==================== design 1
`src/rtl/Led7thanh.sv`:
```
// Single-digit BCD to 7-segment decoder, active-high segments {g,f,e,d,c,b,a}.
// Codes above 9 blank the digit.
module Led7thanh (
    input  logic [3:0] bcd,
    output logic [6:0] seg
);

    always_comb begin
        seg = 7'h00;
        unique case (bcd)
            4'd0:    seg = 7'h3F;
            4'd1:    seg = 7'h06;
            4'd2:    seg = 7'h5B;
            4'd3:    seg = 7'h4F;
            4'd4:    seg = 7'h66;
            4'd5:    seg = 7'h6D;
            4'd6:    seg = 7'h7D;
            4'd7:    seg = 7'h07;
            4'd8:    seg = 7'h7F;
            4'd9:    seg = 7'h6F;
            default: seg = 7'h00;
        endcase
    end

endmodule

```
`src/rtl/bcd_range_counter.sv`:
```
// Multi-digit BCD up/down counter for calendar/clock fields with a run-time
// upper limit, preset with validation, chainable carry/borrow and 7-seg outputs.
module bcd_range_counter #(
    parameter int unsigned NDIG    = 2,
    parameter int unsigned MIN_VAL = 1,
    parameter int unsigned MAX_VAL = 12
) (
    input  logic              clk,
    input  logic              reset_n,
    input  logic              en,
    input  logic              dir,
    input  logic              load,
    input  logic [4*NDIG-1:0] load_val,
    input  logic              lim_en,
    input  logic [4*NDIG-1:0] lim_val,
    output logic [4*NDIG-1:0] bcd,
    output logic [7*NDIG-1:0] seg,
    output logic              cy,
    output logic              bw,
    output logic              at_max,
    output logic              at_min,
    output logic              load_err
);

    localparam int unsigned W  = 4 * NDIG;
    // Wide enough for 9999, the largest 4-digit value.
    localparam int unsigned VW = 14;

    function automatic logic [W-1:0] to_bcd(input int unsigned v);
        logic [W-1:0] r;
        int unsigned  t;
        r = '0;
        t = v;
        for (int unsigned k = 0; k < NDIG; k++) begin
            r[4*k+:4] = 4'(t % 10);
            t         = t / 10;
        end
        return r;
    endfunction

    function automatic logic [VW-1:0] to_bin(input logic [W-1:0] v);
        logic [VW-1:0] r;
        r = '0;
        for (int k = int'(NDIG) - 1; k >= 0; k--) begin
            r = r * VW'(10) + VW'(v[4*k+:4]);
        end
        return r;
    endfunction

    function automatic logic is_bcd(input logic [W-1:0] v);
        logic ok;
        ok = 1'b1;
        for (int unsigned k = 0; k < NDIG; k++) begin
            if (v[4*k+:4] > 4'd9) begin
                ok = 1'b0;
            end
        end
        return ok;
    endfunction

    localparam logic [W-1:0]  MIN_BCD = to_bcd(MIN_VAL);
    localparam logic [W-1:0]  MAX_BCD = to_bcd(MAX_VAL);
    localparam logic [VW-1:0] MIN_BIN = VW'(MIN_VAL);
    localparam logic [VW-1:0] MAX_BIN = VW'(MAX_VAL);

    logic [W-1:0]  bcd_q, bcd_d;
    logic          load_err_q, load_err_d;

    logic [VW-1:0] cur_bin;
    logic [VW-1:0] lim_bin;
    logic [VW-1:0] load_bin;
    logic [VW-1:0] eff_max_bin;
    logic [W-1:0]  eff_max_bcd;
    logic          lim_ok;
    logic          load_ok;
    logic          ge_max;
    logic          gt_max;
    logic          le_min;

    logic [W-1:0]  inc_val;
    logic [W-1:0]  dec_val;
    logic          inc_carry;
    logic          dec_borrow;

    assign cur_bin  = to_bin(bcd_q);
    assign lim_bin  = to_bin(lim_val);
    assign load_bin = to_bin(load_val);

    // An out-of-range or malformed limit falls back to the static maximum.
    assign lim_ok      = lim_en && is_bcd(lim_val) && (lim_bin >= MIN_BIN) && (lim_bin <= MAX_BIN);
    assign eff_max_bcd = lim_ok ? lim_val : MAX_BCD;
    assign eff_max_bin = lim_ok ? lim_bin : MAX_BIN;

    assign load_ok = is_bcd(load_val) && (load_bin >= MIN_BIN) && (load_bin <= eff_max_bin);

    assign ge_max = (cur_bin >= eff_max_bin);
    assign gt_max = (cur_bin > eff_max_bin);
    assign le_min = (cur_bin <= MIN_BIN);

    // Ripple BCD increment: a 9 rolls to 0 and passes the carry upward.
    always_comb begin
        inc_val   = bcd_q;
        inc_carry = 1'b1;
        for (int unsigned k = 0; k < NDIG; k++) begin
            if (inc_carry) begin
                if (bcd_q[4*k+:4] >= 4'd9) begin
                    inc_val[4*k+:4] = 4'd0;
                end else begin
                    inc_val[4*k+:4] = bcd_q[4*k+:4] + 4'd1;
                    inc_carry       = 1'b0;
                end
            end
        end
    end

    // Ripple BCD decrement: a 0 rolls to 9 and borrows from the next digit.
    always_comb begin
        dec_val    = bcd_q;
        dec_borrow = 1'b1;
        for (int unsigned k = 0; k < NDIG; k++) begin
            if (dec_borrow) begin
                if (bcd_q[4*k+:4] == 4'd0) begin
                    dec_val[4*k+:4] = 4'd9;
                end else begin
                    dec_val[4*k+:4] = bcd_q[4*k+:4] - 4'd1;
                    dec_borrow      = 1'b0;
                end
            end
        end
    end

    always_comb begin
        bcd_d      = bcd_q;
        load_err_d = 1'b0;
        if (load) begin
            if (load_ok) begin
                bcd_d = load_val;
            end else begin
                load_err_d = 1'b1;
            end
        end else if (en) begin
            if (dir) begin
                bcd_d = ge_max ? MIN_BCD : inc_val;
            end else if (le_min || gt_max) begin
                // Also pulls a value stranded above a lowered limit back onto it.
                bcd_d = eff_max_bcd;
            end else begin
                bcd_d = dec_val;
            end
        end
    end

    always_ff @(posedge clk or negedge reset_n) begin
        if (!reset_n) begin
            bcd_q      <= MIN_BCD;
            load_err_q <= 1'b0;
        end else begin
            bcd_q      <= bcd_d;
            load_err_q <= load_err_d;
        end
    end

    assign bcd      = bcd_q;
    assign load_err = load_err_q;
    assign cy       = en && dir && !load && ge_max;
    assign bw       = en && !dir && !load && le_min;
    assign at_max   = (cur_bin == eff_max_bin);
    assign at_min   = (cur_bin == MIN_BIN);

    for (genvar k = 0; k < NDIG; k++) begin : g_seg
        Led7thanh u_led (
            .bcd(bcd_q[4*k+:4]),
            .seg(seg[7*k+:7])
        );
    end

endmodule

```
`config.mk`:
```
export PLATFORM = sky130hd
export DESIGN_NAME = bcd_range_counter
export DESIGN_NICKNAME = d
export VERILOG_FILES = /design/src/rtl/Led7thanh.sv /design/src/rtl/bcd_range_counter.sv
export SDC_FILE = /design/constraint.sdc
export NUM_CORES = 1
export LEC_CHECK = 0
export CAP_MARGIN = 20
export CORE_MARGIN = 2
export CORE_UTILIZATION = 40
export DETAILED_ROUTE_END_ITERATION = 8
export PLACE_DENSITY = 0.71
export SYNTH_ARGS = -nofsm -noshare
export SYNTH_HDL_FRONTEND = slang
export SYNTH_SLANG_ARGS = --single-unit
```
`constraint.sdc`:
```
create_clock -name clk -period 7.3 [get_ports clk]
set_clock_uncertainty 0.05 [all_clocks]
set_input_delay 1.46 -clock clk [delete_from_list [all_inputs] [get_ports clk]]
set_output_delay 1.46 -clock clk [all_outputs]
set_load 0.01 [all_outputs]
```
==================== design 2
**config.mk**
```make
export PLATFORM = sky130hd
export DESIGN_NAME = crypto1_keystream
export DESIGN_NICKNAME = d
export VERILOG_FILES = /design/src/rtl/crypto1_pkg.sv /design/src/rtl/crypto1_keystream.sv
export SDC_FILE = /design/constraint.sdc
export NUM_CORES = 1
export LEC_CHECK = 0
export CAP_MARGIN = 20
export CORE_ASPECT_RATIO = 1.5
export CORE_UTILIZATION = 49
export CTS_BUF_LIST = sky130_fd_sc_hd__clkbuf_4 sky130_fd_sc_hd__clkbuf_8 sky130_fd_sc_hd__clkbuf_16
export CTS_CLUSTER_SIZE = 20
export DETAILED_ROUTE_END_ITERATION = 10
export HOLD_SLACK_MARGIN = 0.05
export PLACE_DENSITY = 0.81
export SLEW_MARGIN = 20
export SYNTH_ARGS = -nofsm -noshare
export SYNTH_HDL_FRONTEND = slang
export SYNTH_SLANG_ARGS = --single-unit
```
**constraint.sdc**
```tcl
create_clock -name CLK -period 4.55 [get_ports CLK]
set_input_delay 0.455 -clock CLK [delete_from_list [all_inputs] [get_ports CLK]]
set_output_delay 0.455 -clock CLK [all_outputs]
set_load 0.01 [all_outputs]
```
**src/rtl/crypto1_pkg.sv**
```systemverilog
// Shared Crypto1 definitions: state bit order, LFSR taps, step functions,
// filter function and the FSM state type used by the keystream block.
//
// State bit order: state[47] holds x0 (the oldest bit), state[0] holds x47
// (the newest bit). A forward step shifts left and inserts the feedback bit
// at state[0].
package crypto1_pkg;

    // Feedback taps x0,x5,x9,x10,x12,x14,x15,x17,x19,x24,x25,x27,x29,x35,
    // x39,x41,x42,x43 mapped to state[47-i].
    localparam logic [47:0] LFSR_TAPS = 48'h846b_50d4_1170;

    // Filter truth tables, indexed with the first listed input as MSB.
    localparam logic [15:0] FA_TABLE = 16'hd938;
    localparam logic [15:0] FB_TABLE = 16'hf22c;
    localparam logic [31:0] FC_TABLE = 32'hec57_e80a;

    typedef enum logic [1:0] {
        ST_IDLE = 2'd0,
        ST_RUN  = 2'd1,
        ST_FIN  = 2'd2
    } c1_state_e;

    // One forward LFSR step without input injection.
    function automatic logic [47:0] lfsr_step_fwd(input logic [47:0] s);
        return {s[46:0], ^(s & LFSR_TAPS)};
    endfunction

    // Exact inverse of lfsr_step_fwd: recover the bit that fell off the top.
    function automatic logic [47:0] lfsr_step_bwd(input logic [47:0] s);
        logic [46:0] low_s;
        logic        msb_s;
        low_s = s[47:1];
        msb_s = s[0] ^ (^(low_s & LFSR_TAPS[46:0]));
        return {msb_s, low_s};
    endfunction

    // Nonlinear filter over the odd-indexed bits x9, x11, ..., x47.
    function automatic logic crypto1_filter(input logic [47:0] s);
        logic [3:0] g0_s;
        logic [3:0] g1_s;
        logic [3:0] g2_s;
        logic [3:0] g3_s;
        logic [3:0] g4_s;
        logic [4:0] z_s;
        g0_s = {s[38], s[36], s[34], s[32]};   // x9  x11 x13 x15
        g1_s = {s[30], s[28], s[26], s[24]};   // x17 x19 x21 x23
        g2_s = {s[22], s[20], s[18], s[16]};   // x25 x27 x29 x31
        g3_s = {s[14], s[12], s[10], s[8]};    // x33 x35 x37 x39
        g4_s = {s[6],  s[4],  s[2],  s[0]};    // x41 x43 x45 x47
        z_s[0] = FA_TABLE[g0_s];
        z_s[1] = FB_TABLE[g1_s];
        z_s[2] = FB_TABLE[g2_s];
        z_s[3] = FA_TABLE[g3_s];
        z_s[4] = FB_TABLE[g4_s];
        return FC_TABLE[z_s];
    endfunction

endpackage

```
**src/rtl/crypto1_keystream.sv**
```systemverilog
// Crypto1 keystream / rollback engine: loads a 48-bit LFSR state, runs a
// bounded number of forward steps (collecting filter bits) or backward steps,
// then pulses DONE with the final state and collected stream.
module crypto1_keystream
    import crypto1_pkg::*;
#(
    parameter int MAX_LEN = 64
) (
    input  logic               CLK,
    input  logic               RESET,
    input  logic               START,
    input  logic               MODE,
    input  logic [47:0]        KEY,
    input  logic [6:0]         COUNT,
    output logic               BUSY,
    output logic               DONE,
    output logic [47:0]        STATE_OUT,
    output logic [MAX_LEN-1:0] STREAM
);

    localparam logic [6:0] MAX_CNT = 7'(MAX_LEN);

    c1_state_e          state_q, state_d;
    logic               mode_q, mode_d;
    logic [6:0]         count_q, count_d;
    logic [6:0]         step_q, step_d;
    logic [47:0]        lfsr_q, lfsr_d;
    logic [MAX_LEN-1:0] stream_q, stream_d;
    logic               busy_q, busy_d;
    logic               done_q, done_d;
    logic [6:0]         count_clamped_s;

    // Requested step counts beyond the stream width saturate at MAX_LEN.
    always_comb begin
        if (COUNT > MAX_CNT) begin
            count_clamped_s = MAX_CNT;
        end else begin
            count_clamped_s = COUNT;
        end
    end

    // Next-state logic for the FSM, LFSR, stream register and step counter.
    always_comb begin
        state_d  = state_q;
        mode_d   = mode_q;
        count_d  = count_q;
        step_d   = step_q;
        lfsr_d   = lfsr_q;
        stream_d = stream_q;
        busy_d   = 1'b0;
        done_d   = 1'b0;
        case (state_q)
            ST_IDLE: begin
                if (START) begin
                    state_d  = ST_RUN;
                    lfsr_d   = KEY;
                    mode_d   = MODE;
                    count_d  = count_clamped_s;
                    step_d   = 7'd0;
                    stream_d = {MAX_LEN{1'b0}};
                    busy_d   = 1'b1;
                end else begin
                    busy_d   = 1'b0;
                end
            end
            ST_RUN: begin
                if (step_q == count_q) begin
                    state_d = ST_FIN;
                    done_d  = 1'b1;
                end else begin
                    busy_d  = 1'b1;
                    step_d  = step_q + 7'd1;
                    if (mode_q) begin
                        lfsr_d = lfsr_step_bwd(lfsr_q);
                    end else begin
                        // Filter bit comes from the state before this step.
                        stream_d = {stream_q[MAX_LEN-2:0], crypto1_filter(lfsr_q)};
                        lfsr_d   = lfsr_step_fwd(lfsr_q);
                    end
                end
            end
            ST_FIN: begin
                state_d = ST_IDLE;
            end
            default: begin
                state_d = ST_IDLE;
            end
        endcase
    end

    // State and output registers; reset clears everything asynchronously.
    always_ff @(posedge CLK or posedge RESET) begin
        if (RESET) begin
            state_q  <= ST_IDLE;
            mode_q   <= 1'b0;
            count_q  <= 7'd0;
            step_q   <= 7'd0;
            lfsr_q   <= 48'd0;
            stream_q <= {MAX_LEN{1'b0}};
            busy_q   <= 1'b0;
            done_q   <= 1'b0;
        end else begin
            state_q  <= state_d;
            mode_q   <= mode_d;
            count_q  <= count_d;
            step_q   <= step_d;
            lfsr_q   <= lfsr_d;
            stream_q <= stream_d;
            busy_q   <= busy_d;
            done_q   <= done_d;
        end
    end

    assign BUSY      = busy_q;
    assign DONE      = done_q;
    assign STATE_OUT = lfsr_q;
    assign STREAM    = stream_q;

endmodule
```
==> design_2/io_fan.png <==
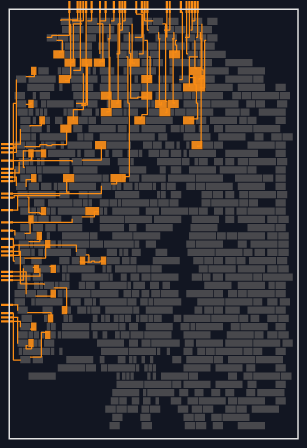
| port | color | direction | end cells | buffers | wire |
|---|---|---|---|---|---|
| KEY | orange | input | 50 | 48 | 1,250 um |
IO Port Bufs: 172
Ports: 173

==> results.yml, design 2 <==
# flow metrics
run_status:
  status: "complete, no violations"
place:
  routabilityCongestion: 0.809
  placed_area_mm2: 0.00809
synthesis:
  yosys_area_mm2: 0.00632
  topCellsByArea: "dfrtp_1 (52%), a22o_1 (8.7%), mux2i_1 (7.3%)"
sta:
  fin_setup_tns_ns: 0
  rsz0062_at_grt: "false"
global_route:
  grt_pass1_wl_um: 25900
  met3_usage_pct: 5.12
  overflow: 0
route:
  wl_met2_um: 8510
final_layout:
  sh_seq_area_pct: 37.6
  clkCellAreaFrac_pct: 6.65
  drive_above_1_share_pct: 8.04
clocking:
  cts_tree: "yes"
run:
  drv_cap: 0
worst_setup_path:
  setup.worst_path.end: "step_q[4]"
  cp_slowest_cell: "or3b_1"
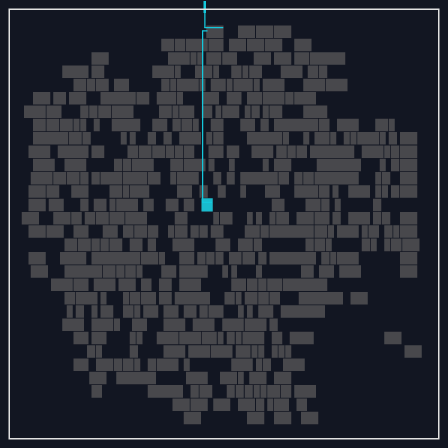
(design_1/io_fan.png)
| port | color | direction | end cells | buffers | wire |
|---|---|---|---|---|---|
| bw | cyan | output | 1 | 1 | 44.8 um |
IO Port Bufs: 48
Ports: 49

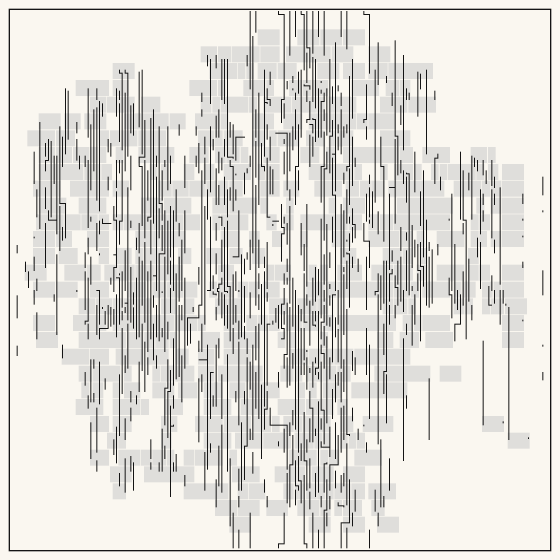
(design_1/layer_met2.png)
Cells faint in the background.
nets with wire on the layer: 412
main direction: vertical
Post-Route WL: 7860 um
met2 usage: 34.1%
routed via count: 2,982

==> results.yml, design 1 <==
# flow metrics
power_and_ir_drop:
  comb_cell_power_mw: 1.30
  seqPwrFrac_pct: 10.1
  total_power_mw: 1.51
worst_setup_path:
  cp_slowest_cell: "fa_1"
  arrival_ns: 5.61
  cp_common_cell: "ha_1"
  crit_fanout: 4
synthesis:
  synth_cell_types: 71
  ys.flops: 9
  mux_share_pct: 2.65
  yosys_area_mm2: 0.00278
  synth_area_mm2: 0.00278
  synth.avg_cell_area_um2: 7.79
  edf_count: 0
clocking:
  h-tree-depth: 1
  max-clock-path-buffers: 2
place:
  routabilityCongestion: 0.958
run_status:
  status: "complete, no violations"
global_route:
  grt_pass1_wl_um: 12900
  grt_pass1_vias: 2778
run:
  openroad.warnings: 38
final_layout:
  n_all_buffers: 68
  final_util_pct: 53.1
  syn2layout_area_growth_pct: 29.0
  final_cell_area_mm2: 0.00359

==================== design 3
==> design_3/layer_met2.png <==
Cells faint in the background.
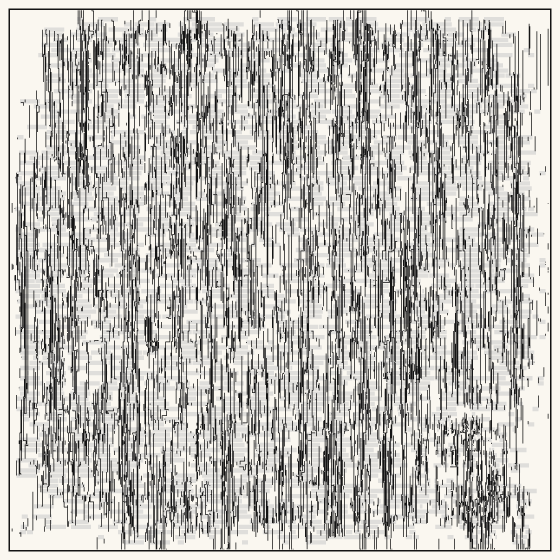

### src/rtl/wb_trace_buffer_pkg.sv
// wb_trace_buffer_pkg: shared trace record layout and field offsets
package wb_trace_buffer_pkg;
  localparam int TRACE_REC_W = 70;
  localparam int PC_LSB = 38;
  localparam int VAL_LSB = 6;
  localparam int REG_LSB = 1;
  localparam int ENA_BIT = 0;
  typedef struct packed {
    logic [31:0] pc;
    logic [31:0] value;
    logic [4:0]  rd;
    logic        ena;
  } trace_rec_t;
endpackage

### src/rtl/wb_trace_buffer_if.sv
// wb_trace_buffer_if: retirement capture inputs and trace stream outputs
interface wb_trace_buffer_if #(parameter int DEPTH = 16);
  import wb_trace_buffer_pkg::*;
  logic                       debug_wb_have_inst;
  logic [31:0]                debug_wb_pc;
  logic                       debug_wb_ena;
  logic [4:0]                 debug_wb_reg;
  logic [31:0]                debug_wb_value;
  logic                       trace_clr;
  logic                       trace_ready;
  logic                       trace_valid;
  logic [TRACE_REC_W-1:0]     trace_data;
  logic [$clog2(DEPTH):0]     trace_level;
  logic                       trace_overflow;
  logic [15:0]                trace_drop_cnt;
  modport master (
    output debug_wb_have_inst, debug_wb_pc, debug_wb_ena, debug_wb_reg, debug_wb_value,
    output trace_clr, trace_ready,
    input  trace_valid, trace_data, trace_level, trace_overflow, trace_drop_cnt
  );
  modport slave (
    input  debug_wb_have_inst, debug_wb_pc, debug_wb_ena, debug_wb_reg, debug_wb_value,
    input  trace_clr, trace_ready,
    output trace_valid, trace_data, trace_level, trace_overflow, trace_drop_cnt
  );
endinterface

### src/rtl/wb_trace_buffer_fifo.sv
// trace_sync_fifo: first-word-fall-through sync FIFO with occupancy output
module trace_sync_fifo #(
  parameter int W = 70,
  parameter int DEPTH = 16,
  localparam int AW = $clog2(DEPTH)
) (
  input  logic         clk,
  input  logic         rst_n,
  input  logic         clr,
  input  logic         push,
  input  logic         pop,
  input  logic [W-1:0] din,
  output logic [W-1:0] dout,
  output logic [AW:0]  level,
  output logic         full,
  output logic         empty
);
  logic [W-1:0] mem [DEPTH];
  logic [AW:0]  wp, rp;
  assign level = wp - rp;
  assign full  = level == (AW+1)'(DEPTH);
  assign empty = wp == rp;
  assign dout  = mem[rp[AW-1:0]];
  // pointers carry an extra MSB so full and empty stay distinguishable
  always_ff @(posedge clk or negedge rst_n)
    if (!rst_n) begin
      wp <= '0;
      rp <= '0;
    end else if (clr) begin
      wp <= '0;
      rp <= '0;
    end else begin
      if (push) wp <= wp + (AW+1)'(1);
      if (pop) rp <= rp + (AW+1)'(1);
    end
  // storage needs no reset; the head is only meaningful while non-empty
  always_ff @(posedge clk)
    if (push && !clr) mem[wp[AW-1:0]] <= din;
endmodule

### src/rtl/wb_trace_buffer.sv
// wb_trace_buffer: retirement trace FIFO with drop counting; WB_TRACE_DROP_NOWB_EN captures only register-writing retirements
module wb_trace_buffer
  import wb_trace_buffer_pkg::*;
#(
  parameter int DEPTH = 16
) (
  input logic               clk,
  input logic               rst_n,
  wb_trace_buffer_if.slave  bus
);
  trace_rec_t rec;
  logic cap, pop, full, empty, drop;
  assign rec = '{pc: bus.debug_wb_pc, value: bus.debug_wb_value, rd: bus.debug_wb_reg, ena: bus.debug_wb_ena};
`ifdef WB_TRACE_DROP_NOWB_EN
  assign cap = bus.debug_wb_have_inst && bus.debug_wb_ena;
`else
  assign cap = bus.debug_wb_have_inst;
`endif
  assign pop  = bus.trace_valid && bus.trace_ready;
  assign drop = cap && full && !pop;
  assign bus.trace_valid = !empty;
  trace_sync_fifo #(.W(TRACE_REC_W), .DEPTH(DEPTH)) u_fifo (
    .clk   (clk),
    .rst_n (rst_n),
    .clr   (bus.trace_clr),
    .push  (cap && !drop),
    .pop   (pop),
    .din   (rec),
    .dout  (bus.trace_data),
    .level (bus.trace_level),
    .full  (full),
    .empty (empty)
  );
  // sticky overflow and saturating drop count, both cleared by flush
  always_ff @(posedge clk or negedge rst_n)
    if (!rst_n) begin
      bus.trace_overflow <= 1'b0;
      bus.trace_drop_cnt <= '0;
    end else if (bus.trace_clr) begin
      bus.trace_overflow <= 1'b0;
      bus.trace_drop_cnt <= '0;
    end else if (drop) begin
      bus.trace_overflow <= 1'b1;
      if (bus.trace_drop_cnt != 16'hFFFF) bus.trace_drop_cnt <= bus.trace_drop_cnt + 16'd1;
    end
endmodule

### src/flat_wrapper.sv
// flat-port wrapper written by rule: the top's interface ports become plain ports
module wb_trace_buffer_flat import wb_trace_buffer_pkg::*;
#(
  parameter int DEPTH = 16
)
  (clk, rst_n, bus_debug_wb_have_inst, bus_debug_wb_pc, bus_debug_wb_ena, bus_debug_wb_reg, bus_debug_wb_value, bus_trace_clr, bus_trace_ready, bus_trace_valid, bus_trace_data, bus_trace_level, bus_trace_overflow, bus_trace_drop_cnt);
  wb_trace_buffer_if #(.DEPTH(DEPTH)) bus_i ();
  input logic clk;
  input logic rst_n;
  input wire logic [$bits(bus_i.debug_wb_have_inst)-1:0] bus_debug_wb_have_inst;
  input wire logic [$bits(bus_i.debug_wb_pc)-1:0] bus_debug_wb_pc;
  input wire logic [$bits(bus_i.debug_wb_ena)-1:0] bus_debug_wb_ena;
  input wire logic [$bits(bus_i.debug_wb_reg)-1:0] bus_debug_wb_reg;
  input wire logic [$bits(bus_i.debug_wb_value)-1:0] bus_debug_wb_value;
  input wire logic [$bits(bus_i.trace_clr)-1:0] bus_trace_clr;
  input wire logic [$bits(bus_i.trace_ready)-1:0] bus_trace_ready;
  output wire logic [$bits(bus_i.trace_valid)-1:0] bus_trace_valid;
  output wire logic [$bits(bus_i.trace_data)-1:0] bus_trace_data;
  output wire logic [$bits(bus_i.trace_level)-1:0] bus_trace_level;
  output wire logic [$bits(bus_i.trace_overflow)-1:0] bus_trace_overflow;
  output wire logic [$bits(bus_i.trace_drop_cnt)-1:0] bus_trace_drop_cnt;
  assign bus_i.debug_wb_have_inst = bus_debug_wb_have_inst;
  assign bus_i.debug_wb_pc = bus_debug_wb_pc;
  assign bus_i.debug_wb_ena = bus_debug_wb_ena;
  assign bus_i.debug_wb_reg = bus_debug_wb_reg;
  assign bus_i.debug_wb_value = bus_debug_wb_value;
  assign bus_i.trace_clr = bus_trace_clr;
  assign bus_i.trace_ready = bus_trace_ready;
  assign bus_trace_valid = bus_i.trace_valid;
  assign bus_trace_data = bus_i.trace_data;
  assign bus_trace_level = bus_i.trace_level;
  assign bus_trace_overflow = bus_i.trace_overflow;
  assign bus_trace_drop_cnt = bus_i.trace_drop_cnt;
  wb_trace_buffer #(.DEPTH(DEPTH)) u_core (.clk(clk), .rst_n(rst_n), .bus(bus_i));
endmodule
### config.mk
export PLATFORM = sky130hd
export DESIGN_NAME = wb_trace_buffer_flat
export DESIGN_NICKNAME = d
export VERILOG_FILES = /design/src/rtl/wb_trace_buffer_pkg.sv /design/src/rtl/wb_trace_buffer_if.sv /design/src/rtl/wb_trace_buffer_fifo.sv /design/src/rtl/wb_trace_buffer.sv /design/src/flat_wrapper.sv
export SDC_FILE = /design/constraint.sdc
export NUM_CORES = 1
export LEC_CHECK = 0
export CORE_MARGIN = 2
export CORE_UTILIZATION = 55
export CTS_CLUSTER_SIZE = 14
export DETAILED_ROUTE_END_ITERATION = 16
export PLACE_DENSITY_LB_ADDON = 0.08
export RECOVER_POWER = 50
export SYNTH_ARGS = -nofsm -noshare
export SYNTH_HDL_FRONTEND = slang
export SYNTH_SLANG_ARGS = --single-unit
### constraint.sdc
create_clock -name clk -period 6 [get_ports clk]
set_input_delay 0.9 -clock clk [delete_from_list [all_inputs] [get_ports clk]]
set_output_delay 0.9 -clock clk [all_outputs]
set_load 0.02 [all_outputs]
==================== design 4
## config.mk

```make
export PLATFORM = sky130hd
export DESIGN_NAME = smg_disp_sched
export DESIGN_NICKNAME = d
export VERILOG_FILES = /design/src/rtl/smg_pkg.sv /design/src/rtl/smg_seg_decode.sv /design/src/rtl/smg_disp_sched.sv
export SDC_FILE = /design/constraint.sdc
export NUM_CORES = 1
export LEC_CHECK = 0
export ABC_AREA = 1
export CAP_MARGIN = 20
export CORE_ASPECT_RATIO = 0.9
export CORE_MARGIN = 2
export CORE_UTILIZATION = 35
export CTS_BUF_LIST = sky130_fd_sc_hd__clkbuf_8
export DETAILED_ROUTE_END_ITERATION = 7
export SLEW_MARGIN = 20
export SYNTH_ARGS = -nofsm -noshare
export SYNTH_HDL_FRONTEND = slang
export SYNTH_SLANG_ARGS = --single-unit
```

## constraint.sdc

```tcl
create_clock -name clk -period 4.6 [get_ports clk]
set_clock_uncertainty 0.2 [all_clocks]
set_input_delay 1.15 -clock clk [delete_from_list [all_inputs] [get_ports clk]]
set_output_delay 1.15 -clock clk [all_outputs]
set_load 0.01 [all_outputs]
```

## src/rtl/smg_pkg.sv

```systemverilog
`default_nettype none
// ============================================================================
//  Module      : smg_pkg
//  Description : Shared constants for the 2-digit 7-segment display scheduler:
//                active-low segment codes, digit-select codes and the state
//                encodings of the arbiter and scan state machines.
//  Revision    : 1.0 - initial release
// ============================================================================
package smg_pkg;

    // Active-low segment patterns, decimal point (bit 7) off
    localparam logic [7:0] SEG_0     = 8'hC0;
    localparam logic [7:0] SEG_1     = 8'hF9;
    localparam logic [7:0] SEG_2     = 8'hA4;
    localparam logic [7:0] SEG_3     = 8'hB0;
    localparam logic [7:0] SEG_4     = 8'h99;
    localparam logic [7:0] SEG_5     = 8'h92;
    localparam logic [7:0] SEG_6     = 8'h82;
    localparam logic [7:0] SEG_7     = 8'hF8;
    localparam logic [7:0] SEG_8     = 8'h80;
    localparam logic [7:0] SEG_9     = 8'h90;
    localparam logic [7:0] SEG_A     = 8'h88;
    localparam logic [7:0] SEG_B     = 8'h83;
    localparam logic [7:0] SEG_C     = 8'hC6;
    localparam logic [7:0] SEG_D     = 8'hA1;
    localparam logic [7:0] SEG_E     = 8'h86;
    localparam logic [7:0] SEG_F     = 8'h8E;
    localparam logic [7:0] SEG_BLANK = 8'hFF;

    // AND mask that lights the decimal point (active-low dp on bit 7)
    localparam logic [7:0] DP_MASK   = 8'h7F;

    // Active-low digit selects
    localparam logic [1:0] CS_ONES   = 2'b10;
    localparam logic [1:0] CS_TENS   = 2'b01;
    localparam logic [1:0] CS_OFF    = 2'b11;

    // Arbiter states
    localparam logic [0:0] A_IDLE    = 1'b0;
    localparam logic [0:0] A_OWN     = 1'b1;

    // Scan states
    localparam logic [2:0] S_OFF     = 3'd0;
    localparam logic [2:0] S_D0      = 3'd1;
    localparam logic [2:0] S_B0      = 3'd2;
    localparam logic [2:0] S_D1      = 3'd3;
    localparam logic [2:0] S_B1      = 3'd4;

endpackage
`default_nettype wire

```

## src/rtl/smg_seg_decode.sv

```systemverilog
`default_nettype none
// ============================================================================
//  Module      : smg_seg_decode
//  Description : Combinational nibble to active-low 7-segment decoder
//                (0-9, A, b, C, d, E, F), decimal point off.
//  Revision    : 1.0 - initial release
// ============================================================================
module smg_seg_decode (
    input  logic [3:0] nibble,
    output logic [7:0] seg
);
    import smg_pkg::*;

    // Hex digit lookup
    always_comb begin
        seg = SEG_BLANK;
        case (nibble)
            4'h0: seg = SEG_0;
            4'h1: seg = SEG_1;
            4'h2: seg = SEG_2;
            4'h3: seg = SEG_3;
            4'h4: seg = SEG_4;
            4'h5: seg = SEG_5;
            4'h6: seg = SEG_6;
            4'h7: seg = SEG_7;
            4'h8: seg = SEG_8;
            4'h9: seg = SEG_9;
            4'hA: seg = SEG_A;
            4'hB: seg = SEG_B;
            4'hC: seg = SEG_C;
            4'hD: seg = SEG_D;
            4'hE: seg = SEG_E;
            4'hF: seg = SEG_F;
        endcase
    end

endmodule
`default_nettype wire

```

## src/rtl/smg_disp_sched.sv

```systemverilog
`default_nettype none
// ============================================================================
//  Module      : smg_disp_sched
//  Description : Ownership arbiter and scan controller for a shared 2-digit
//                common-anode 7-segment display. Two requesters compete for
//                the display with a minimum hold time per owner; the digits
//                are time-multiplexed with blanking gaps between slots.
//                Build option SMG_HEX_MODE_EN: show the value as two hex
//                digits instead of decimal ones/tens (no overflow dp).
//  Revision    : 1.0 - initial release
// ============================================================================
module smg_disp_sched #(
    parameter int SCAN_CYC  = 50_000,
    parameter int BLANK_CYC = 250,
    parameter int HOLD_CYC  = 50_000_000
) (
    input  logic       clk,
    input  logic       rst_n,
    input  logic [1:0] req,
    input  logic [7:0] req_data0,
    input  logic [7:0] req_data1,
    output logic [1:0] gnt,
    output logic       owner,
    output logic [1:0] cs,
    output logic [7:0] dx
);
    import smg_pkg::*;

    localparam int HOLD_W   = $clog2(HOLD_CYC + 1);
    localparam int SLOT_MAX = (SCAN_CYC > BLANK_CYC) ? SCAN_CYC : BLANK_CYC;
    localparam int SLOT_W   = $clog2(SLOT_MAX + 1);

    localparam logic [HOLD_W-1:0] HOLD_LAST  = HOLD_W'(HOLD_CYC - 1);
    localparam logic [HOLD_W-1:0] HOLD_ONE   = HOLD_W'(1);
    localparam logic [SLOT_W-1:0] SCAN_LAST  = SLOT_W'(SCAN_CYC - 1);
    localparam logic [SLOT_W-1:0] BLANK_LAST = SLOT_W'(BLANK_CYC - 1);
    localparam logic [SLOT_W-1:0] SLOT_ONE   = SLOT_W'(1);

    // ------------------------------------------------------------------
    // Arbiter
    // ------------------------------------------------------------------
    logic [0:0]        r_arb_state;
    logic [0:0]        w_arb_next;
    logic [1:0]        r_gnt;
    logic              r_owner;
    logic [7:0]        r_value;
    logic [HOLD_W-1:0] r_hold_cnt;
    logic [HOLD_W-1:0] w_hold_inc;
    logic              r_expired;

    logic [1:0]        w_req_eff;
    logic              w_own_req;
    logic              w_oth_req;
    logic              w_take;
    logic              w_take_idx;
    logic              w_restart;

    // A request still high during its own grant cycle is the tail of the
    // request just served, not a new one.
    assign w_req_eff  = req & ~r_gnt;
    assign w_own_req  = w_req_eff[r_owner];
    assign w_oth_req  = w_req_eff[~r_owner];
    assign w_hold_inc = r_hold_cnt + HOLD_ONE;

    // Arbiter state register
    always_ff @(posedge clk or negedge rst_n) begin
        if (!rst_n) r_arb_state <= A_IDLE;
        else        r_arb_state <= w_arb_next;
    end

    // Arbiter next state: ownership, once taken, is never released
    always_comb begin
        w_arb_next = r_arb_state;
        case (r_arb_state)
            A_IDLE:  if (|w_req_eff) w_arb_next = A_OWN;
            A_OWN:   w_arb_next = A_OWN;
            default: w_arb_next = A_IDLE;
        endcase
    end

    // Arbiter decisions: who is granted this cycle and whether the hold restarts
    always_comb begin
        w_take     = 1'b0;
        w_take_idx = 1'b0;
        w_restart  = 1'b0;
        case (r_arb_state)
            A_IDLE: begin
                if (|w_req_eff) begin
                    w_take     = 1'b1;
                    w_take_idx = w_req_eff[0] ? 1'b0 : 1'b1;
                    w_restart  = 1'b1;
                end
            end
            A_OWN: begin
                // An expired hold lets the other side in even if the owner
                // is also asking; the owner's request simply stays pending.
                if (r_expired && w_oth_req) begin
                    w_take     = 1'b1;
                    w_take_idx = ~r_owner;
                    w_restart  = 1'b1;
                end else if (w_own_req) begin
                    w_take     = 1'b1;
                    w_take_idx = r_owner;
                end
            end
            default: ;
        endcase
    end

    // Grant pulse, value latch, owner and hold timer
    always_ff @(posedge clk or negedge rst_n) begin
        if (!rst_n) begin
            r_gnt      <= 2'b00;
            r_owner    <= 1'b0;
            r_value    <= 8'h00;
            r_hold_cnt <= '0;
            r_expired  <= 1'b0;
        end else begin
            r_gnt <= 2'b00;
            if (w_take) begin
                r_gnt   <= w_take_idx ? 2'b10 : 2'b01;
                r_owner <= w_take_idx;
                r_value <= w_take_idx ? req_data1 : req_data0;
            end
            // Owner updates do not restart the hold; only a change of owner does
            if (w_restart) begin
                r_hold_cnt <= '0;
                r_expired  <= (HOLD_CYC <= 1);
            end else if (r_arb_state == A_OWN && r_hold_cnt != HOLD_LAST) begin
                r_hold_cnt <= w_hold_inc;
                if (w_hold_inc == HOLD_LAST) r_expired <= 1'b1;
            end
        end
    end

    assign gnt   = r_gnt;
    assign owner = r_owner;

    // ------------------------------------------------------------------
    // Digit extraction and decode
    // ------------------------------------------------------------------
    logic [3:0] w_ones_nib;
    logic [3:0] w_tens_nib;
    logic       w_ovf;
    logic [7:0] w_ones_seg;
    logic [7:0] w_tens_seg;
    logic [7:0] w_ones_pat;
    logic [7:0] w_tens_pat;

`ifdef SMG_HEX_MODE_EN
    assign w_ones_nib = r_value[3:0];
    assign w_tens_nib = r_value[7:4];
    assign w_ovf      = 1'b0;
`else
    assign w_ones_nib = 4'(r_value % 8'd10);
    assign w_tens_nib = 4'((r_value / 8'd10) % 8'd10);
    assign w_ovf      = (r_value > 8'd99);
`endif

    smg_seg_decode u_dec_ones (
        .nibble (w_ones_nib),
        .seg    (w_ones_seg)
    );

    smg_seg_decode u_dec_tens (
        .nibble (w_tens_nib),
        .seg    (w_tens_seg)
    );

    // Ones dp flags a value that does not fit two decimal digits; tens dp marks owner 1
    assign w_ones_pat = w_ones_seg & (w_ovf   ? DP_MASK : SEG_BLANK);
    assign w_tens_pat = w_tens_seg & (r_owner ? DP_MASK : SEG_BLANK);

    // ------------------------------------------------------------------
    // Scan controller
    // ------------------------------------------------------------------
    logic [2:0]        r_scan_state;
    logic [2:0]        w_scan_next;
    logic [SLOT_W-1:0] r_slot_cnt;
    logic              w_slot_done;
    logic [1:0]        r_cs;
    logic [7:0]        r_dx;
    logic [1:0]        w_cs_nxt;
    logic [7:0]        w_dx_nxt;

    // End-of-slot detect for the current scan state
    always_comb begin
        w_slot_done = 1'b0;
        case (r_scan_state)
            S_D0, S_D1: w_slot_done = (r_slot_cnt == SCAN_LAST);
            S_B0, S_B1: w_slot_done = (r_slot_cnt == BLANK_LAST);
            default:    w_slot_done = 1'b0;
        endcase
    end

    // Scan state register
    always_ff @(posedge clk or negedge rst_n) begin
        if (!rst_n) r_scan_state <= S_OFF;
        else        r_scan_state <= w_scan_next;
    end

    // Scan next state: stay dark until something has been granted, then loop
    always_comb begin
        w_scan_next = r_scan_state;
        case (r_scan_state)
            S_OFF:   if (r_arb_state == A_OWN) w_scan_next = S_D0;
            S_D0:    if (w_slot_done) w_scan_next = S_B0;
            S_B0:    if (w_slot_done) w_scan_next = S_D1;
            S_D1:    if (w_slot_done) w_scan_next = S_B1;
            S_B1:    if (w_slot_done) w_scan_next = S_D0;
            default: w_scan_next = S_OFF;
        endcase
    end

    // Scan outputs: patterns are captured only on slot entry so a new value
    // never alters a digit part-way through its slot.
    always_comb begin
        w_cs_nxt = r_cs;
        w_dx_nxt = r_dx;
        if (w_scan_next != r_scan_state) begin
            case (w_scan_next)
                S_D0: begin
                    w_cs_nxt = CS_ONES;
                    w_dx_nxt = w_ones_pat;
                end
                S_D1: begin
                    w_cs_nxt = CS_TENS;
                    w_dx_nxt = w_tens_pat;
                end
                default: begin
                    w_cs_nxt = CS_OFF;
                    w_dx_nxt = SEG_BLANK;
                end
            endcase
        end
    end

    // Slot timer and registered display pins
    always_ff @(posedge clk or negedge rst_n) begin
        if (!rst_n) begin
            r_slot_cnt <= '0;
            r_cs       <= CS_OFF;
            r_dx       <= SEG_BLANK;
        end else begin
            if (w_scan_next != r_scan_state)
                r_slot_cnt <= '0;
            else if (r_scan_state != S_OFF)
                r_slot_cnt <= r_slot_cnt + SLOT_ONE;
            r_cs <= w_cs_nxt;
            r_dx <= w_dx_nxt;
        end
    end

    assign cs = r_cs;
    assign dx = r_dx;

endmodule
`default_nettype wire

```

==> design_3/placement.png <==
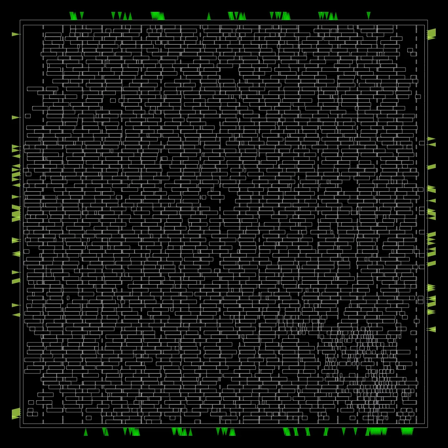
fin cells: 3,179
# rows: 103
Core Area: 0.0790 mm^2
fraction of area in registers: 67.2%
final core utilization: 64.6%

## Picture notes: design_3/layer_met2.png
wire length on this layer: 47.9 mm
longest straight run: 114 um
met2 usage: 38.5%
Post-Route WL: 95,300 um
routed via count: 19,994

==> results.yml, design 3 <==
# flow metrics
run_status:
  violations: "capacitance limit, slew limit"
  status: "complete, but fails checks"
final_layout:
  final_cell_area_mm2: 0.0511
  clkCellAreaFrac_pct: 7.29
  antenna_cells: 0
  logic_area_mm2: 0.00925
worst_setup_path:
  startpoint: "u_core.u_fifo.rp[2]"
  worstPathRequired_ns: 5.10
  cp_common_cell: "buf_4"
route:
  drt-initial-drc-count: 2051
synthesis:
  ys_sh_adder_pct: 0.331
  aoi_share_pct: 0.351
clocking:
  insertion_delay_ns: 0.66
  numCtsBuffers: 115
sta:
  maxSlewViolCount: 47
  fin_ws_ns: 1.13
run:
  drv_cap: 2
floorplan:
  taps: 1050
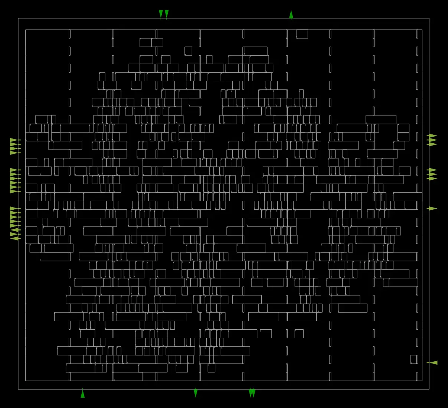
(design_4/placement.png)
# rows: 41
Core Area: 0.0141 mm^2
final core utilization: 41.5%
seq_cells: 68

==> results.yml, design 4 <==
# flow metrics
route:
  top_layer_used: "met4"
  remaining_drc_errors: 0
  drt-initial-drc-count: 213
  met3_length_um: 465
  wl_met1_um: 5840
run_status:
  status: "complete, no violations"
sta:
  slew_headroom_pct: 46.0
  finalSetupViolations: 0
synthesis:
  topCombFamilyByArea: "simple AND/OR/NAND/NOR gates"
  synthArstFlopShare_pct: 100
  mux_share_pct: 0
  yosys_area_mm2: 0.00504
  xor_share_pct: 4.89
worst_setup_path:
  rr_startpoint: "r_value[6]"
  cp_slowest_cell: "dfrtp_1"
  r2r_end: "dx[5]"
  cp.depth: 32
final_layout:
  mostFrequentLayoutCell: "nand2_1"
  sh_seq_area_pct: 29.4
  final_nets: 753
  final_cell_area_mm2: 0.00583
  bufAreaShareNonClock_pct: 5.80
global_route:
  met3_usage_pct: 3.64
==================== design 5
==> design_5/placement.png <==
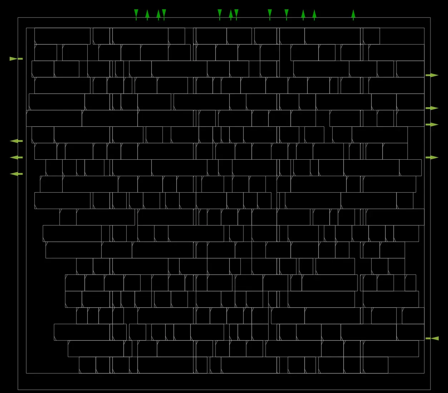

### config.mk
export PLATFORM = sky130hd
export DESIGN_NAME = gate_sweep_ctrl
export DESIGN_NICKNAME = d
export VERILOG_FILES = /design/src/rtl/gate_sweep_ctrl.sv
export SDC_FILE = /design/constraint.sdc
export NUM_CORES = 1
export LEC_CHECK = 0
export CORE_ASPECT_RATIO = 0.9
export CORE_UTILIZATION = 50
export CTS_CLUSTER_DIAMETER = 50
export CTS_CLUSTER_SIZE = 25
export DETAILED_ROUTE_END_ITERATION = 10
export PLACE_DENSITY = 0.75
export SLEW_MARGIN = 20
export SYNTH_ARGS = -nofsm -noshare
export SYNTH_HDL_FRONTEND = slang
export SYNTH_SLANG_ARGS = --single-unit
### constraint.sdc
create_clock -name clk -period 1.65 [get_ports clk]
set_clock_uncertainty 0.1 [all_clocks]
set_input_delay 0.33 -clock clk [delete_from_list [all_inputs] [get_ports clk]]
set_output_delay 0.33 -clock clk [all_outputs]
set_load 0.01 [all_outputs]
### src/rtl/gate_sweep_ctrl.sv
// Stimulus sequencer and on-chip checker for a 2-input combinational gate:
// walks 00,01,10,11 with a programmable hold, samples the gate and grades it.
module gate_sweep_ctrl #(
    parameter int unsigned HOLD_CYCLES = 250,
    parameter int unsigned CNT_W       = 16
) (
    input  logic       clk,
    input  logic       rst_n,
    input  logic       start,
    input  logic [3:0] exp_tt,
    input  logic       gate_o,
    output logic       i0,
    output logic       i1,
    output logic       busy,
    output logic       done,
    output logic       pass,
    output logic [3:0] obs_tt,
    output logic [3:0] err_mask
);

    typedef enum logic [1:0] {
        ST_IDLE  = 2'd0,
        ST_DRIVE = 2'd1,
        ST_DONE  = 2'd2
    } state_t;

    localparam logic [CNT_W-1:0] CNT_LAST = CNT_W'(HOLD_CYCLES - 32'd1);
    localparam logic [CNT_W-1:0] CNT_ONE  = CNT_W'(32'd1);

    // Bitwise disagreement between observed and expected truth tables.
    function automatic logic [3:0] tt_diff(input logic [3:0] obs, input logic [3:0] expd);
        return obs ^ expd;
    endfunction

    state_t           state_q, state_d;
    logic [1:0]       idx_q, idx_d;
    logic [CNT_W-1:0] cnt_q, cnt_d;
    logic [3:0]       exp_cap_q, exp_cap_d;
    logic [3:0]       obs_q, obs_d;
    logic [3:0]       err_q, err_d;
    logic             pass_q, pass_d;
    logic             i0_q, i0_d;
    logic             i1_q, i1_d;
    logic             busy_q, busy_d;
    logic             done_q, done_d;

    // Next-state, sweep bookkeeping and registered-output precomputation.
    always_comb begin
        state_d   = state_q;
        idx_d     = idx_q;
        cnt_d     = cnt_q;
        exp_cap_d = exp_cap_q;
        obs_d     = obs_q;
        err_d     = err_q;
        pass_d    = pass_q;

        case (state_q)
            ST_IDLE: begin
                if (start) begin
                    exp_cap_d = exp_tt;
                    obs_d     = 4'b0000;
                    err_d     = 4'b0000;
                    pass_d    = 1'b0;
                    idx_d     = 2'd0;
                    cnt_d     = '0;
                    state_d   = ST_DRIVE;
                end else begin
                    state_d   = ST_IDLE;
                end
            end
            ST_DRIVE: begin
                if (cnt_q == CNT_LAST) begin
                    cnt_d        = '0;
                    obs_d[idx_q] = gate_o;
                    if (idx_q == 2'd3) begin
                        // Grade using the table including the bit captured this edge,
                        // so pass/err_mask are already valid alongside done.
                        state_d = ST_DONE;
                        idx_d   = 2'd0;
                        pass_d  = (obs_d == exp_cap_q);
                        err_d   = tt_diff(obs_d, exp_cap_q);
                    end else begin
                        idx_d   = idx_q + 2'd1;
                    end
                end else begin
                    cnt_d = cnt_q + CNT_ONE;
                end
            end
            ST_DONE: begin
                state_d = ST_IDLE;
            end
            default: begin
                state_d = ST_IDLE;
            end
        endcase

        busy_d = (state_d == ST_DRIVE);
        done_d = (state_d == ST_DONE);
        if (state_d == ST_DRIVE) begin
            i0_d = idx_d[1];
            i1_d = idx_d[0];
        end else begin
            i0_d = 1'b0;
            i1_d = 1'b0;
        end
    end

    // State and output registers; reset aborts any sweep without a done pulse.
    always_ff @(posedge clk or negedge rst_n) begin
        if (!rst_n) begin
            state_q   <= ST_IDLE;
            idx_q     <= 2'd0;
            cnt_q     <= '0;
            exp_cap_q <= 4'b0000;
            obs_q     <= 4'b0000;
            err_q     <= 4'b0000;
            pass_q    <= 1'b0;
            i0_q      <= 1'b0;
            i1_q      <= 1'b0;
            busy_q    <= 1'b0;
            done_q    <= 1'b0;
        end else begin
            state_q   <= state_d;
            idx_q     <= idx_d;
            cnt_q     <= cnt_d;
            exp_cap_q <= exp_cap_d;
            obs_q     <= obs_d;
            err_q     <= err_d;
            pass_q    <= pass_d;
            i0_q      <= i0_d;
            i1_q      <= i1_d;
            busy_q    <= busy_d;
            done_q    <= done_d;
        end
    end

    assign i0       = i0_q;
    assign i1       = i1_q;
    assign busy     = busy_q;
    assign done     = done_q;
    assign pass     = pass_q;
    assign obs_tt   = obs_q;
    assign err_mask = err_q;

endmodule

==================== design 6
--- src/rtl/mmu_pkg.sv ---
// Shared MMU types: hash-table entry layout, walker states, Wishbone structs
// and the {ASID,VPN} slot hash.
package mmu_pkg;

  typedef struct packed {
    logic        v;
    logic [9:0]  asid;
    logic [24:0] vpn_tag;
    logic [23:0] ppn;
    logic [2:0]  rwx;
    logic        rsvd;
  } ht_entry_t;

  typedef enum logic [1:0] {
    IDLE  = 2'd0,
    ISSUE = 2'd1,
    CHECK = 2'd2,
    DONE  = 2'd3
  } ht_walk_state_e;

  typedef struct packed {
    logic        cyc;
    logic        stb;
    logic        we;
    logic [7:0]  sel;
    logic [31:0] adr;
    logic [63:0] dat;
  } wb_req_t;

  typedef struct packed {
    logic        ack;
    logic        err;
    logic [63:0] dat;
  } wb_resp_t;

  // Folds the 25-bit VPN into 10 bits and mixes in the ASID.
  function automatic logic [9:0] ht_hash(input logic [9:0] asid, input logic [24:0] vpn);
    return vpn[9:0] ^ vpn[19:10] ^ {vpn[24:20], 5'b0} ^ asid;
  endfunction

endpackage

--- src/rtl/wb_bus_interface.sv ---
// MMU-local Wishbone link: clock/reset plus request and response bundles.
interface wb_bus_interface (
  input logic clk,
  input logic rst
);
  import mmu_pkg::*;

  wb_req_t  req;
  wb_resp_t resp;

  modport master (input clk, input rst, output req, input resp);
  modport slave  (input clk, input rst, input req, output resp);
endinterface

--- src/rtl/ht_walker_hash_idx.sv ---
// Combinational slot address for probe n: hash, add probe offset, wrap to
// the table size, scale to 8-byte entries.
module ht_hash_idx
  import mmu_pkg::*;
#(
  parameter logic [31:0] HT_BASE = 32'hFFF8_0000,
  parameter int          ENTRIES = 1024,
  parameter int          N_W     = 3
) (
  input  logic [9:0]     asid,
  input  logic [24:0]    vpn,
  input  logic [N_W-1:0] n,
  output logic [31:0]    adr
);
  localparam int IDX_W = (ENTRIES > 1) ? $clog2(ENTRIES) : 1;

  logic [IDX_W-1:0] idx;

  // Adding in IDX_W bits gives the modulo-ENTRIES wrap for free.
  always_comb begin
    idx = IDX_W'(ht_hash(asid, vpn)) + IDX_W'(n);
    adr = HT_BASE + (32'(idx) << 3);
  end

endmodule

--- src/rtl/ht_walker.sv ---
// Hash-table walker: on a TLB miss, reads successive table slots over
// Wishbone until a tag match, an empty slot, the probe limit, or a bus fault.
module ht_walker
  import mmu_pkg::*;
#(
  parameter logic [31:0] HT_BASE = 32'hFFF8_0000,
  parameter int          ENTRIES = 1024,
  parameter int          PROBES  = 8,
  parameter int          TIMEOUT = 63
) (
  wb_bus_interface.master bus,
  input  logic            lk_req,
  input  logic [9:0]      lk_asid,
  input  logic [24:0]     lk_vpn,
  input  logic            lk_abort,
  output logic            lk_busy,
  output logic            lk_done,
  output logic            lk_hit,
  output logic            lk_fault,
  output logic [63:0]     lk_pte
);
  localparam int N_W   = (PROBES > 1) ? $clog2(PROBES) : 1;
  localparam int TMO_W = (TIMEOUT > 0) ? $clog2(TIMEOUT + 1) : 1;

  ht_walk_state_e   state_q, state_d;
  logic [9:0]       asid_q, asid_d;
  logic [24:0]      vpn_q, vpn_d;
  logic [N_W-1:0]   n_q, n_d;
  logic [TMO_W-1:0] tmo_q, tmo_d;
  ht_entry_t        entry_q, entry_d;
  logic             hit_q, hit_d;
  logic             fault_q, fault_d;
  logic [63:0]      pte_q, pte_d;
  logic [31:0]      probe_adr;
  logic             tag_match;

  ht_hash_idx #(
    .HT_BASE (HT_BASE),
    .ENTRIES (ENTRIES),
    .N_W     (N_W)
  ) u_hash_idx (
    .asid (asid_q),
    .vpn  (vpn_q),
    .n    (n_q),
    .adr  (probe_adr)
  );

  assign tag_match = entry_q.v && (entry_q.asid == asid_q) && (entry_q.vpn_tag == vpn_q);

  always_comb begin
    state_d = state_q;
    asid_d  = asid_q;
    vpn_d   = vpn_q;
    n_d     = n_q;
    tmo_d   = tmo_q;
    entry_d = entry_q;
    hit_d   = hit_q;
    fault_d = fault_q;
    pte_d   = pte_q;
    bus.req = '0;

    case (state_q)
      IDLE: begin
        if (lk_req) begin
          asid_d  = lk_asid;
          vpn_d   = lk_vpn;
          n_d     = '0;
          tmo_d   = '0;
          state_d = ISSUE;
        end
      end
      ISSUE: begin
        bus.req.cyc = 1'b1;
        bus.req.stb = 1'b1;
        bus.req.sel = 8'hFF;
        bus.req.adr = probe_adr;
        // Abort outranks everything, err outranks a simultaneous ack.
        if (lk_abort) begin
          state_d = IDLE;
        end else if (bus.resp.err) begin
          hit_d   = 1'b0;
          fault_d = 1'b1;
          state_d = DONE;
        end else if (bus.resp.ack) begin
          entry_d = ht_entry_t'(bus.resp.dat);
          state_d = CHECK;
        end else if (tmo_q == TMO_W'(TIMEOUT)) begin
          hit_d   = 1'b0;
          fault_d = 1'b1;
          state_d = DONE;
        end else begin
          tmo_d = tmo_q + TMO_W'(1);
        end
      end
      CHECK: begin
        if (lk_abort) begin
          state_d = IDLE;
        end else if (tag_match) begin
          hit_d   = 1'b1;
          fault_d = 1'b0;
          pte_d   = entry_q;
          state_d = DONE;
        end else if (!entry_q.v || (n_q == N_W'(PROBES - 1))) begin
          hit_d   = 1'b0;
          fault_d = 1'b0;
          state_d = DONE;
        end else begin
          n_d     = n_q + N_W'(1);
          tmo_d   = '0;
          state_d = ISSUE;
        end
      end
      DONE:    state_d = IDLE;
      default: state_d = IDLE;
    endcase
  end

  always_ff @(posedge bus.clk) begin
    if (bus.rst) begin
      state_q <= IDLE;
      asid_q  <= '0;
      vpn_q   <= '0;
      n_q     <= '0;
      tmo_q   <= '0;
      entry_q <= '0;
      hit_q   <= 1'b0;
      fault_q <= 1'b0;
      pte_q   <= '0;
    end else begin
      state_q <= state_d;
      asid_q  <= asid_d;
      vpn_q   <= vpn_d;
      n_q     <= n_d;
      tmo_q   <= tmo_d;
      entry_q <= entry_d;
      hit_q   <= hit_d;
      fault_q <= fault_d;
      pte_q   <= pte_d;
    end
  end

  assign lk_busy  = (state_q == ISSUE) || (state_q == CHECK);
  assign lk_done  = (state_q == DONE);
  assign lk_hit   = hit_q;
  assign lk_fault = fault_q;
  assign lk_pte   = pte_q;

endmodule

--- src/flat_wrapper.sv ---
// flat-port wrapper written by rule: the top's interface ports become plain ports
module ht_walker_flat import mmu_pkg::*;
#(
  parameter logic [31:0] HT_BASE = 32'hFFF8_0000,
  parameter int          ENTRIES = 1024,
  parameter int          PROBES  = 8,
  parameter int          TIMEOUT = 63
)
  (lk_req, lk_asid, lk_vpn, lk_abort, lk_busy, lk_done, lk_hit, lk_fault, lk_pte, clk, rst, bus_req, bus_resp);
  wb_bus_interface bus_i (.clk(clk), .rst(rst));
  input  logic lk_req;
  input  logic [9:0] lk_asid;
  input  logic [24:0] lk_vpn;
  input  logic lk_abort;
  output logic lk_busy;
  output logic lk_done;
  output logic lk_hit;
  output logic lk_fault;
  output logic [63:0] lk_pte;
  input wire logic clk;
  input wire logic rst;
  output wire logic [$bits(bus_i.req)-1:0] bus_req;
  input wire logic [$bits(bus_i.resp)-1:0] bus_resp;
  assign bus_req = bus_i.req;
  assign bus_i.resp = bus_resp;
  ht_walker #(.HT_BASE(HT_BASE), .ENTRIES(ENTRIES), .PROBES(PROBES), .TIMEOUT(TIMEOUT)) u_core (.bus(bus_i), .lk_req(lk_req), .lk_asid(lk_asid), .lk_vpn(lk_vpn), .lk_abort(lk_abort), .lk_busy(lk_busy), .lk_done(lk_done), .lk_hit(lk_hit), .lk_fault(lk_fault), .lk_pte(lk_pte));
endmodule
--- config.mk ---
export PLATFORM = sky130hd
export DESIGN_NAME = ht_walker_flat
export DESIGN_NICKNAME = d
export VERILOG_FILES = /design/src/rtl/mmu_pkg.sv /design/src/rtl/wb_bus_interface.sv /design/src/rtl/ht_walker_hash_idx.sv /design/src/rtl/ht_walker.sv /design/src/flat_wrapper.sv
export SDC_FILE = /design/constraint.sdc
export NUM_CORES = 1
export LEC_CHECK = 0
export CAP_MARGIN = 5
export CORE_MARGIN = 8
export CORE_UTILIZATION = 43
export CTS_BUF_LIST = sky130_fd_sc_hd__clkbuf_4
export DETAILED_ROUTE_END_ITERATION = 6
export GPL_ROUTABILITY_DRIVEN = 1
export PLACE_DENSITY = 0.79
export SYNTH_ARGS = -nofsm -noshare
export SYNTH_HDL_FRONTEND = slang
export SYNTH_HIERARCHICAL = 1
export SYNTH_SLANG_ARGS = --single-unit
export TNS_END_PERCENT = 100
--- constraint.sdc ---
create_clock -name clk -period 2 [get_ports clk]
set_input_delay 0.2 -clock clk [delete_from_list [all_inputs] [get_ports clk]]
set_output_delay 0.2 -clock clk [all_outputs]
set_load 0.005 [all_outputs]
==================== design 7
## src/rtl/ctrl_pipe_if.sv

```systemverilog
`default_nettype none
// ============================================================================
// Module   : ctrl_pipe_if
// Brief    : Decoded-control and stage-aligned control bundle for ctrl_pipe.
// Revision : 1.0 - initial release
// ============================================================================
interface ctrl_pipe_if #(
    parameter int CNT_W = 16
);
    logic             id_valid;
    logic             id_alusrc;
    logic             id_memtoreg;
    logic             id_regwrite;
    logic             id_memread;
    logic             id_memwrite;
    logic             id_branch;
    logic [1:0]       id_aluop;
    logic [4:0]       id_rd;
    logic [4:0]       id_rs1;
    logic [4:0]       id_rs2;
    logic             ex_zero;

    logic             stall;
    logic             flush;
    logic             ex_valid;
    logic             ex_alusrc;
    logic             ex_branch;
    logic             ex_memread;
    logic             ex_memwrite;
    logic             ex_regwrite;
    logic             ex_memtoreg;
    logic [1:0]       ex_aluop;
    logic [4:0]       ex_rd;
    logic             mem_memread;
    logic             mem_memwrite;
    logic             mem_regwrite;
    logic             mem_memtoreg;
    logic [4:0]       mem_rd;
    logic             wb_regwrite;
    logic             wb_memtoreg;
    logic [4:0]       wb_rd;
    logic [CNT_W-1:0] stall_cnt;
    logic [CNT_W-1:0] flush_cnt;

    modport master (
        output id_valid, id_alusrc, id_memtoreg, id_regwrite, id_memread,
               id_memwrite, id_branch, id_aluop, id_rd, id_rs1, id_rs2, ex_zero,
        input  stall, flush, ex_valid, ex_alusrc, ex_branch, ex_memread,
               ex_memwrite, ex_regwrite, ex_memtoreg, ex_aluop, ex_rd,
               mem_memread, mem_memwrite, mem_regwrite, mem_memtoreg, mem_rd,
               wb_regwrite, wb_memtoreg, wb_rd, stall_cnt, flush_cnt
    );

    modport slave (
        input  id_valid, id_alusrc, id_memtoreg, id_regwrite, id_memread,
               id_memwrite, id_branch, id_aluop, id_rd, id_rs1, id_rs2, ex_zero,
        output stall, flush, ex_valid, ex_alusrc, ex_branch, ex_memread,
               ex_memwrite, ex_regwrite, ex_memtoreg, ex_aluop, ex_rd,
               mem_memread, mem_memwrite, mem_regwrite, mem_memtoreg, mem_rd,
               wb_regwrite, wb_memtoreg, wb_rd, stall_cnt, flush_cnt
    );
endinterface
`default_nettype wire

```

## src/rtl/ctrl_pipe.sv

```systemverilog
`default_nettype none
// ============================================================================
// Module   : ctrl_pipe
// Brief    : ID->EX->MEM->WB control pipeline with load-use stall, taken-branch
//            squash and saturating stall/flush event counters.
// Revision : 1.0 - initial release
// ============================================================================
module ctrl_pipe #(
    parameter int CNT_W = 16
) (
    input  wire logic   clk,
    input  wire logic   rst,
    ctrl_pipe_if.slave  bus
);

    typedef struct packed {
        logic       valid;
        logic       alusrc;
        logic       branch;
        logic       memread;
        logic       memwrite;
        logic       regwrite;
        logic       memtoreg;
        logic [1:0] aluop;
        logic [4:0] rd;
    } ex_word_t;

    typedef struct packed {
        logic       memread;
        logic       memwrite;
        logic       regwrite;
        logic       memtoreg;
        logic [4:0] rd;
    } mem_word_t;

    typedef struct packed {
        logic       regwrite;
        logic       memtoreg;
        logic [4:0] rd;
    } wb_word_t;

    localparam logic [4:0] c_x0 = 5'd0;

    ex_word_t         ex_q, ex_d;
    mem_word_t        mem_q, mem_d;
    wb_word_t         wb_q, wb_d;
    logic [CNT_W-1:0] stall_cnt_q, stall_cnt_d;
    logic [CNT_W-1:0] flush_cnt_q, flush_cnt_d;

    logic w_taken;
    logic w_hazard;
    logic w_stall;

    always_comb begin
        w_taken  = ex_q.valid & ex_q.branch & bus.ex_zero;
        w_hazard = bus.id_valid & ex_q.valid & ex_q.memread & (ex_q.rd != c_x0) &
                   ((ex_q.rd == bus.id_rs1) | (ex_q.rd == bus.id_rs2));
        // The ID instruction is wrong-path on a taken branch, so stalling it is pointless.
        w_stall  = w_hazard & ~w_taken;
    end

    always_comb begin
        ex_d = '0;
        if (!(w_taken || w_hazard || !bus.id_valid)) begin
            ex_d.valid    = 1'b1;
            ex_d.alusrc   = bus.id_alusrc;
            ex_d.branch   = bus.id_branch;
            ex_d.memread  = bus.id_memread;
            ex_d.memwrite = bus.id_memwrite;
            ex_d.regwrite = bus.id_regwrite & (bus.id_rd != c_x0);
            ex_d.memtoreg = bus.id_memtoreg;
            ex_d.aluop    = bus.id_aluop;
            ex_d.rd       = bus.id_rd;
        end

        mem_d.memread  = ex_q.memread;
        mem_d.memwrite = ex_q.memwrite;
        mem_d.regwrite = ex_q.regwrite;
        mem_d.memtoreg = ex_q.memtoreg;
        mem_d.rd       = ex_q.rd;

        wb_d.regwrite  = mem_q.regwrite;
        wb_d.memtoreg  = mem_q.memtoreg;
        wb_d.rd        = mem_q.rd;

        stall_cnt_d = stall_cnt_q;
        if (w_stall && (stall_cnt_q != '1)) begin
            stall_cnt_d = stall_cnt_q + CNT_W'(1);
        end
        flush_cnt_d = flush_cnt_q;
        if (w_taken && (flush_cnt_q != '1)) begin
            flush_cnt_d = flush_cnt_q + CNT_W'(1);
        end
    end

    always_ff @(posedge clk or posedge rst) begin
        if (rst) begin
            ex_q        <= '0;
            mem_q       <= '0;
            wb_q        <= '0;
            stall_cnt_q <= '0;
            flush_cnt_q <= '0;
        end else begin
            ex_q        <= ex_d;
            mem_q       <= mem_d;
            wb_q        <= wb_d;
            stall_cnt_q <= stall_cnt_d;
            flush_cnt_q <= flush_cnt_d;
        end
    end

    assign bus.stall        = w_stall;
    assign bus.flush        = w_taken;
    assign bus.ex_valid     = ex_q.valid;
    assign bus.ex_alusrc    = ex_q.alusrc;
    assign bus.ex_branch    = ex_q.branch;
    assign bus.ex_memread   = ex_q.memread;
    assign bus.ex_memwrite  = ex_q.memwrite;
    assign bus.ex_regwrite  = ex_q.regwrite;
    assign bus.ex_memtoreg  = ex_q.memtoreg;
    assign bus.ex_aluop     = ex_q.aluop;
    assign bus.ex_rd        = ex_q.rd;
    assign bus.mem_memread  = mem_q.memread;
    assign bus.mem_memwrite = mem_q.memwrite;
    assign bus.mem_regwrite = mem_q.regwrite;
    assign bus.mem_memtoreg = mem_q.memtoreg;
    assign bus.mem_rd       = mem_q.rd;
    assign bus.wb_regwrite  = wb_q.regwrite;
    assign bus.wb_memtoreg  = wb_q.memtoreg;
    assign bus.wb_rd        = wb_q.rd;
    assign bus.stall_cnt    = stall_cnt_q;
    assign bus.flush_cnt    = flush_cnt_q;

endmodule
`default_nettype wire

```

## src/flat_wrapper.sv

```systemverilog
// flat-port wrapper written by rule: the top's interface ports become plain ports
module ctrl_pipe_flat 
#(
    parameter int CNT_W = 16
)
  (clk, rst, bus_id_valid, bus_id_alusrc, bus_id_memtoreg, bus_id_regwrite, bus_id_memread, bus_id_memwrite, bus_id_branch, bus_id_aluop, bus_id_rd, bus_id_rs1, bus_id_rs2, bus_ex_zero, bus_stall, bus_flush, bus_ex_valid, bus_ex_alusrc, bus_ex_branch, bus_ex_memread, bus_ex_memwrite, bus_ex_regwrite, bus_ex_memtoreg, bus_ex_aluop, bus_ex_rd, bus_mem_memread, bus_mem_memwrite, bus_mem_regwrite, bus_mem_memtoreg, bus_mem_rd, bus_wb_regwrite, bus_wb_memtoreg, bus_wb_rd, bus_stall_cnt, bus_flush_cnt);
  ctrl_pipe_if #(.CNT_W(CNT_W)) bus_i ();
  input  wire logic clk;
  input  wire logic rst;
  input wire logic [$bits(bus_i.id_valid)-1:0] bus_id_valid;
  input wire logic [$bits(bus_i.id_alusrc)-1:0] bus_id_alusrc;
  input wire logic [$bits(bus_i.id_memtoreg)-1:0] bus_id_memtoreg;
  input wire logic [$bits(bus_i.id_regwrite)-1:0] bus_id_regwrite;
  input wire logic [$bits(bus_i.id_memread)-1:0] bus_id_memread;
  input wire logic [$bits(bus_i.id_memwrite)-1:0] bus_id_memwrite;
  input wire logic [$bits(bus_i.id_branch)-1:0] bus_id_branch;
  input wire logic [$bits(bus_i.id_aluop)-1:0] bus_id_aluop;
  input wire logic [$bits(bus_i.id_rd)-1:0] bus_id_rd;
  input wire logic [$bits(bus_i.id_rs1)-1:0] bus_id_rs1;
  input wire logic [$bits(bus_i.id_rs2)-1:0] bus_id_rs2;
  input wire logic [$bits(bus_i.ex_zero)-1:0] bus_ex_zero;
  output wire logic [$bits(bus_i.stall)-1:0] bus_stall;
  output wire logic [$bits(bus_i.flush)-1:0] bus_flush;
  output wire logic [$bits(bus_i.ex_valid)-1:0] bus_ex_valid;
  output wire logic [$bits(bus_i.ex_alusrc)-1:0] bus_ex_alusrc;
  output wire logic [$bits(bus_i.ex_branch)-1:0] bus_ex_branch;
  output wire logic [$bits(bus_i.ex_memread)-1:0] bus_ex_memread;
  output wire logic [$bits(bus_i.ex_memwrite)-1:0] bus_ex_memwrite;
  output wire logic [$bits(bus_i.ex_regwrite)-1:0] bus_ex_regwrite;
  output wire logic [$bits(bus_i.ex_memtoreg)-1:0] bus_ex_memtoreg;
  output wire logic [$bits(bus_i.ex_aluop)-1:0] bus_ex_aluop;
  output wire logic [$bits(bus_i.ex_rd)-1:0] bus_ex_rd;
  output wire logic [$bits(bus_i.mem_memread)-1:0] bus_mem_memread;
  output wire logic [$bits(bus_i.mem_memwrite)-1:0] bus_mem_memwrite;
  output wire logic [$bits(bus_i.mem_regwrite)-1:0] bus_mem_regwrite;
  output wire logic [$bits(bus_i.mem_memtoreg)-1:0] bus_mem_memtoreg;
  output wire logic [$bits(bus_i.mem_rd)-1:0] bus_mem_rd;
  output wire logic [$bits(bus_i.wb_regwrite)-1:0] bus_wb_regwrite;
  output wire logic [$bits(bus_i.wb_memtoreg)-1:0] bus_wb_memtoreg;
  output wire logic [$bits(bus_i.wb_rd)-1:0] bus_wb_rd;
  output wire logic [$bits(bus_i.stall_cnt)-1:0] bus_stall_cnt;
  output wire logic [$bits(bus_i.flush_cnt)-1:0] bus_flush_cnt;
  assign bus_i.id_valid = bus_id_valid;
  assign bus_i.id_alusrc = bus_id_alusrc;
  assign bus_i.id_memtoreg = bus_id_memtoreg;
  assign bus_i.id_regwrite = bus_id_regwrite;
  assign bus_i.id_memread = bus_id_memread;
  assign bus_i.id_memwrite = bus_id_memwrite;
  assign bus_i.id_branch = bus_id_branch;
  assign bus_i.id_aluop = bus_id_aluop;
  assign bus_i.id_rd = bus_id_rd;
  assign bus_i.id_rs1 = bus_id_rs1;
  assign bus_i.id_rs2 = bus_id_rs2;
  assign bus_i.ex_zero = bus_ex_zero;
  assign bus_stall = bus_i.stall;
  assign bus_flush = bus_i.flush;
  assign bus_ex_valid = bus_i.ex_valid;
  assign bus_ex_alusrc = bus_i.ex_alusrc;
  assign bus_ex_branch = bus_i.ex_branch;
  assign bus_ex_memread = bus_i.ex_memread;
  assign bus_ex_memwrite = bus_i.ex_memwrite;
  assign bus_ex_regwrite = bus_i.ex_regwrite;
  assign bus_ex_memtoreg = bus_i.ex_memtoreg;
  assign bus_ex_aluop = bus_i.ex_aluop;
  assign bus_ex_rd = bus_i.ex_rd;
  assign bus_mem_memread = bus_i.mem_memread;
  assign bus_mem_memwrite = bus_i.mem_memwrite;
  assign bus_mem_regwrite = bus_i.mem_regwrite;
  assign bus_mem_memtoreg = bus_i.mem_memtoreg;
  assign bus_mem_rd = bus_i.mem_rd;
  assign bus_wb_regwrite = bus_i.wb_regwrite;
  assign bus_wb_memtoreg = bus_i.wb_memtoreg;
  assign bus_wb_rd = bus_i.wb_rd;
  assign bus_stall_cnt = bus_i.stall_cnt;
  assign bus_flush_cnt = bus_i.flush_cnt;
  ctrl_pipe #(.CNT_W(CNT_W)) u_core (.clk(clk), .rst(rst), .bus(bus_i));
endmodule
```

## config.mk

```make
export PLATFORM = sky130hd
export DESIGN_NAME = ctrl_pipe_flat
export DESIGN_NICKNAME = d
export VERILOG_FILES = /design/src/rtl/ctrl_pipe_if.sv /design/src/rtl/ctrl_pipe.sv /design/src/flat_wrapper.sv
export SDC_FILE = /design/constraint.sdc
export NUM_CORES = 1
export LEC_CHECK = 0
export ABC_AREA = 0
export CELL_PAD_IN_SITES_DETAIL_PLACEMENT = 0
export CELL_PAD_IN_SITES_GLOBAL_PLACEMENT = 1
export CORE_AREA = 3 3 75 130
export DETAILED_ROUTE_END_ITERATION = 12
export DIE_AREA = 0 0 78 133
export GPL_TIMING_DRIVEN = 0
export PLACE_DENSITY_LB_ADDON = 0.25
export RECOVER_POWER = 25
export SLEW_MARGIN = 25
export SYNTH_ARGS = -nofsm -noshare
export SYNTH_HDL_FRONTEND = slang
export SYNTH_SLANG_ARGS = --single-unit
```

## constraint.sdc

```tcl
create_clock -name clk -period 2.35 [get_ports clk]
set_clock_uncertainty 0.1 [all_clocks]
set_input_delay 0.47 -clock clk [delete_from_list [all_inputs] [get_ports clk]]
set_output_delay 0.47 -clock clk [all_outputs]
set_load 0.01 [all_outputs]
```


==> layout pictures side by side <==
Wires at chosen ports, followed through buffers.
Plate I
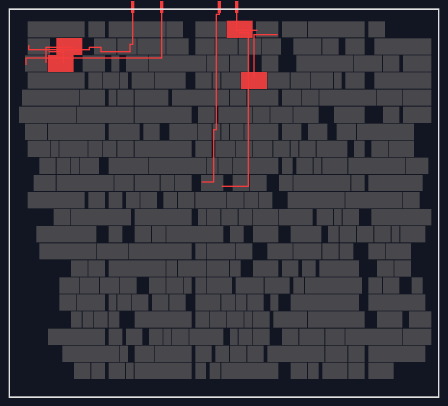
Plate II
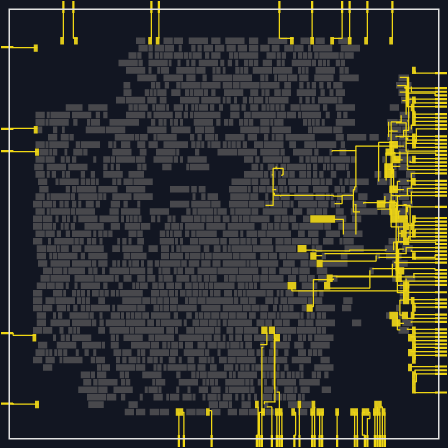
Plate III
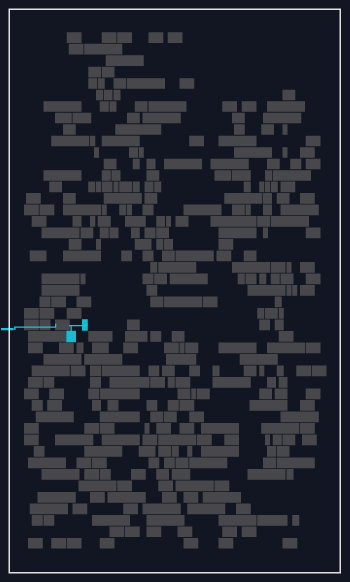
The one with the fewest cells is Plate I.
Plate I is design 5.
Plate II is design 6.
Plate III is design 7.

Key to Plate I:
| port | color | direction | end cells | buffers | wire |
|---|---|---|---|---|---|
| exp_tt | red | input | 4 | 4 | 142 um |

==> design_7/layer_met3.png <==
The bar under the picture is 20 um long.
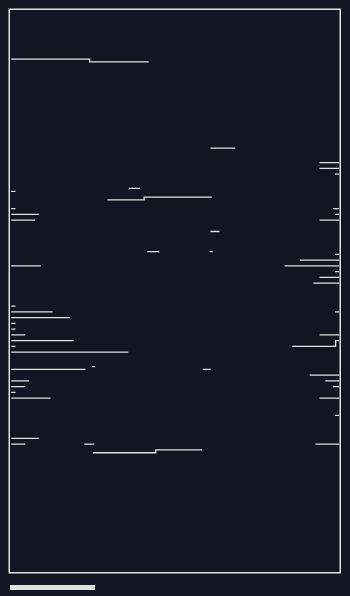
longest straight run: 27.4 um
nets with wire on the layer: 45
main direction: horizontal
wire length on this layer: 321 um
share of all routed wire: 4.9%
routed via count: 1,992
grt met3 use: 3.88%
Post-Route WL: 6500 um

==> results.yml, design 7 <==
# flow metrics
worst_setup_path:
  r2r_end: "u_core.bus.stall_cnt[1]"
  max_stage_delay_ns: 0.56
  reg2reg_depth: 6
route:
  wl_per_cell_um: 14.5
  drtPass1Iterations: 4
run_status:
  status: "complete, but fails checks"
  violations: "setup timing"
final_layout:
  syn2layout_area_growth_pct: 57.4
  final_cell_area_mm2: 0.00410
  mostFrequentLayoutCell: "clkdlybuf4s50_1"
sta:
  fin_ws_ns: -0.00900
  finalSetupViolations: 1
  fin_setup_tns_ns: -0.00900
synthesis:
  topCellsByArea: "dfrtp_1 (60%), xnor2_1 (10%), nand3_1 (3.5%)"
  synth_cell_types: 33
global_route:
  grt_max_degree: 35
  grt_util_met2_pct: 23.9
power_and_ir_drop:
  combPwrFrac_pct: 12.6
  seqPwrFrac_pct: 40.4
  cellLeakagePower_nw: 1.73
floorplan:
  fp.dieW_um: 78
  core.rowCount: 45
clocking:
  post-cts-setup-buffer-count: 7
  hold_buffers: 0
place:
  hpwlAfterDp_um: 4930
  numPortBuffers: 90
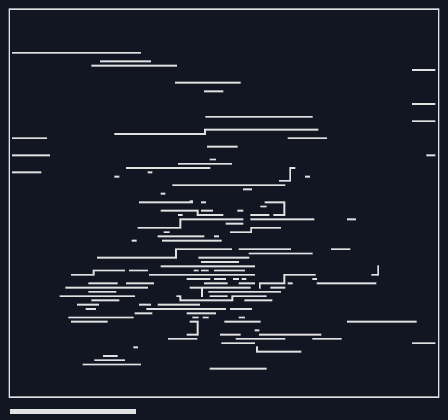
(design_5/layer_met3.png)
The bar under the picture is 20 um long.
wire length on this layer: 648 um
nets with wire on the layer: 62
grt met3 use: 10.6%
routed via count: 2,235

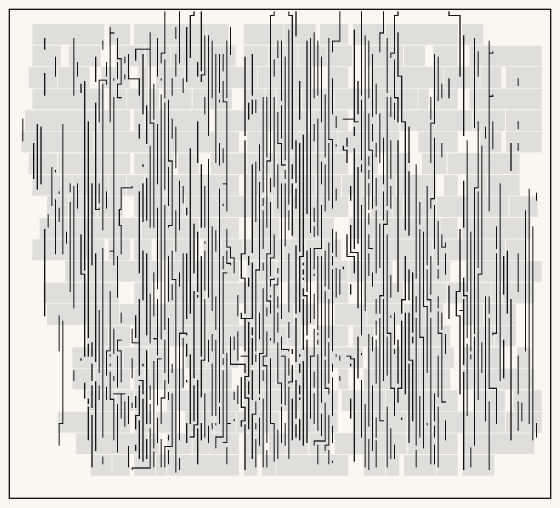
(design_5/layer_met2.png)
Cells faint in the background.
main direction: vertical
longest straight run: 34.7 um
met2 usage: 51.0%
Post-Route WL: 7520 um

Notes on design_5/placement.png above:
# rows: 21
final core utilization: 85.9%
Fill cells: 175
fraction of area in registers: 28.8%

==> results.yml, design 5 <==
# flow metrics
sta:
  tightestPinTransition_ns: 0.461
  fin_ws_ns: -0.324
  finalSetupViolations: 33
power_and_ir_drop:
  p_per_area_mw_per_mm2: 554
  combPwrFrac_pct: 3.0
  p_clk_mw: 0.828
  p_int_mw: 1.43
worst_setup_path:
  arrival_ns: 2.08
  setup.worst_path.end: "cnt_q[2]"
  r2r_end: "cnt_q[2]"
  startpoint: "cnt_q[0]"
  rr_startpoint: "cnt_q[0]"
global_route:
  grt_max_degree: 22
  grt_pass1_wl_um: 9750
  use_met1_pct: 42.8
run:
  openroad.warnings: 33
run_status:
  violations: "setup timing"
  status: "complete, but fails checks"
floorplan:
  ioPinCount: 21
  die-area_mm2: 0.00420
final_layout:
  antenna_cells: 0
  n_all_inverters: 8
synthesis:
  ys.flops: 37
  synthArstFlopShare_pct: 100
clocking:
  clock_sinks: 37
  hold_buffers: 1
route:
  top_layer_used: "met4"
place:
  routabilityCongestion: 0.903
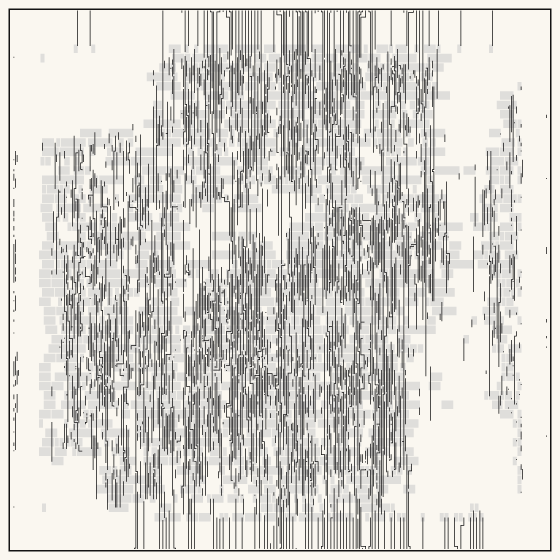
(design_6/layer_met2.png)
Cells faint in the background.
wire length on this layer: 14,200 um
main direction: vertical
met2 usage: 35.9%
Post-Route WL: 29,700 um
routed via count: 8,486

==> results.yml, design 6 <==
# flow metrics
place:
  hpwlAfterDp_um: 19800
final_layout:
  clkCellAreaFrac_pct: 2.58
  fill_cells: 1650
  final-seq-area_mm2: 0.00355
  n_clock_buffer: 19
clocking:
  post-cts-setup-buffer-count: 19
sta:
  fin_setup_tns_ns: -19.58
  fin_ws_ns: -0.756
  finalSetupViolations: 88
global_route:
  use_met1_pct: 26.8
run_status:
  status: "complete, but fails checks"
  violations: "setup timing"
worst_setup_path:
  start_kind: "flip-flop"
  r2r_end: "u_core/lk_pte[6]"
  cp_top_family: "adder cells"
route:
  remaining_drc_errors: 0
synthesis:
  yosysTopAreaCellShare_pct: 41.4
  aoi_share_pct: 16.9
  synth.avg_cell_area_um2: 7.85
  edf_count: 0
power_and_ir_drop:
  p_per_area_mw_per_mm2: 628
  swShare_pct: 29.4
  combPwrFrac_pct: 22.6

==================== design 8
`config.mk`:
```
export PLATFORM = sky130hd
export DESIGN_NAME = mem_addr_decoder
export DESIGN_NICKNAME = d
export VERILOG_FILES = /design/src/rtl/mem_map_pkg.sv /design/src/rtl/mem_region_decode.sv /design/src/rtl/mem_addr_decoder.sv
export SDC_FILE = /design/constraint.sdc
export NUM_CORES = 1
export LEC_CHECK = 0
export CORE_AREA = 2 2 39 41
export CTS_CLUSTER_SIZE = 14
export DETAILED_ROUTE_END_ITERATION = 8
export DIE_AREA = 0 0 41 43
export HOLD_SLACK_MARGIN = 0.02
export PLACE_DENSITY = 0.53
export SLEW_MARGIN = 30
export SYNTH_ARGS = -nofsm -noshare
export SYNTH_HDL_FRONTEND = slang
export SYNTH_SLANG_ARGS = --single-unit
```
`constraint.sdc`:
```
create_clock -name clk -period 2.45 [get_ports clk]
set_input_delay 0.3675 -clock clk [delete_from_list [all_inputs] [get_ports clk]]
set_output_delay 0.3675 -clock clk [all_outputs]
set_load 0.02 [all_outputs]
```
`src/rtl/mem_map_pkg.sv`:
```
`default_nettype none
// ============================================================================
//  Module      : mem_map_pkg
//  Description : Shared 12-bit memory map (region encoding and bounds) for the
//                address decoder, the CPU read mux and the MMR block.
//  Revision    : 1.0 - initial release
// ============================================================================
package mem_map_pkg;

   localparam int              ADDR_W    = 12;
   localparam logic [11:0]     INSTR_END = 12'h400;
   localparam logic [11:0]     MMR_END   = 12'h44B;

   typedef enum logic [1:0] {
      instructions = 2'd0,
      mmr          = 2'd1,
      stack        = 2'd2
   } region_t;

endpackage
`default_nettype wire

```
`src/rtl/mem_region_decode.sv`:
```
`default_nettype none
// ============================================================================
//  Module      : mem_region_decode
//  Description : Pure combinational address-to-region classifier.
//  Revision    : 1.0 - initial release
// ============================================================================
module mem_region_decode
   import mem_map_pkg::*;
#(
   parameter int                ADDR_W    = mem_map_pkg::ADDR_W,
   parameter logic [ADDR_W-1:0] INSTR_END = mem_map_pkg::INSTR_END,
   parameter logic [ADDR_W-1:0] MMR_END   = mem_map_pkg::MMR_END
) (
   input  logic [ADDR_W-1:0] addr,
   output region_t           region
);

   // Bounds are inclusive; anything above MMR_END falls into the stack.
   always_comb begin
      region = instructions;
      if (addr <= INSTR_END) begin
         region = instructions;
      end else if (addr <= MMR_END) begin
         region = mmr;
      end else begin
         region = stack;
      end
   end

endmodule
`default_nettype wire

```
`src/rtl/mem_addr_decoder.sv`:
```
`default_nettype none
// ============================================================================
//  Module      : mem_addr_decoder
//  Description : Read-mux select and region-qualified write enables for the
//                CPU data bus, plus a registered region/write-error snapshot.
//  Revision    : 1.0 - initial release
// ============================================================================
module mem_addr_decoder
   import mem_map_pkg::*;
#(
   parameter int                ADDR_W    = mem_map_pkg::ADDR_W,
   parameter logic [ADDR_W-1:0] INSTR_END = mem_map_pkg::INSTR_END,
   parameter logic [ADDR_W-1:0] MMR_END   = mem_map_pkg::MMR_END
) (
   input  logic              clk,
   input  logic              rst,
   input  logic [ADDR_W-1:0] addr,
   input  logic              MEMLOAD,
   output logic [1:0]        sel,
   output logic              load_mmr,
   output logic              load_stack,
   output logic [1:0]        region_q,
   output logic              wr_err_q
);

   region_t state;
   region_t r_region_q;
   logic    r_wr_err_q;

   mem_region_decode #(
      .ADDR_W    (ADDR_W),
      .INSTR_END (INSTR_END),
      .MMR_END   (MMR_END)
   ) u_region_decode (
      .addr   (addr),
      .region (state)
   );

   // Instruction memory is never writable through this path, so only the
   // MMR and stack regions get an enable.
   assign sel        = state;
   assign load_mmr   = MEMLOAD & (state == mmr);
   assign load_stack = MEMLOAD & (state == stack);

   always_ff @(posedge clk) begin
      if (rst) begin
         r_region_q <= instructions;
         r_wr_err_q <= 1'b0;
      end else begin
         r_region_q <= state;
         r_wr_err_q <= r_wr_err_q | (MEMLOAD & (state == instructions));
      end
   end

   assign region_q = r_region_q;
   assign wr_err_q = r_wr_err_q;

endmodule
`default_nettype wire

```
==================== design 9
File: src/rtl/conv_window_reader.sv
// Sliding-window reader: pops a first-word-fall-through FIFO and presents
// WindowSize-sample windows per line over a valid/ready handshake.
// Optional stall statistics (StallCnt port) under CONV_READER_STATS_EN.
module conv_window_reader #(
  parameter int DataWidth  = 32,
  parameter int BufferSize = 16,
  parameter int WindowSize = 3,
  parameter int LineLength = 16
) (
  input  logic                            clk,
  input  logic                            aclr,
  input  logic                            Enable,
  input  logic [BufferSize-1:0]           ReadyM,
  input  logic [DataWidth-1:0]            FifoData,
  output logic                            Pop,
  output logic                            WinValid,
  input  logic                            WinReady,
  output logic [WindowSize*DataWidth-1:0] WinData,
`ifdef CONV_READER_STATS_EN
  output logic [15:0]                     StallCnt,
`endif
  output logic                            WinLast
);

  localparam int ColW  = (LineLength > 1) ? $clog2(LineLength) : 1;
  localparam int FillW = $clog2(WindowSize + 1);
  localparam int TapW  = WindowSize * DataWidth;

  localparam logic [ColW-1:0]  ColLast    = ColW'(LineLength - 1);
  localparam logic [ColW-1:0]  ColOne     = ColW'(1);
  localparam logic [FillW-1:0] FillFull   = FillW'(WindowSize);
  localparam logic [FillW-1:0] FillStream = FillW'(WindowSize - 1);
  localparam logic [FillW-1:0] FillOne    = FillW'(1);

  typedef enum logic [0:0] {
    ST_FILL   = 1'b0,
    ST_STREAM = 1'b1
  } state_e;

  state_e            state_r, state_next_s;
  logic [FillW-1:0]  fill_cnt_r, fill_cnt_next_s, fill_inc_s;
  logic [ColW-1:0]   col_cnt_r, col_cnt_next_s;
  logic [TapW-1:0]   taps_r, taps_next_s;
  logic              win_valid_r, win_valid_next_s;
  logic              win_last_r, win_last_next_s;
  logic              not_empty_s, pop_s, emit_s, line_end_s;

  assign not_empty_s = |ReadyM;
  assign pop_s       = Enable & not_empty_s & (~win_valid_r | WinReady);
  assign fill_inc_s  = (fill_cnt_r == FillFull) ? FillFull : (fill_cnt_r + FillOne);
  assign line_end_s  = (col_cnt_r == ColLast);
  // Every pop taken in STREAM completes a window; FILL pops never do.
  assign emit_s      = (state_r == ST_STREAM);

  // Next-state and datapath update for the fill/stream controller.
  always_comb begin
    state_next_s     = state_r;
    fill_cnt_next_s  = fill_cnt_r;
    col_cnt_next_s   = col_cnt_r;
    taps_next_s      = taps_r;
    win_last_next_s  = win_last_r;
    win_valid_next_s = win_valid_r;

    case (state_r)
      ST_FILL: begin
        if (pop_s && !line_end_s && (fill_inc_s >= FillStream)) begin
          state_next_s = ST_STREAM;
        end else begin
          state_next_s = ST_FILL;
        end
      end
      ST_STREAM: begin
        if (pop_s && line_end_s) begin
          state_next_s = ST_FILL;
        end else begin
          state_next_s = ST_STREAM;
        end
      end
      default: begin
        state_next_s = ST_FILL;
      end
    endcase

    if (pop_s) begin
      taps_next_s     = {taps_r[TapW-DataWidth-1:0], FifoData};
      win_last_next_s = line_end_s;
      // A line boundary abandons the fill so windows never straddle lines.
      if (line_end_s) begin
        col_cnt_next_s  = '0;
        fill_cnt_next_s = '0;
      end else begin
        col_cnt_next_s  = col_cnt_r + ColOne;
        fill_cnt_next_s = fill_inc_s;
      end
    end else begin
      taps_next_s = taps_r;
    end

    if (pop_s && emit_s) begin
      win_valid_next_s = 1'b1;
    end else if (WinReady) begin
      win_valid_next_s = 1'b0;
    end else begin
      win_valid_next_s = win_valid_r;
    end
  end

  // Controller and window registers.
  always_ff @(posedge clk or negedge aclr) begin
    if (!aclr) begin
      state_r     <= ST_FILL;
      fill_cnt_r  <= '0;
      col_cnt_r   <= '0;
      taps_r      <= '0;
      win_valid_r <= 1'b0;
      win_last_r  <= 1'b0;
    end else begin
      state_r     <= state_next_s;
      fill_cnt_r  <= fill_cnt_next_s;
      col_cnt_r   <= col_cnt_next_s;
      taps_r      <= taps_next_s;
      win_valid_r <= win_valid_next_s;
      win_last_r  <= win_last_next_s;
    end
  end

`ifdef CONV_READER_STATS_EN
  logic [15:0] stall_cnt_r;

  // Saturating count of cycles a window waits on the consumer.
  always_ff @(posedge clk or negedge aclr) begin
    if (!aclr) begin
      stall_cnt_r <= 16'h0000;
    end else if (win_valid_r && !WinReady && (stall_cnt_r != 16'hFFFF)) begin
      stall_cnt_r <= stall_cnt_r + 16'h0001;
    end else begin
      stall_cnt_r <= stall_cnt_r;
    end
  end

  assign StallCnt = stall_cnt_r;
`else
  // Stall statistics are not built in this configuration.
`endif

  assign Pop      = pop_s;
  assign WinValid = win_valid_r;
  assign WinData  = taps_r;
  assign WinLast  = win_last_r;

endmodule

File: config.mk
export PLATFORM = sky130hd
export DESIGN_NAME = conv_window_reader
export DESIGN_NICKNAME = d
export VERILOG_FILES = /design/src/rtl/conv_window_reader.sv
export SDC_FILE = /design/constraint.sdc
export NUM_CORES = 1
export LEC_CHECK = 0
export ABC_CLOCK_PERIOD_IN_PS = 1600
export CELL_PAD_IN_SITES_DETAIL_PLACEMENT = 0
export CELL_PAD_IN_SITES_GLOBAL_PLACEMENT = 2
export CORE_MARGIN = 3
export CORE_UTILIZATION = 25
export CTS_BUF_LIST = sky130_fd_sc_hd__clkbuf_4 sky130_fd_sc_hd__clkbuf_8
export DETAILED_ROUTE_END_ITERATION = 10
export PLACE_DENSITY_LB_ADDON = 0.1
export SETUP_SLACK_MARGIN = 0.05
export SLEW_MARGIN = 10
export SYNTH_ARGS = -nofsm -noshare
export SYNTH_HDL_FRONTEND = slang
export SYNTH_SLANG_ARGS = --single-unit
File: constraint.sdc
create_clock -name clk -period 1.6 [get_ports clk]
set_input_delay 0.32 -clock clk [delete_from_list [all_inputs] [get_ports clk]]
set_output_delay 0.32 -clock clk [all_outputs]
set_load 0.03 [all_outputs]
==================== design 10
===== src/rtl/ee457_pkg.sv =====
// Shared types and constants for the ee457 fetch stage: fetch FSM encoding,
// the IF/ID payload struct and the bubble value.
package ee457_pkg;

  localparam logic [31:0] NOP_INSTR        = 32'h0000_0000;
  localparam logic [31:0] DEFAULT_RESET_PC = 32'h0000_0000;

  typedef enum logic [1:0] {
    ST_REQ  = 2'd0,
    ST_HOLD = 2'd1,
    ST_DROP = 2'd2
  } fetch_st_e;

  typedef struct packed {
    logic [31:0] instr;
    logic [31:0] pc4;
    logic        valid;
  } if_id_t;

  localparam if_id_t IF_ID_BUBBLE = '{instr: NOP_INSTR, pc4: 32'h0, valid: 1'b0};

endpackage


===== src/rtl/ee457_if_id_reg.sv =====
// IF/ID pipeline register: flush (bubble) wins over enable, enable 0 holds.
module ee457_if_id_reg
  import ee457_pkg::*;
(
  input  logic   clk,
  input  logic   rst,
  input  logic   en_i,
  input  logic   flush_i,
  input  if_id_t d_i,
  output if_id_t q_o
);

  always_ff @(posedge clk) begin
    if (rst || flush_i) q_o <= IF_ID_BUBBLE;
    else if (en_i)      q_o <= d_i;
  end

endmodule


===== src/rtl/ee457_if_stage.sv =====
// Instruction fetch with a one-entry hold buffer (load-use stalls) and a drop
// state that swallows a fetch already in flight when a branch redirects.
module ee457_if_stage
  import ee457_pkg::*;
#(
  parameter logic [31:0] RESET_PC = DEFAULT_RESET_PC
) (
  input  logic        clk,
  input  logic        rst,
  input  logic        pcwrite,
  input  logic        irwrite,
  input  logic        br_taken,
  input  logic [31:0] br_target,
  output logic        imem_req,
  output logic [31:0] imem_addr,
  input  logic        imem_rdy,
  input  logic [31:0] imem_rdata,
  output logic [31:0] if_id_instr,
  output logic [31:0] if_id_pc4,
  output logic        if_id_valid
);

  fetch_st_e   st_q, st_d;
  logic [31:0] pc_q, pc_d;
  logic [31:0] req_addr_q, req_addr_d;
  logic [31:0] buf_q, buf_d;
  logic [31:0] pc4;
  logic        accept;
  logic        ifid_en, ifid_flush;
  if_id_t      ifid_d, ifid_q;

  assign pc4       = pc_q + 32'd4;
  assign imem_req  = ~rst & (st_q != ST_HOLD);
  assign imem_addr = req_addr_q;
  assign accept    = imem_req & imem_rdy;

  always_comb begin
    st_d       = st_q;
    pc_d       = pc_q;
    req_addr_d = req_addr_q;
    buf_d      = buf_q;
    ifid_en    = 1'b0;
    ifid_flush = 1'b0;
    ifid_d     = '{instr: imem_rdata, pc4: pc4, valid: 1'b1};
    if (br_taken) begin
      ifid_flush = 1'b1;
      pc_d       = br_target;
      buf_d      = NOP_INSTR;
      case (st_q)
        ST_REQ: begin
          // An issued request cannot be withdrawn; without accept we must
          // let it complete and throw the data away.
          if (accept) req_addr_d = br_target;
          else        st_d       = ST_DROP;
        end
        ST_HOLD: begin
          req_addr_d = br_target;
          st_d       = ST_REQ;
        end
        default: st_d = ST_DROP;
      endcase
    end else begin
      case (st_q)
        ST_REQ: begin
          if (accept) begin
            if (irwrite) begin
              ifid_en = 1'b1;
              if (pcwrite) begin
                pc_d       = pc4;
                req_addr_d = pc4;
              end
            end else begin
              buf_d = imem_rdata;
              st_d  = ST_HOLD;
            end
          end else if (irwrite) begin
            ifid_flush = 1'b1;
          end
        end
        ST_HOLD: begin
          if (irwrite) begin
            ifid_en = 1'b1;
            ifid_d  = '{instr: buf_q, pc4: pc4, valid: 1'b1};
            st_d    = ST_REQ;
            if (pcwrite) begin
              pc_d       = pc4;
              req_addr_d = pc4;
            end
          end
        end
        default: begin
          ifid_flush = irwrite;
          if (accept) begin
            req_addr_d = pc_q;
            st_d       = ST_REQ;
          end
        end
      endcase
    end
  end

  always_ff @(posedge clk) begin
    if (rst) begin
      st_q       <= ST_REQ;
      pc_q       <= RESET_PC;
      req_addr_q <= RESET_PC;
      buf_q      <= NOP_INSTR;
    end else begin
      st_q       <= st_d;
      pc_q       <= pc_d;
      req_addr_q <= req_addr_d;
      buf_q      <= buf_d;
    end
  end

  ee457_if_id_reg u_if_id (
    .clk     (clk),
    .rst     (rst),
    .en_i    (ifid_en),
    .flush_i (ifid_flush),
    .d_i     (ifid_d),
    .q_o     (ifid_q)
  );

  assign if_id_instr = ifid_q.instr;
  assign if_id_pc4   = ifid_q.pc4;
  assign if_id_valid = ifid_q.valid;

endmodule


===== config.mk =====
export PLATFORM = sky130hd
export DESIGN_NAME = ee457_if_stage
export DESIGN_NICKNAME = d
export VERILOG_FILES = /design/src/rtl/ee457_pkg.sv /design/src/rtl/ee457_if_id_reg.sv /design/src/rtl/ee457_if_stage.sv
export SDC_FILE = /design/constraint.sdc
export NUM_CORES = 1
export LEC_CHECK = 0
export CAP_MARGIN = 20
export CORE_ASPECT_RATIO = 0.6
export CORE_MARGIN = 2
export CORE_UTILIZATION = 32
export CTS_CLUSTER_SIZE = 24
export DETAILED_ROUTE_END_ITERATION = 6
export GPL_ROUTABILITY_DRIVEN = 0
export GPL_TIMING_DRIVEN = 0
export PLACE_DENSITY = 0.51
export SLEW_MARGIN = 20
export SYNTH_ARGS = -nofsm -noshare
export SYNTH_HDL_FRONTEND = slang
export SYNTH_SLANG_ARGS = --single-unit
export TNS_END_PERCENT = 5

===== constraint.sdc =====
create_clock -name clk -period 3.2 [get_ports clk]
set_clock_uncertainty 0.1 [all_clocks]
set_input_delay 0.8 -clock clk [delete_from_list [all_inputs] [get_ports clk]]
set_output_delay 0.8 -clock clk [all_outputs]
set_load 0.03 [all_outputs]

==================== design 11
### config.mk
export PLATFORM = sky130hd
export DESIGN_NAME = interrupt_arbiter
export DESIGN_NICKNAME = d
export VERILOG_FILES = /design/src/rtl/interrupt_pkg.sv /design/src/rtl/interrupt_arbiter_plic_select.sv /design/src/rtl/interrupt_arbiter.sv
export SDC_FILE = /design/constraint.sdc
export NUM_CORES = 1
export LEC_CHECK = 0
export CORE_ASPECT_RATIO = 0.6
export CORE_MARGIN = 2
export CORE_UTILIZATION = 49
export DETAILED_ROUTE_END_ITERATION = 10
export PLACE_DENSITY = 0.78
export REMOVE_ABC_BUFFERS = 1
export SYNTH_ARGS = -nofsm -noshare
export SYNTH_HDL_FRONTEND = slang
export SYNTH_SLANG_ARGS = --single-unit
### constraint.sdc
create_clock -name clk -period 18.9 [get_ports clk]
set_input_delay 2.835 -clock clk [delete_from_list [all_inputs] [get_ports clk]]
set_output_delay 2.835 -clock clk [all_outputs]
set_load 0.02 [all_outputs]
### src/rtl/interrupt_pkg.sv
// Shared constants and types for the machine-level interrupt arbiter.
// Cause codes, PLIC register addresses and the request FSM states.
package interrupt_pkg;

   localparam logic [4:0] CAUSE_MSI = 5'd3;
   localparam logic [4:0] CAUSE_MTI = 5'd7;
   localparam logic [4:0] CAUSE_MEI = 5'd11;

   localparam logic [31:0] PLIC_PRIO_BASE   = 32'h0C00_0000;
   localparam logic [31:0] PLIC_ENABLE_ADDR = 32'h0C00_2000;
   localparam logic [31:0] PLIC_THRESH_ADDR = 32'h0C20_0000;
   localparam logic [31:0] PLIC_CLAIM_ADDR  = 32'h0C20_0004;

   typedef enum logic [1:0] {
      ST_IDLE    = 2'd0,
      ST_REQ     = 2'd1,
      ST_SERVICE = 2'd2
   } arb_state_t;

endpackage

### src/rtl/interrupt_arbiter_plic_select.sv
// Combinational external-source selector: highest priority above
// threshold wins, ties resolved toward the lowest source ID.
module plic_select #(
   parameter int N      = 16,
   parameter int PRIO_W = 3,
   parameter int ID_W   = 4
) (
   input  logic [N-1:0]             enable_i,
   input  logic [N-1:0]             pending_i,
   input  logic [N-1:0][PRIO_W-1:0] prio_i,
   input  logic [PRIO_W-1:0]        threshold_i,
   output logic                     valid_o,
   output logic [ID_W-1:0]          id_o
);

   logic [PRIO_W-1:0] best;

   // Strict '>' against the running best keeps the lower ID on ties;
   // priority 0 can never exceed the threshold, so source 0 never wins.
   always_comb begin
      valid_o = 1'b0;
      id_o    = '0;
      best    = '0;
      for (int i = 0; i < N; i++) begin
         if (enable_i[i] && pending_i[i] &&
             (prio_i[i] > threshold_i) &&
             (!valid_o || (prio_i[i] > best))) begin
            valid_o = 1'b1;
            id_o    = ID_W'(i);
            best    = prio_i[i];
         end
      end
   end

endmodule

### src/rtl/interrupt_arbiter.sv
// Machine-level interrupt arbiter: merges CLINT levels with PLIC-style
// external sources and drives a single request with ack/complete tracking.
module interrupt_arbiter
   import interrupt_pkg::*;
#(
   parameter int PLIC_NUM_SOURCES = 16,
   parameter int PRIO_W           = 3
) (
   input  logic                        clk,
   input  logic                        rst,
   input  logic                        clint_timer_irq_i,
   input  logic                        clint_software_irq_i,
   input  logic [PLIC_NUM_SOURCES-1:0] plic_irq_sources_i,
   input  logic                        cfg_en,
   input  logic                        cfg_we,
   input  logic [31:0]                 cfg_addr,
   input  logic [31:0]                 cfg_wdata,
   output logic [31:0]                 cfg_rdata,
   output logic                        cfg_ready,
   output logic                        irq_o,
   output logic [4:0]                  irq_cause_o,
   output logic [31:0]                 irq_extra_o,
   input  logic                        irq_ack_i,
   input  logic                        irq_complete_i
);

   localparam int N    = PLIC_NUM_SOURCES;
   localparam int ID_W = $clog2(N);

   logic [N-1:0][PRIO_W-1:0] prio_q, prio_d;
   logic [N-1:0]             enable_q, enable_d;
   logic [PRIO_W-1:0]        thresh_q, thresh_d;
   logic [N-1:0]             pending_q, pending_d;
   logic [N-1:0]             claimed_q, claimed_d;
   arb_state_t               state_q, state_d;
   logic                     irq_q, irq_d;
   logic [4:0]               cause_q, cause_d;
   logic [31:0]              extra_q, extra_d;
   logic                     cfg_ready_q, cfg_ready_d;
   logic [31:0]              cfg_rdata_q, cfg_rdata_d;
   logic                     cfg_wait_q, cfg_wait_d;

   logic            acc;
   logic [31:0]     prio_off;
   logic            prio_hit;
   logic [ID_W-1:0] prio_idx;
   logic [31:0]     svc_id;
   logic            ext_valid;
   logic [ID_W-1:0] ext_id;
   logic            cand;
   logic [4:0]      cand_cause;
   logic [31:0]     cand_extra;
   logic [ID_W-1:0] cur_id;

   assign acc      = cfg_en && !cfg_wait_q;
   assign prio_off = cfg_addr - PLIC_PRIO_BASE;
   assign prio_hit = (prio_off < 32'(4 * N)) && (cfg_addr[1:0] == 2'b00);
   assign prio_idx = prio_off[ID_W+1:2];
   assign cur_id   = extra_q[ID_W-1:0];
   assign svc_id   = (state_q == ST_SERVICE && cause_q == CAUSE_MEI)
                     ? extra_q : 32'd0;

   // Config access: one registered ready pulse per accepted request.
   always_comb begin
      prio_d      = prio_q;
      enable_d    = enable_q;
      thresh_d    = thresh_q;
      cfg_ready_d = acc;
      cfg_rdata_d = 32'd0;
      cfg_wait_d  = cfg_wait_q;
      if (acc) begin
         cfg_wait_d = 1'b1;
      end else if (!cfg_en) begin
         cfg_wait_d = 1'b0;
      end
      if (acc && cfg_we) begin
         if (prio_hit && prio_idx != '0) begin
            prio_d[prio_idx] = cfg_wdata[PRIO_W-1:0];
         end else if (cfg_addr == PLIC_ENABLE_ADDR) begin
            enable_d = cfg_wdata[N-1:0] & ~N'(1);
         end else if (cfg_addr == PLIC_THRESH_ADDR) begin
            thresh_d = cfg_wdata[PRIO_W-1:0];
         end
      end else if (acc) begin
         if (prio_hit) begin
            cfg_rdata_d = 32'(prio_q[prio_idx]);
         end else if (cfg_addr == PLIC_ENABLE_ADDR) begin
            cfg_rdata_d = 32'(enable_q);
         end else if (cfg_addr == PLIC_THRESH_ADDR) begin
            cfg_rdata_d = 32'(thresh_q);
         end else if (cfg_addr == PLIC_CLAIM_ADDR) begin
            cfg_rdata_d = svc_id;
         end
      end
   end

   plic_select #(
      .N      (N),
      .PRIO_W (PRIO_W),
      .ID_W   (ID_W)
   ) u_select (
      .enable_i    (enable_q),
      .pending_i   (pending_q),
      .prio_i      (prio_q),
      .threshold_i (thresh_q),
      .valid_o     (ext_valid),
      .id_o        (ext_id)
   );

   always_comb begin
      cand       = 1'b1;
      cand_cause = 5'd0;
      cand_extra = 32'd0;
      if (clint_timer_irq_i) begin
         cand_cause = CAUSE_MTI;
      end else if (clint_software_irq_i) begin
         cand_cause = CAUSE_MSI;
      end else if (ext_valid) begin
         cand_cause = CAUSE_MEI;
         cand_extra = 32'(ext_id);
      end else begin
         cand = 1'b0;
      end
   end

   // Gateway and request FSM share one process: ack/complete move bits
   // between pending and claimed for the latched source ID.
   always_comb begin
      state_d   = state_q;
      irq_d     = irq_q;
      cause_d   = cause_q;
      extra_d   = extra_q;
      claimed_d = claimed_q;
      pending_d = (pending_q | (plic_irq_sources_i & ~claimed_q))
                  & ~N'(1);
      unique case (state_q)
         ST_IDLE: begin
            irq_d   = cand;
            cause_d = cand_cause;
            extra_d = cand_extra;
            if (cand) begin
               state_d = ST_REQ;
            end
         end
         ST_REQ: begin
            if (irq_ack_i) begin
               state_d = ST_SERVICE;
               irq_d   = 1'b0;
               if (cause_q == CAUSE_MEI) begin
                  pending_d[cur_id] = 1'b0;
                  claimed_d[cur_id] = 1'b1;
               end
            end else begin
               irq_d   = cand;
               cause_d = cand_cause;
               extra_d = cand_extra;
               if (!cand) begin
                  state_d = ST_IDLE;
               end
            end
         end
         ST_SERVICE: begin
            irq_d = 1'b0;
            if (irq_complete_i) begin
               state_d = ST_IDLE;
               cause_d = 5'd0;
               extra_d = 32'd0;
               if (cause_q == CAUSE_MEI) begin
                  claimed_d[cur_id] = 1'b0;
               end
            end
         end
         default: begin
            state_d = ST_IDLE;
            irq_d   = 1'b0;
            cause_d = 5'd0;
            extra_d = 32'd0;
         end
      endcase
   end

   always_ff @(posedge clk or posedge rst) begin
      if (rst) begin
         prio_q      <= '0;
         enable_q    <= '0;
         thresh_q    <= '0;
         pending_q   <= '0;
         claimed_q   <= '0;
         state_q     <= ST_IDLE;
         irq_q       <= 1'b0;
         cause_q     <= 5'd0;
         extra_q     <= 32'd0;
         cfg_ready_q <= 1'b0;
         cfg_rdata_q <= 32'd0;
         cfg_wait_q  <= 1'b0;
      end else begin
         prio_q      <= prio_d;
         enable_q    <= enable_d;
         thresh_q    <= thresh_d;
         pending_q   <= pending_d;
         claimed_q   <= claimed_d;
         state_q     <= state_d;
         irq_q       <= irq_d;
         cause_q     <= cause_d;
         extra_q     <= extra_d;
         cfg_ready_q <= cfg_ready_d;
         cfg_rdata_q <= cfg_rdata_d;
         cfg_wait_q  <= cfg_wait_d;
      end
   end

   assign cfg_ready   = cfg_ready_q;
   assign cfg_rdata   = cfg_rdata_q;
   assign irq_o       = irq_q;
   assign irq_cause_o = cause_q;
   assign irq_extra_o = extra_q;

endmodule

==> design_9/io_fan.png <==
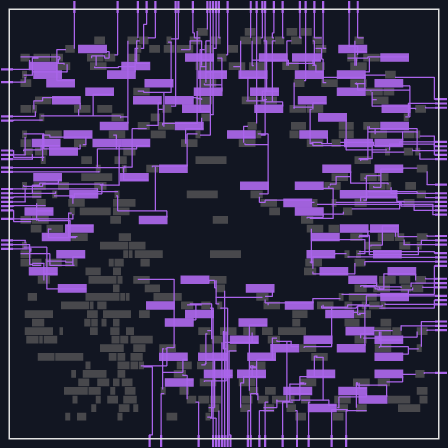
| port | color | direction | end cells | buffers | wire |
|---|---|---|---|---|---|
| WinData | purple | output | 96 | 96 | 3,830 um |
Ports: 151
IO Port Bufs: 150

==> results.yml, design 9 <==
# flow metrics
run_status:
  status: "complete, no violations"
worst_setup_path:
  setup.worst_path.end: "WinData[67]"
  cp.buffers_inverters: 3
  start_kind: "input port"
floorplan:
  coreArea_mm2: 0.0162
  die-area_mm2: 0.0185
  fp.dieH_um: 136
  core.rowCount: 46
synthesis:
  topCombFamilyByArea: "multiplexers"
  yosysTopAreaCellShare_pct: 62.0
  synth-main-ff-cell: "dfrtp_1"
  ys_cells: 244
route:
  wl_per_cell_um: 16.3
final_layout:
  seq_cells: 105
  syn2layout_area_growth_pct: 50.1
  n_clock_buffer: 11
  logic_area_mm2: 0.00162
  bufAreaShareNonClock_pct: 25.6
  drive_above_1_share_pct: 45.7
  n_all_inverters: 1
run:
  openroad.warnings: 29
power_and_ir_drop:
  ir_drop_mv: 0.540
clocking:
  clk_pin_slew_ns: 0.10
global_route:
  grt_util_met2_pct: 18.8
  grt_pass1_wl_um: 16400
  grt_max_degree: 55
place:
  dp.cells: 611
sta:
  period_needed_ns: 1.59
  tightestPinTransition_ns: 0.347
  rsz0062_at_grt: "true"
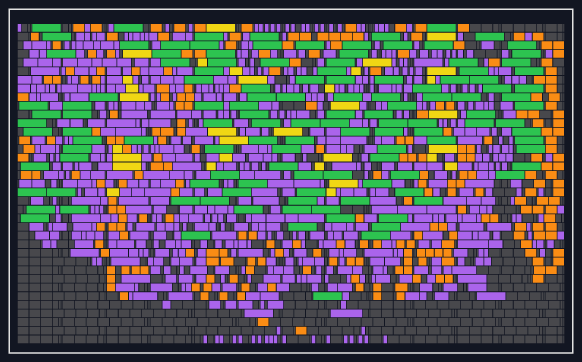
(design_11/placement_by_type.png)
Fill, decap, tap and diode cells in gray.
| class | color | cells |
|---|---|---|
| combinational and other logic | purple | 749 |
| other buffers and delay cells | orange | 241 |
| flops | green | 124 |
| clock drivers and dummy loads | yellow | 32 |
Core Area: 0.0173 mm^2
Design Area, Final: 0.0122 mm^2
fraction of area in registers: 25.4%

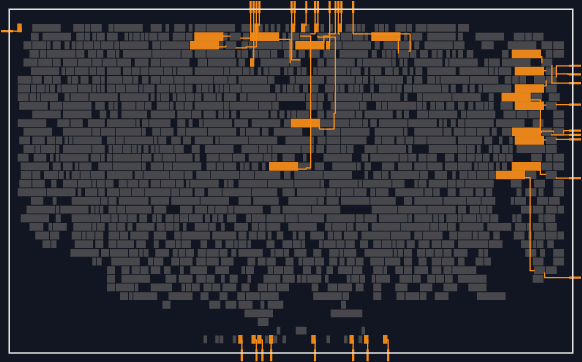
(design_11/io_fan.png)
| port | color | direction | end cells | buffers | wire |
|---|---|---|---|---|---|
| cfg_rdata | orange | output | 32 | 16 | 425 um |
Ports: 159
IO Port Bufs: 96

==> results.yml, design 11 <==
# flow metrics
worst_setup_path:
  cp.depth: 114
  cp_top_family: "AND-OR/OR-AND gates"
clocking:
  cts_tree: "yes"
  hold_buffers: 0
  post-cts-setup-buffer-count: 26
run_status:
  violations: "setup timing"
  status: "complete, but fails checks"
final_layout:
  comb_area_share_pct: 48.5
  final-seq-area_mm2: 0.00310
  clkCellAreaFrac_pct: 4.65
sta:
  fin_ws_ns: -0.609
  finalSetupViolations: 4
  slew_headroom_pct: 23.8
  period_needed_ns: 19.51
  holdWs_ns: 0.382
floorplan:
  fp.dieH_um: 108
place:
  routabilityCongestion: 0.989
synthesis:
  edf_count: 0
  aoi_share_pct: 19.6
  synth-main-ff-cell: "dfrtp_1"
route:
  remaining_drc_errors: 0
  met3_length_um: 3800
  vias_per_cell: 6.17
power_and_ir_drop:
  swShare_pct: 28.3
  p_int_mw: 0.467
  total_power_mw: 0.651
  p_per_area_mw_per_mm2: 53.3
min_path:
  hold_end: "prio_q[1]"
global_route:
  grt_util_met2_pct: 45.8
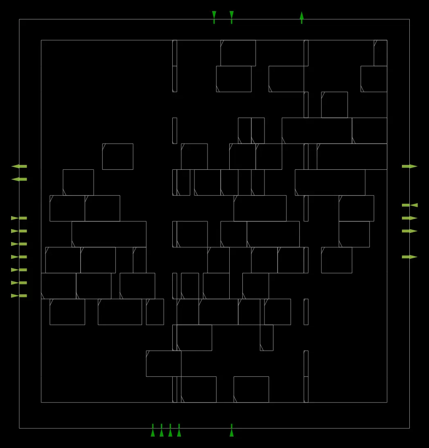
(design_8/placement.png)
# rows: 14
Fill cells: 157
fin cells: 71
Core Area: 0.00138 mm^2
seq_cells: 3

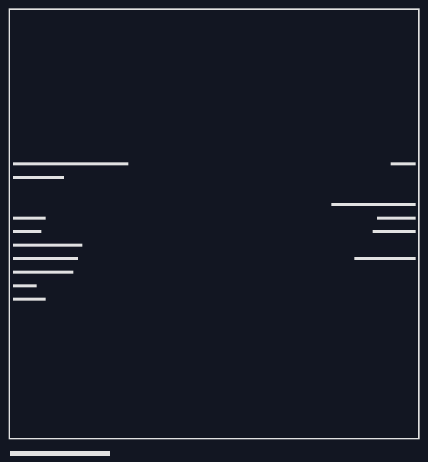
(design_8/layer_met3.png)
The bar under the picture is 10 um long.
wire length on this layer: 69.1 um
nets with wire on the layer: 14
longest straight run: 11.3 um
share of all routed wire: 11%
routed via count: 299
Post-Route WL: 636 um
grt met3 use: 2.62%

==> results.yml, design 8 <==
# flow metrics
floorplan:
  fp.dieH_um: 43
  ioPinCount: 22
synthesis:
  syn_nets: 40
  topCellsByArea: "dfxtp_1 (26%), a2111oi_2 (13%), nor4_4 (9.2%)"
  synth_cell_types: 18
final_layout:
  syn2layout_area_growth_pct: 126
  clkCellAreaFrac_pct: 5.06
  bufAreaShareNonClock_pct: 46.7
  mostFrequentLayoutCell: "clkdlybuf4s50_1"
power_and_ir_drop:
  seqPwrFrac_pct: 26.5
  total_power_mw: 0.196
worst_setup_path:
  max_stage_delay_ns: 0.44
  end_kind: "output port"
  cp.depth: 5
  cp_slowest_cell: "clkdlybuf4s50_1"
clocking:
  cts_resized: 4
  clk_pin_slew_ns: 0.04
  post-cts-setup-buffer-count: 0
  h-tree-depth: 1
global_route:
  antenna_found_initial: 0
  grt_pass1_vias: 306
  use_met1_pct: 11.1
sta:
  hold_viol_final: 0
place:
  routabilityCongestion: 0.645
run_status:
  status: "complete, no violations"
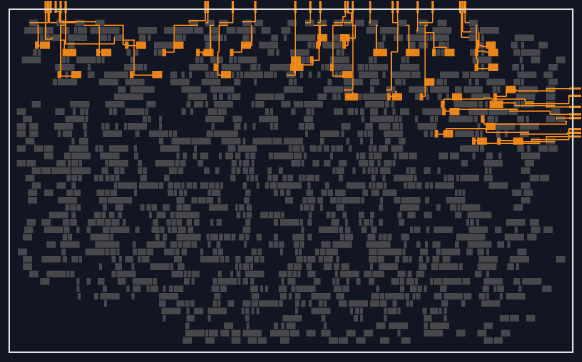
(design_10/io_fan.png)
| port | color | direction | end cells | buffers | wire |
|---|---|---|---|---|---|
| imem_rdata | orange | input | 64 | 32 | 1,030 um |
IO Port Bufs: 166
Ports: 168

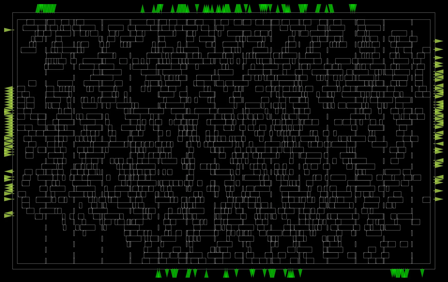
(design_10/placement.png)
# Taps: 322
# rows: 44
fin cells: 1,517

==> results.yml, design 10 <==
# flow metrics
run_status:
  status: "complete, no violations"
worst_setup_path:
  worstPathRequired_ns: 3.39
  start_kind: "input port"
  cp.depth: 6
power_and_ir_drop:
  p_int_mw: 3.58
  p_sw_mw: 1.49
  total_power_mw: 5.07
place:
  dp.cells: 1485
  hpwlAfterDp_um: 23900
  placed_area_mm2: 0.0100
final_layout:
  syn2layout_area_growth_pct: 34.3
  drive_above_1_share_pct: 6.19
  logic_area_mm2: 0.00426
run:
  openroad.warnings: 27
sta:
  holdWs_ns: 0.356
  post-route-period-util_pct: 98.6
synthesis:
  synth_cell_types: 61
  synth_area_mm2: 0.00792
  synthCells: 996
  mux_share_pct: 4.68
clocking:
  cts_tree: "yes"
  cts-root-buf: "clkbuf_16"
route:
  remaining_drc_errors: 0
global_route:
  overflow: 0
min_path:
  hold_end: "buf_q[5]"
floorplan:
  fp.dieH_um: 126


==> layout pictures side by side <==
Cell outlines without signal wires.
panel A
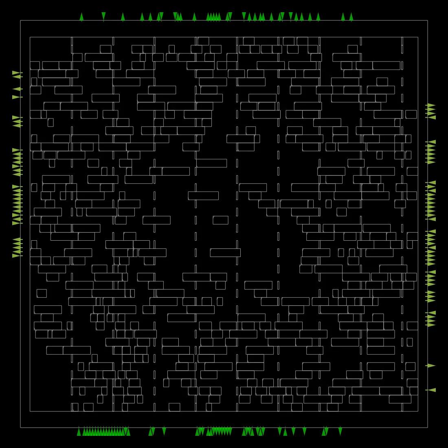
panel B
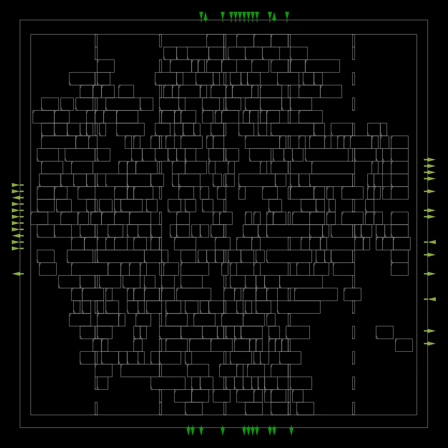
panel C
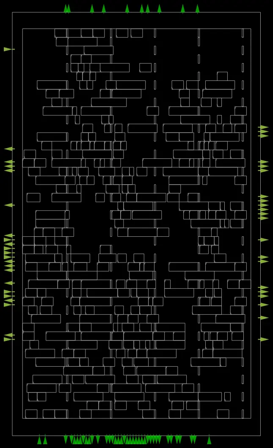
panel D
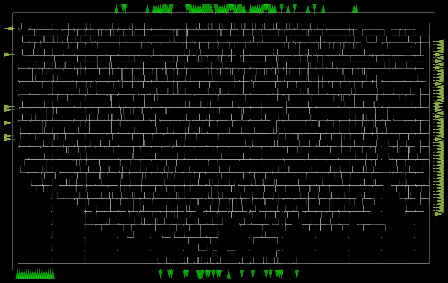
panel E
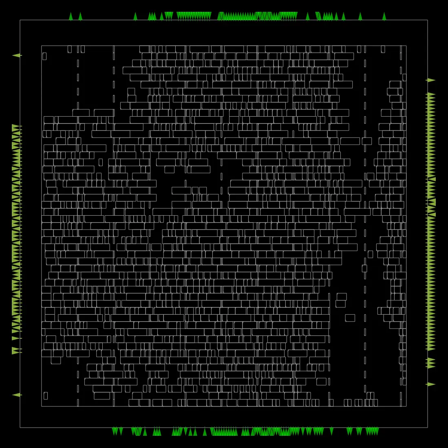
panel F
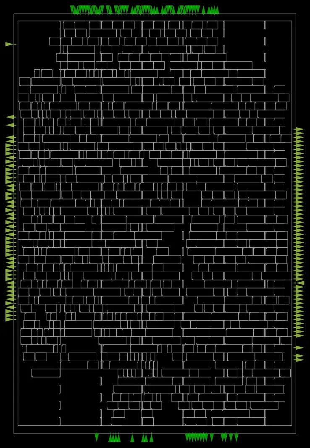
Panel B comes from design 1.
Panel F comes from design 2.
Panel C comes from design 7.
Panel D comes from design 11.
Panel A comes from design 9.
Panel E comes from design 6.
Of these, most cells: panel E
Of these, lowest utilization: panel A


==> layout pictures side by side <==
Placement by cell class.
Fill, decap, tap and diode cells in gray.
(a)
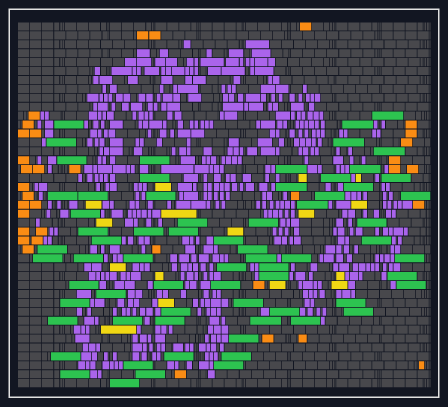
(b)
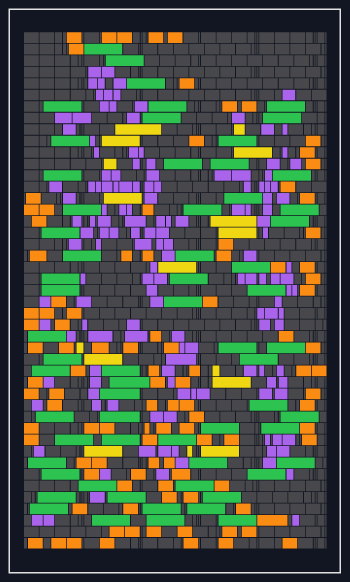
(c)
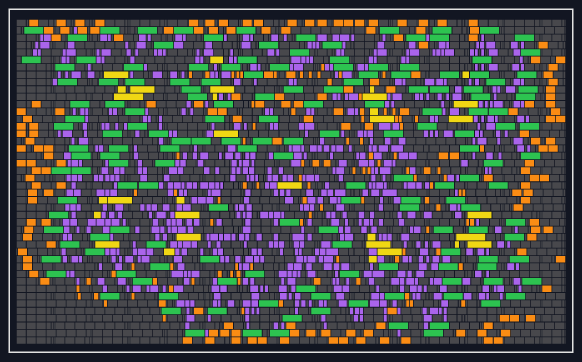
(d)
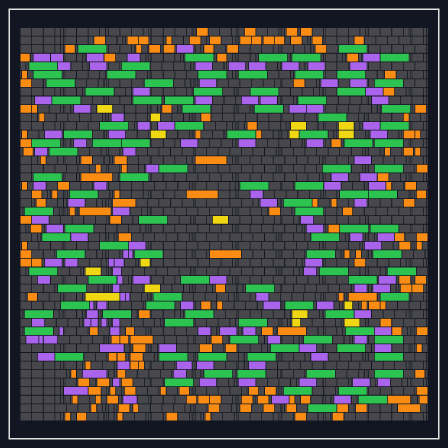
(e)
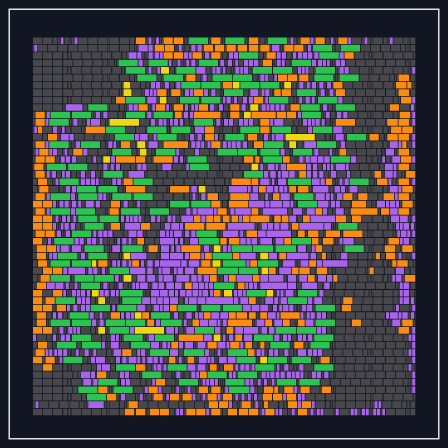
(f)
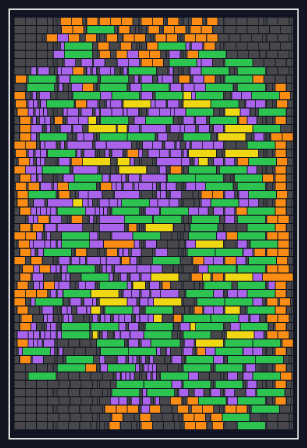
Of these, fewest cells: (b)
(b) is design 7.
(c) is design 10.
(f) is design 2.
(e) is design 6.
(a) is design 4.
(d) is design 9.

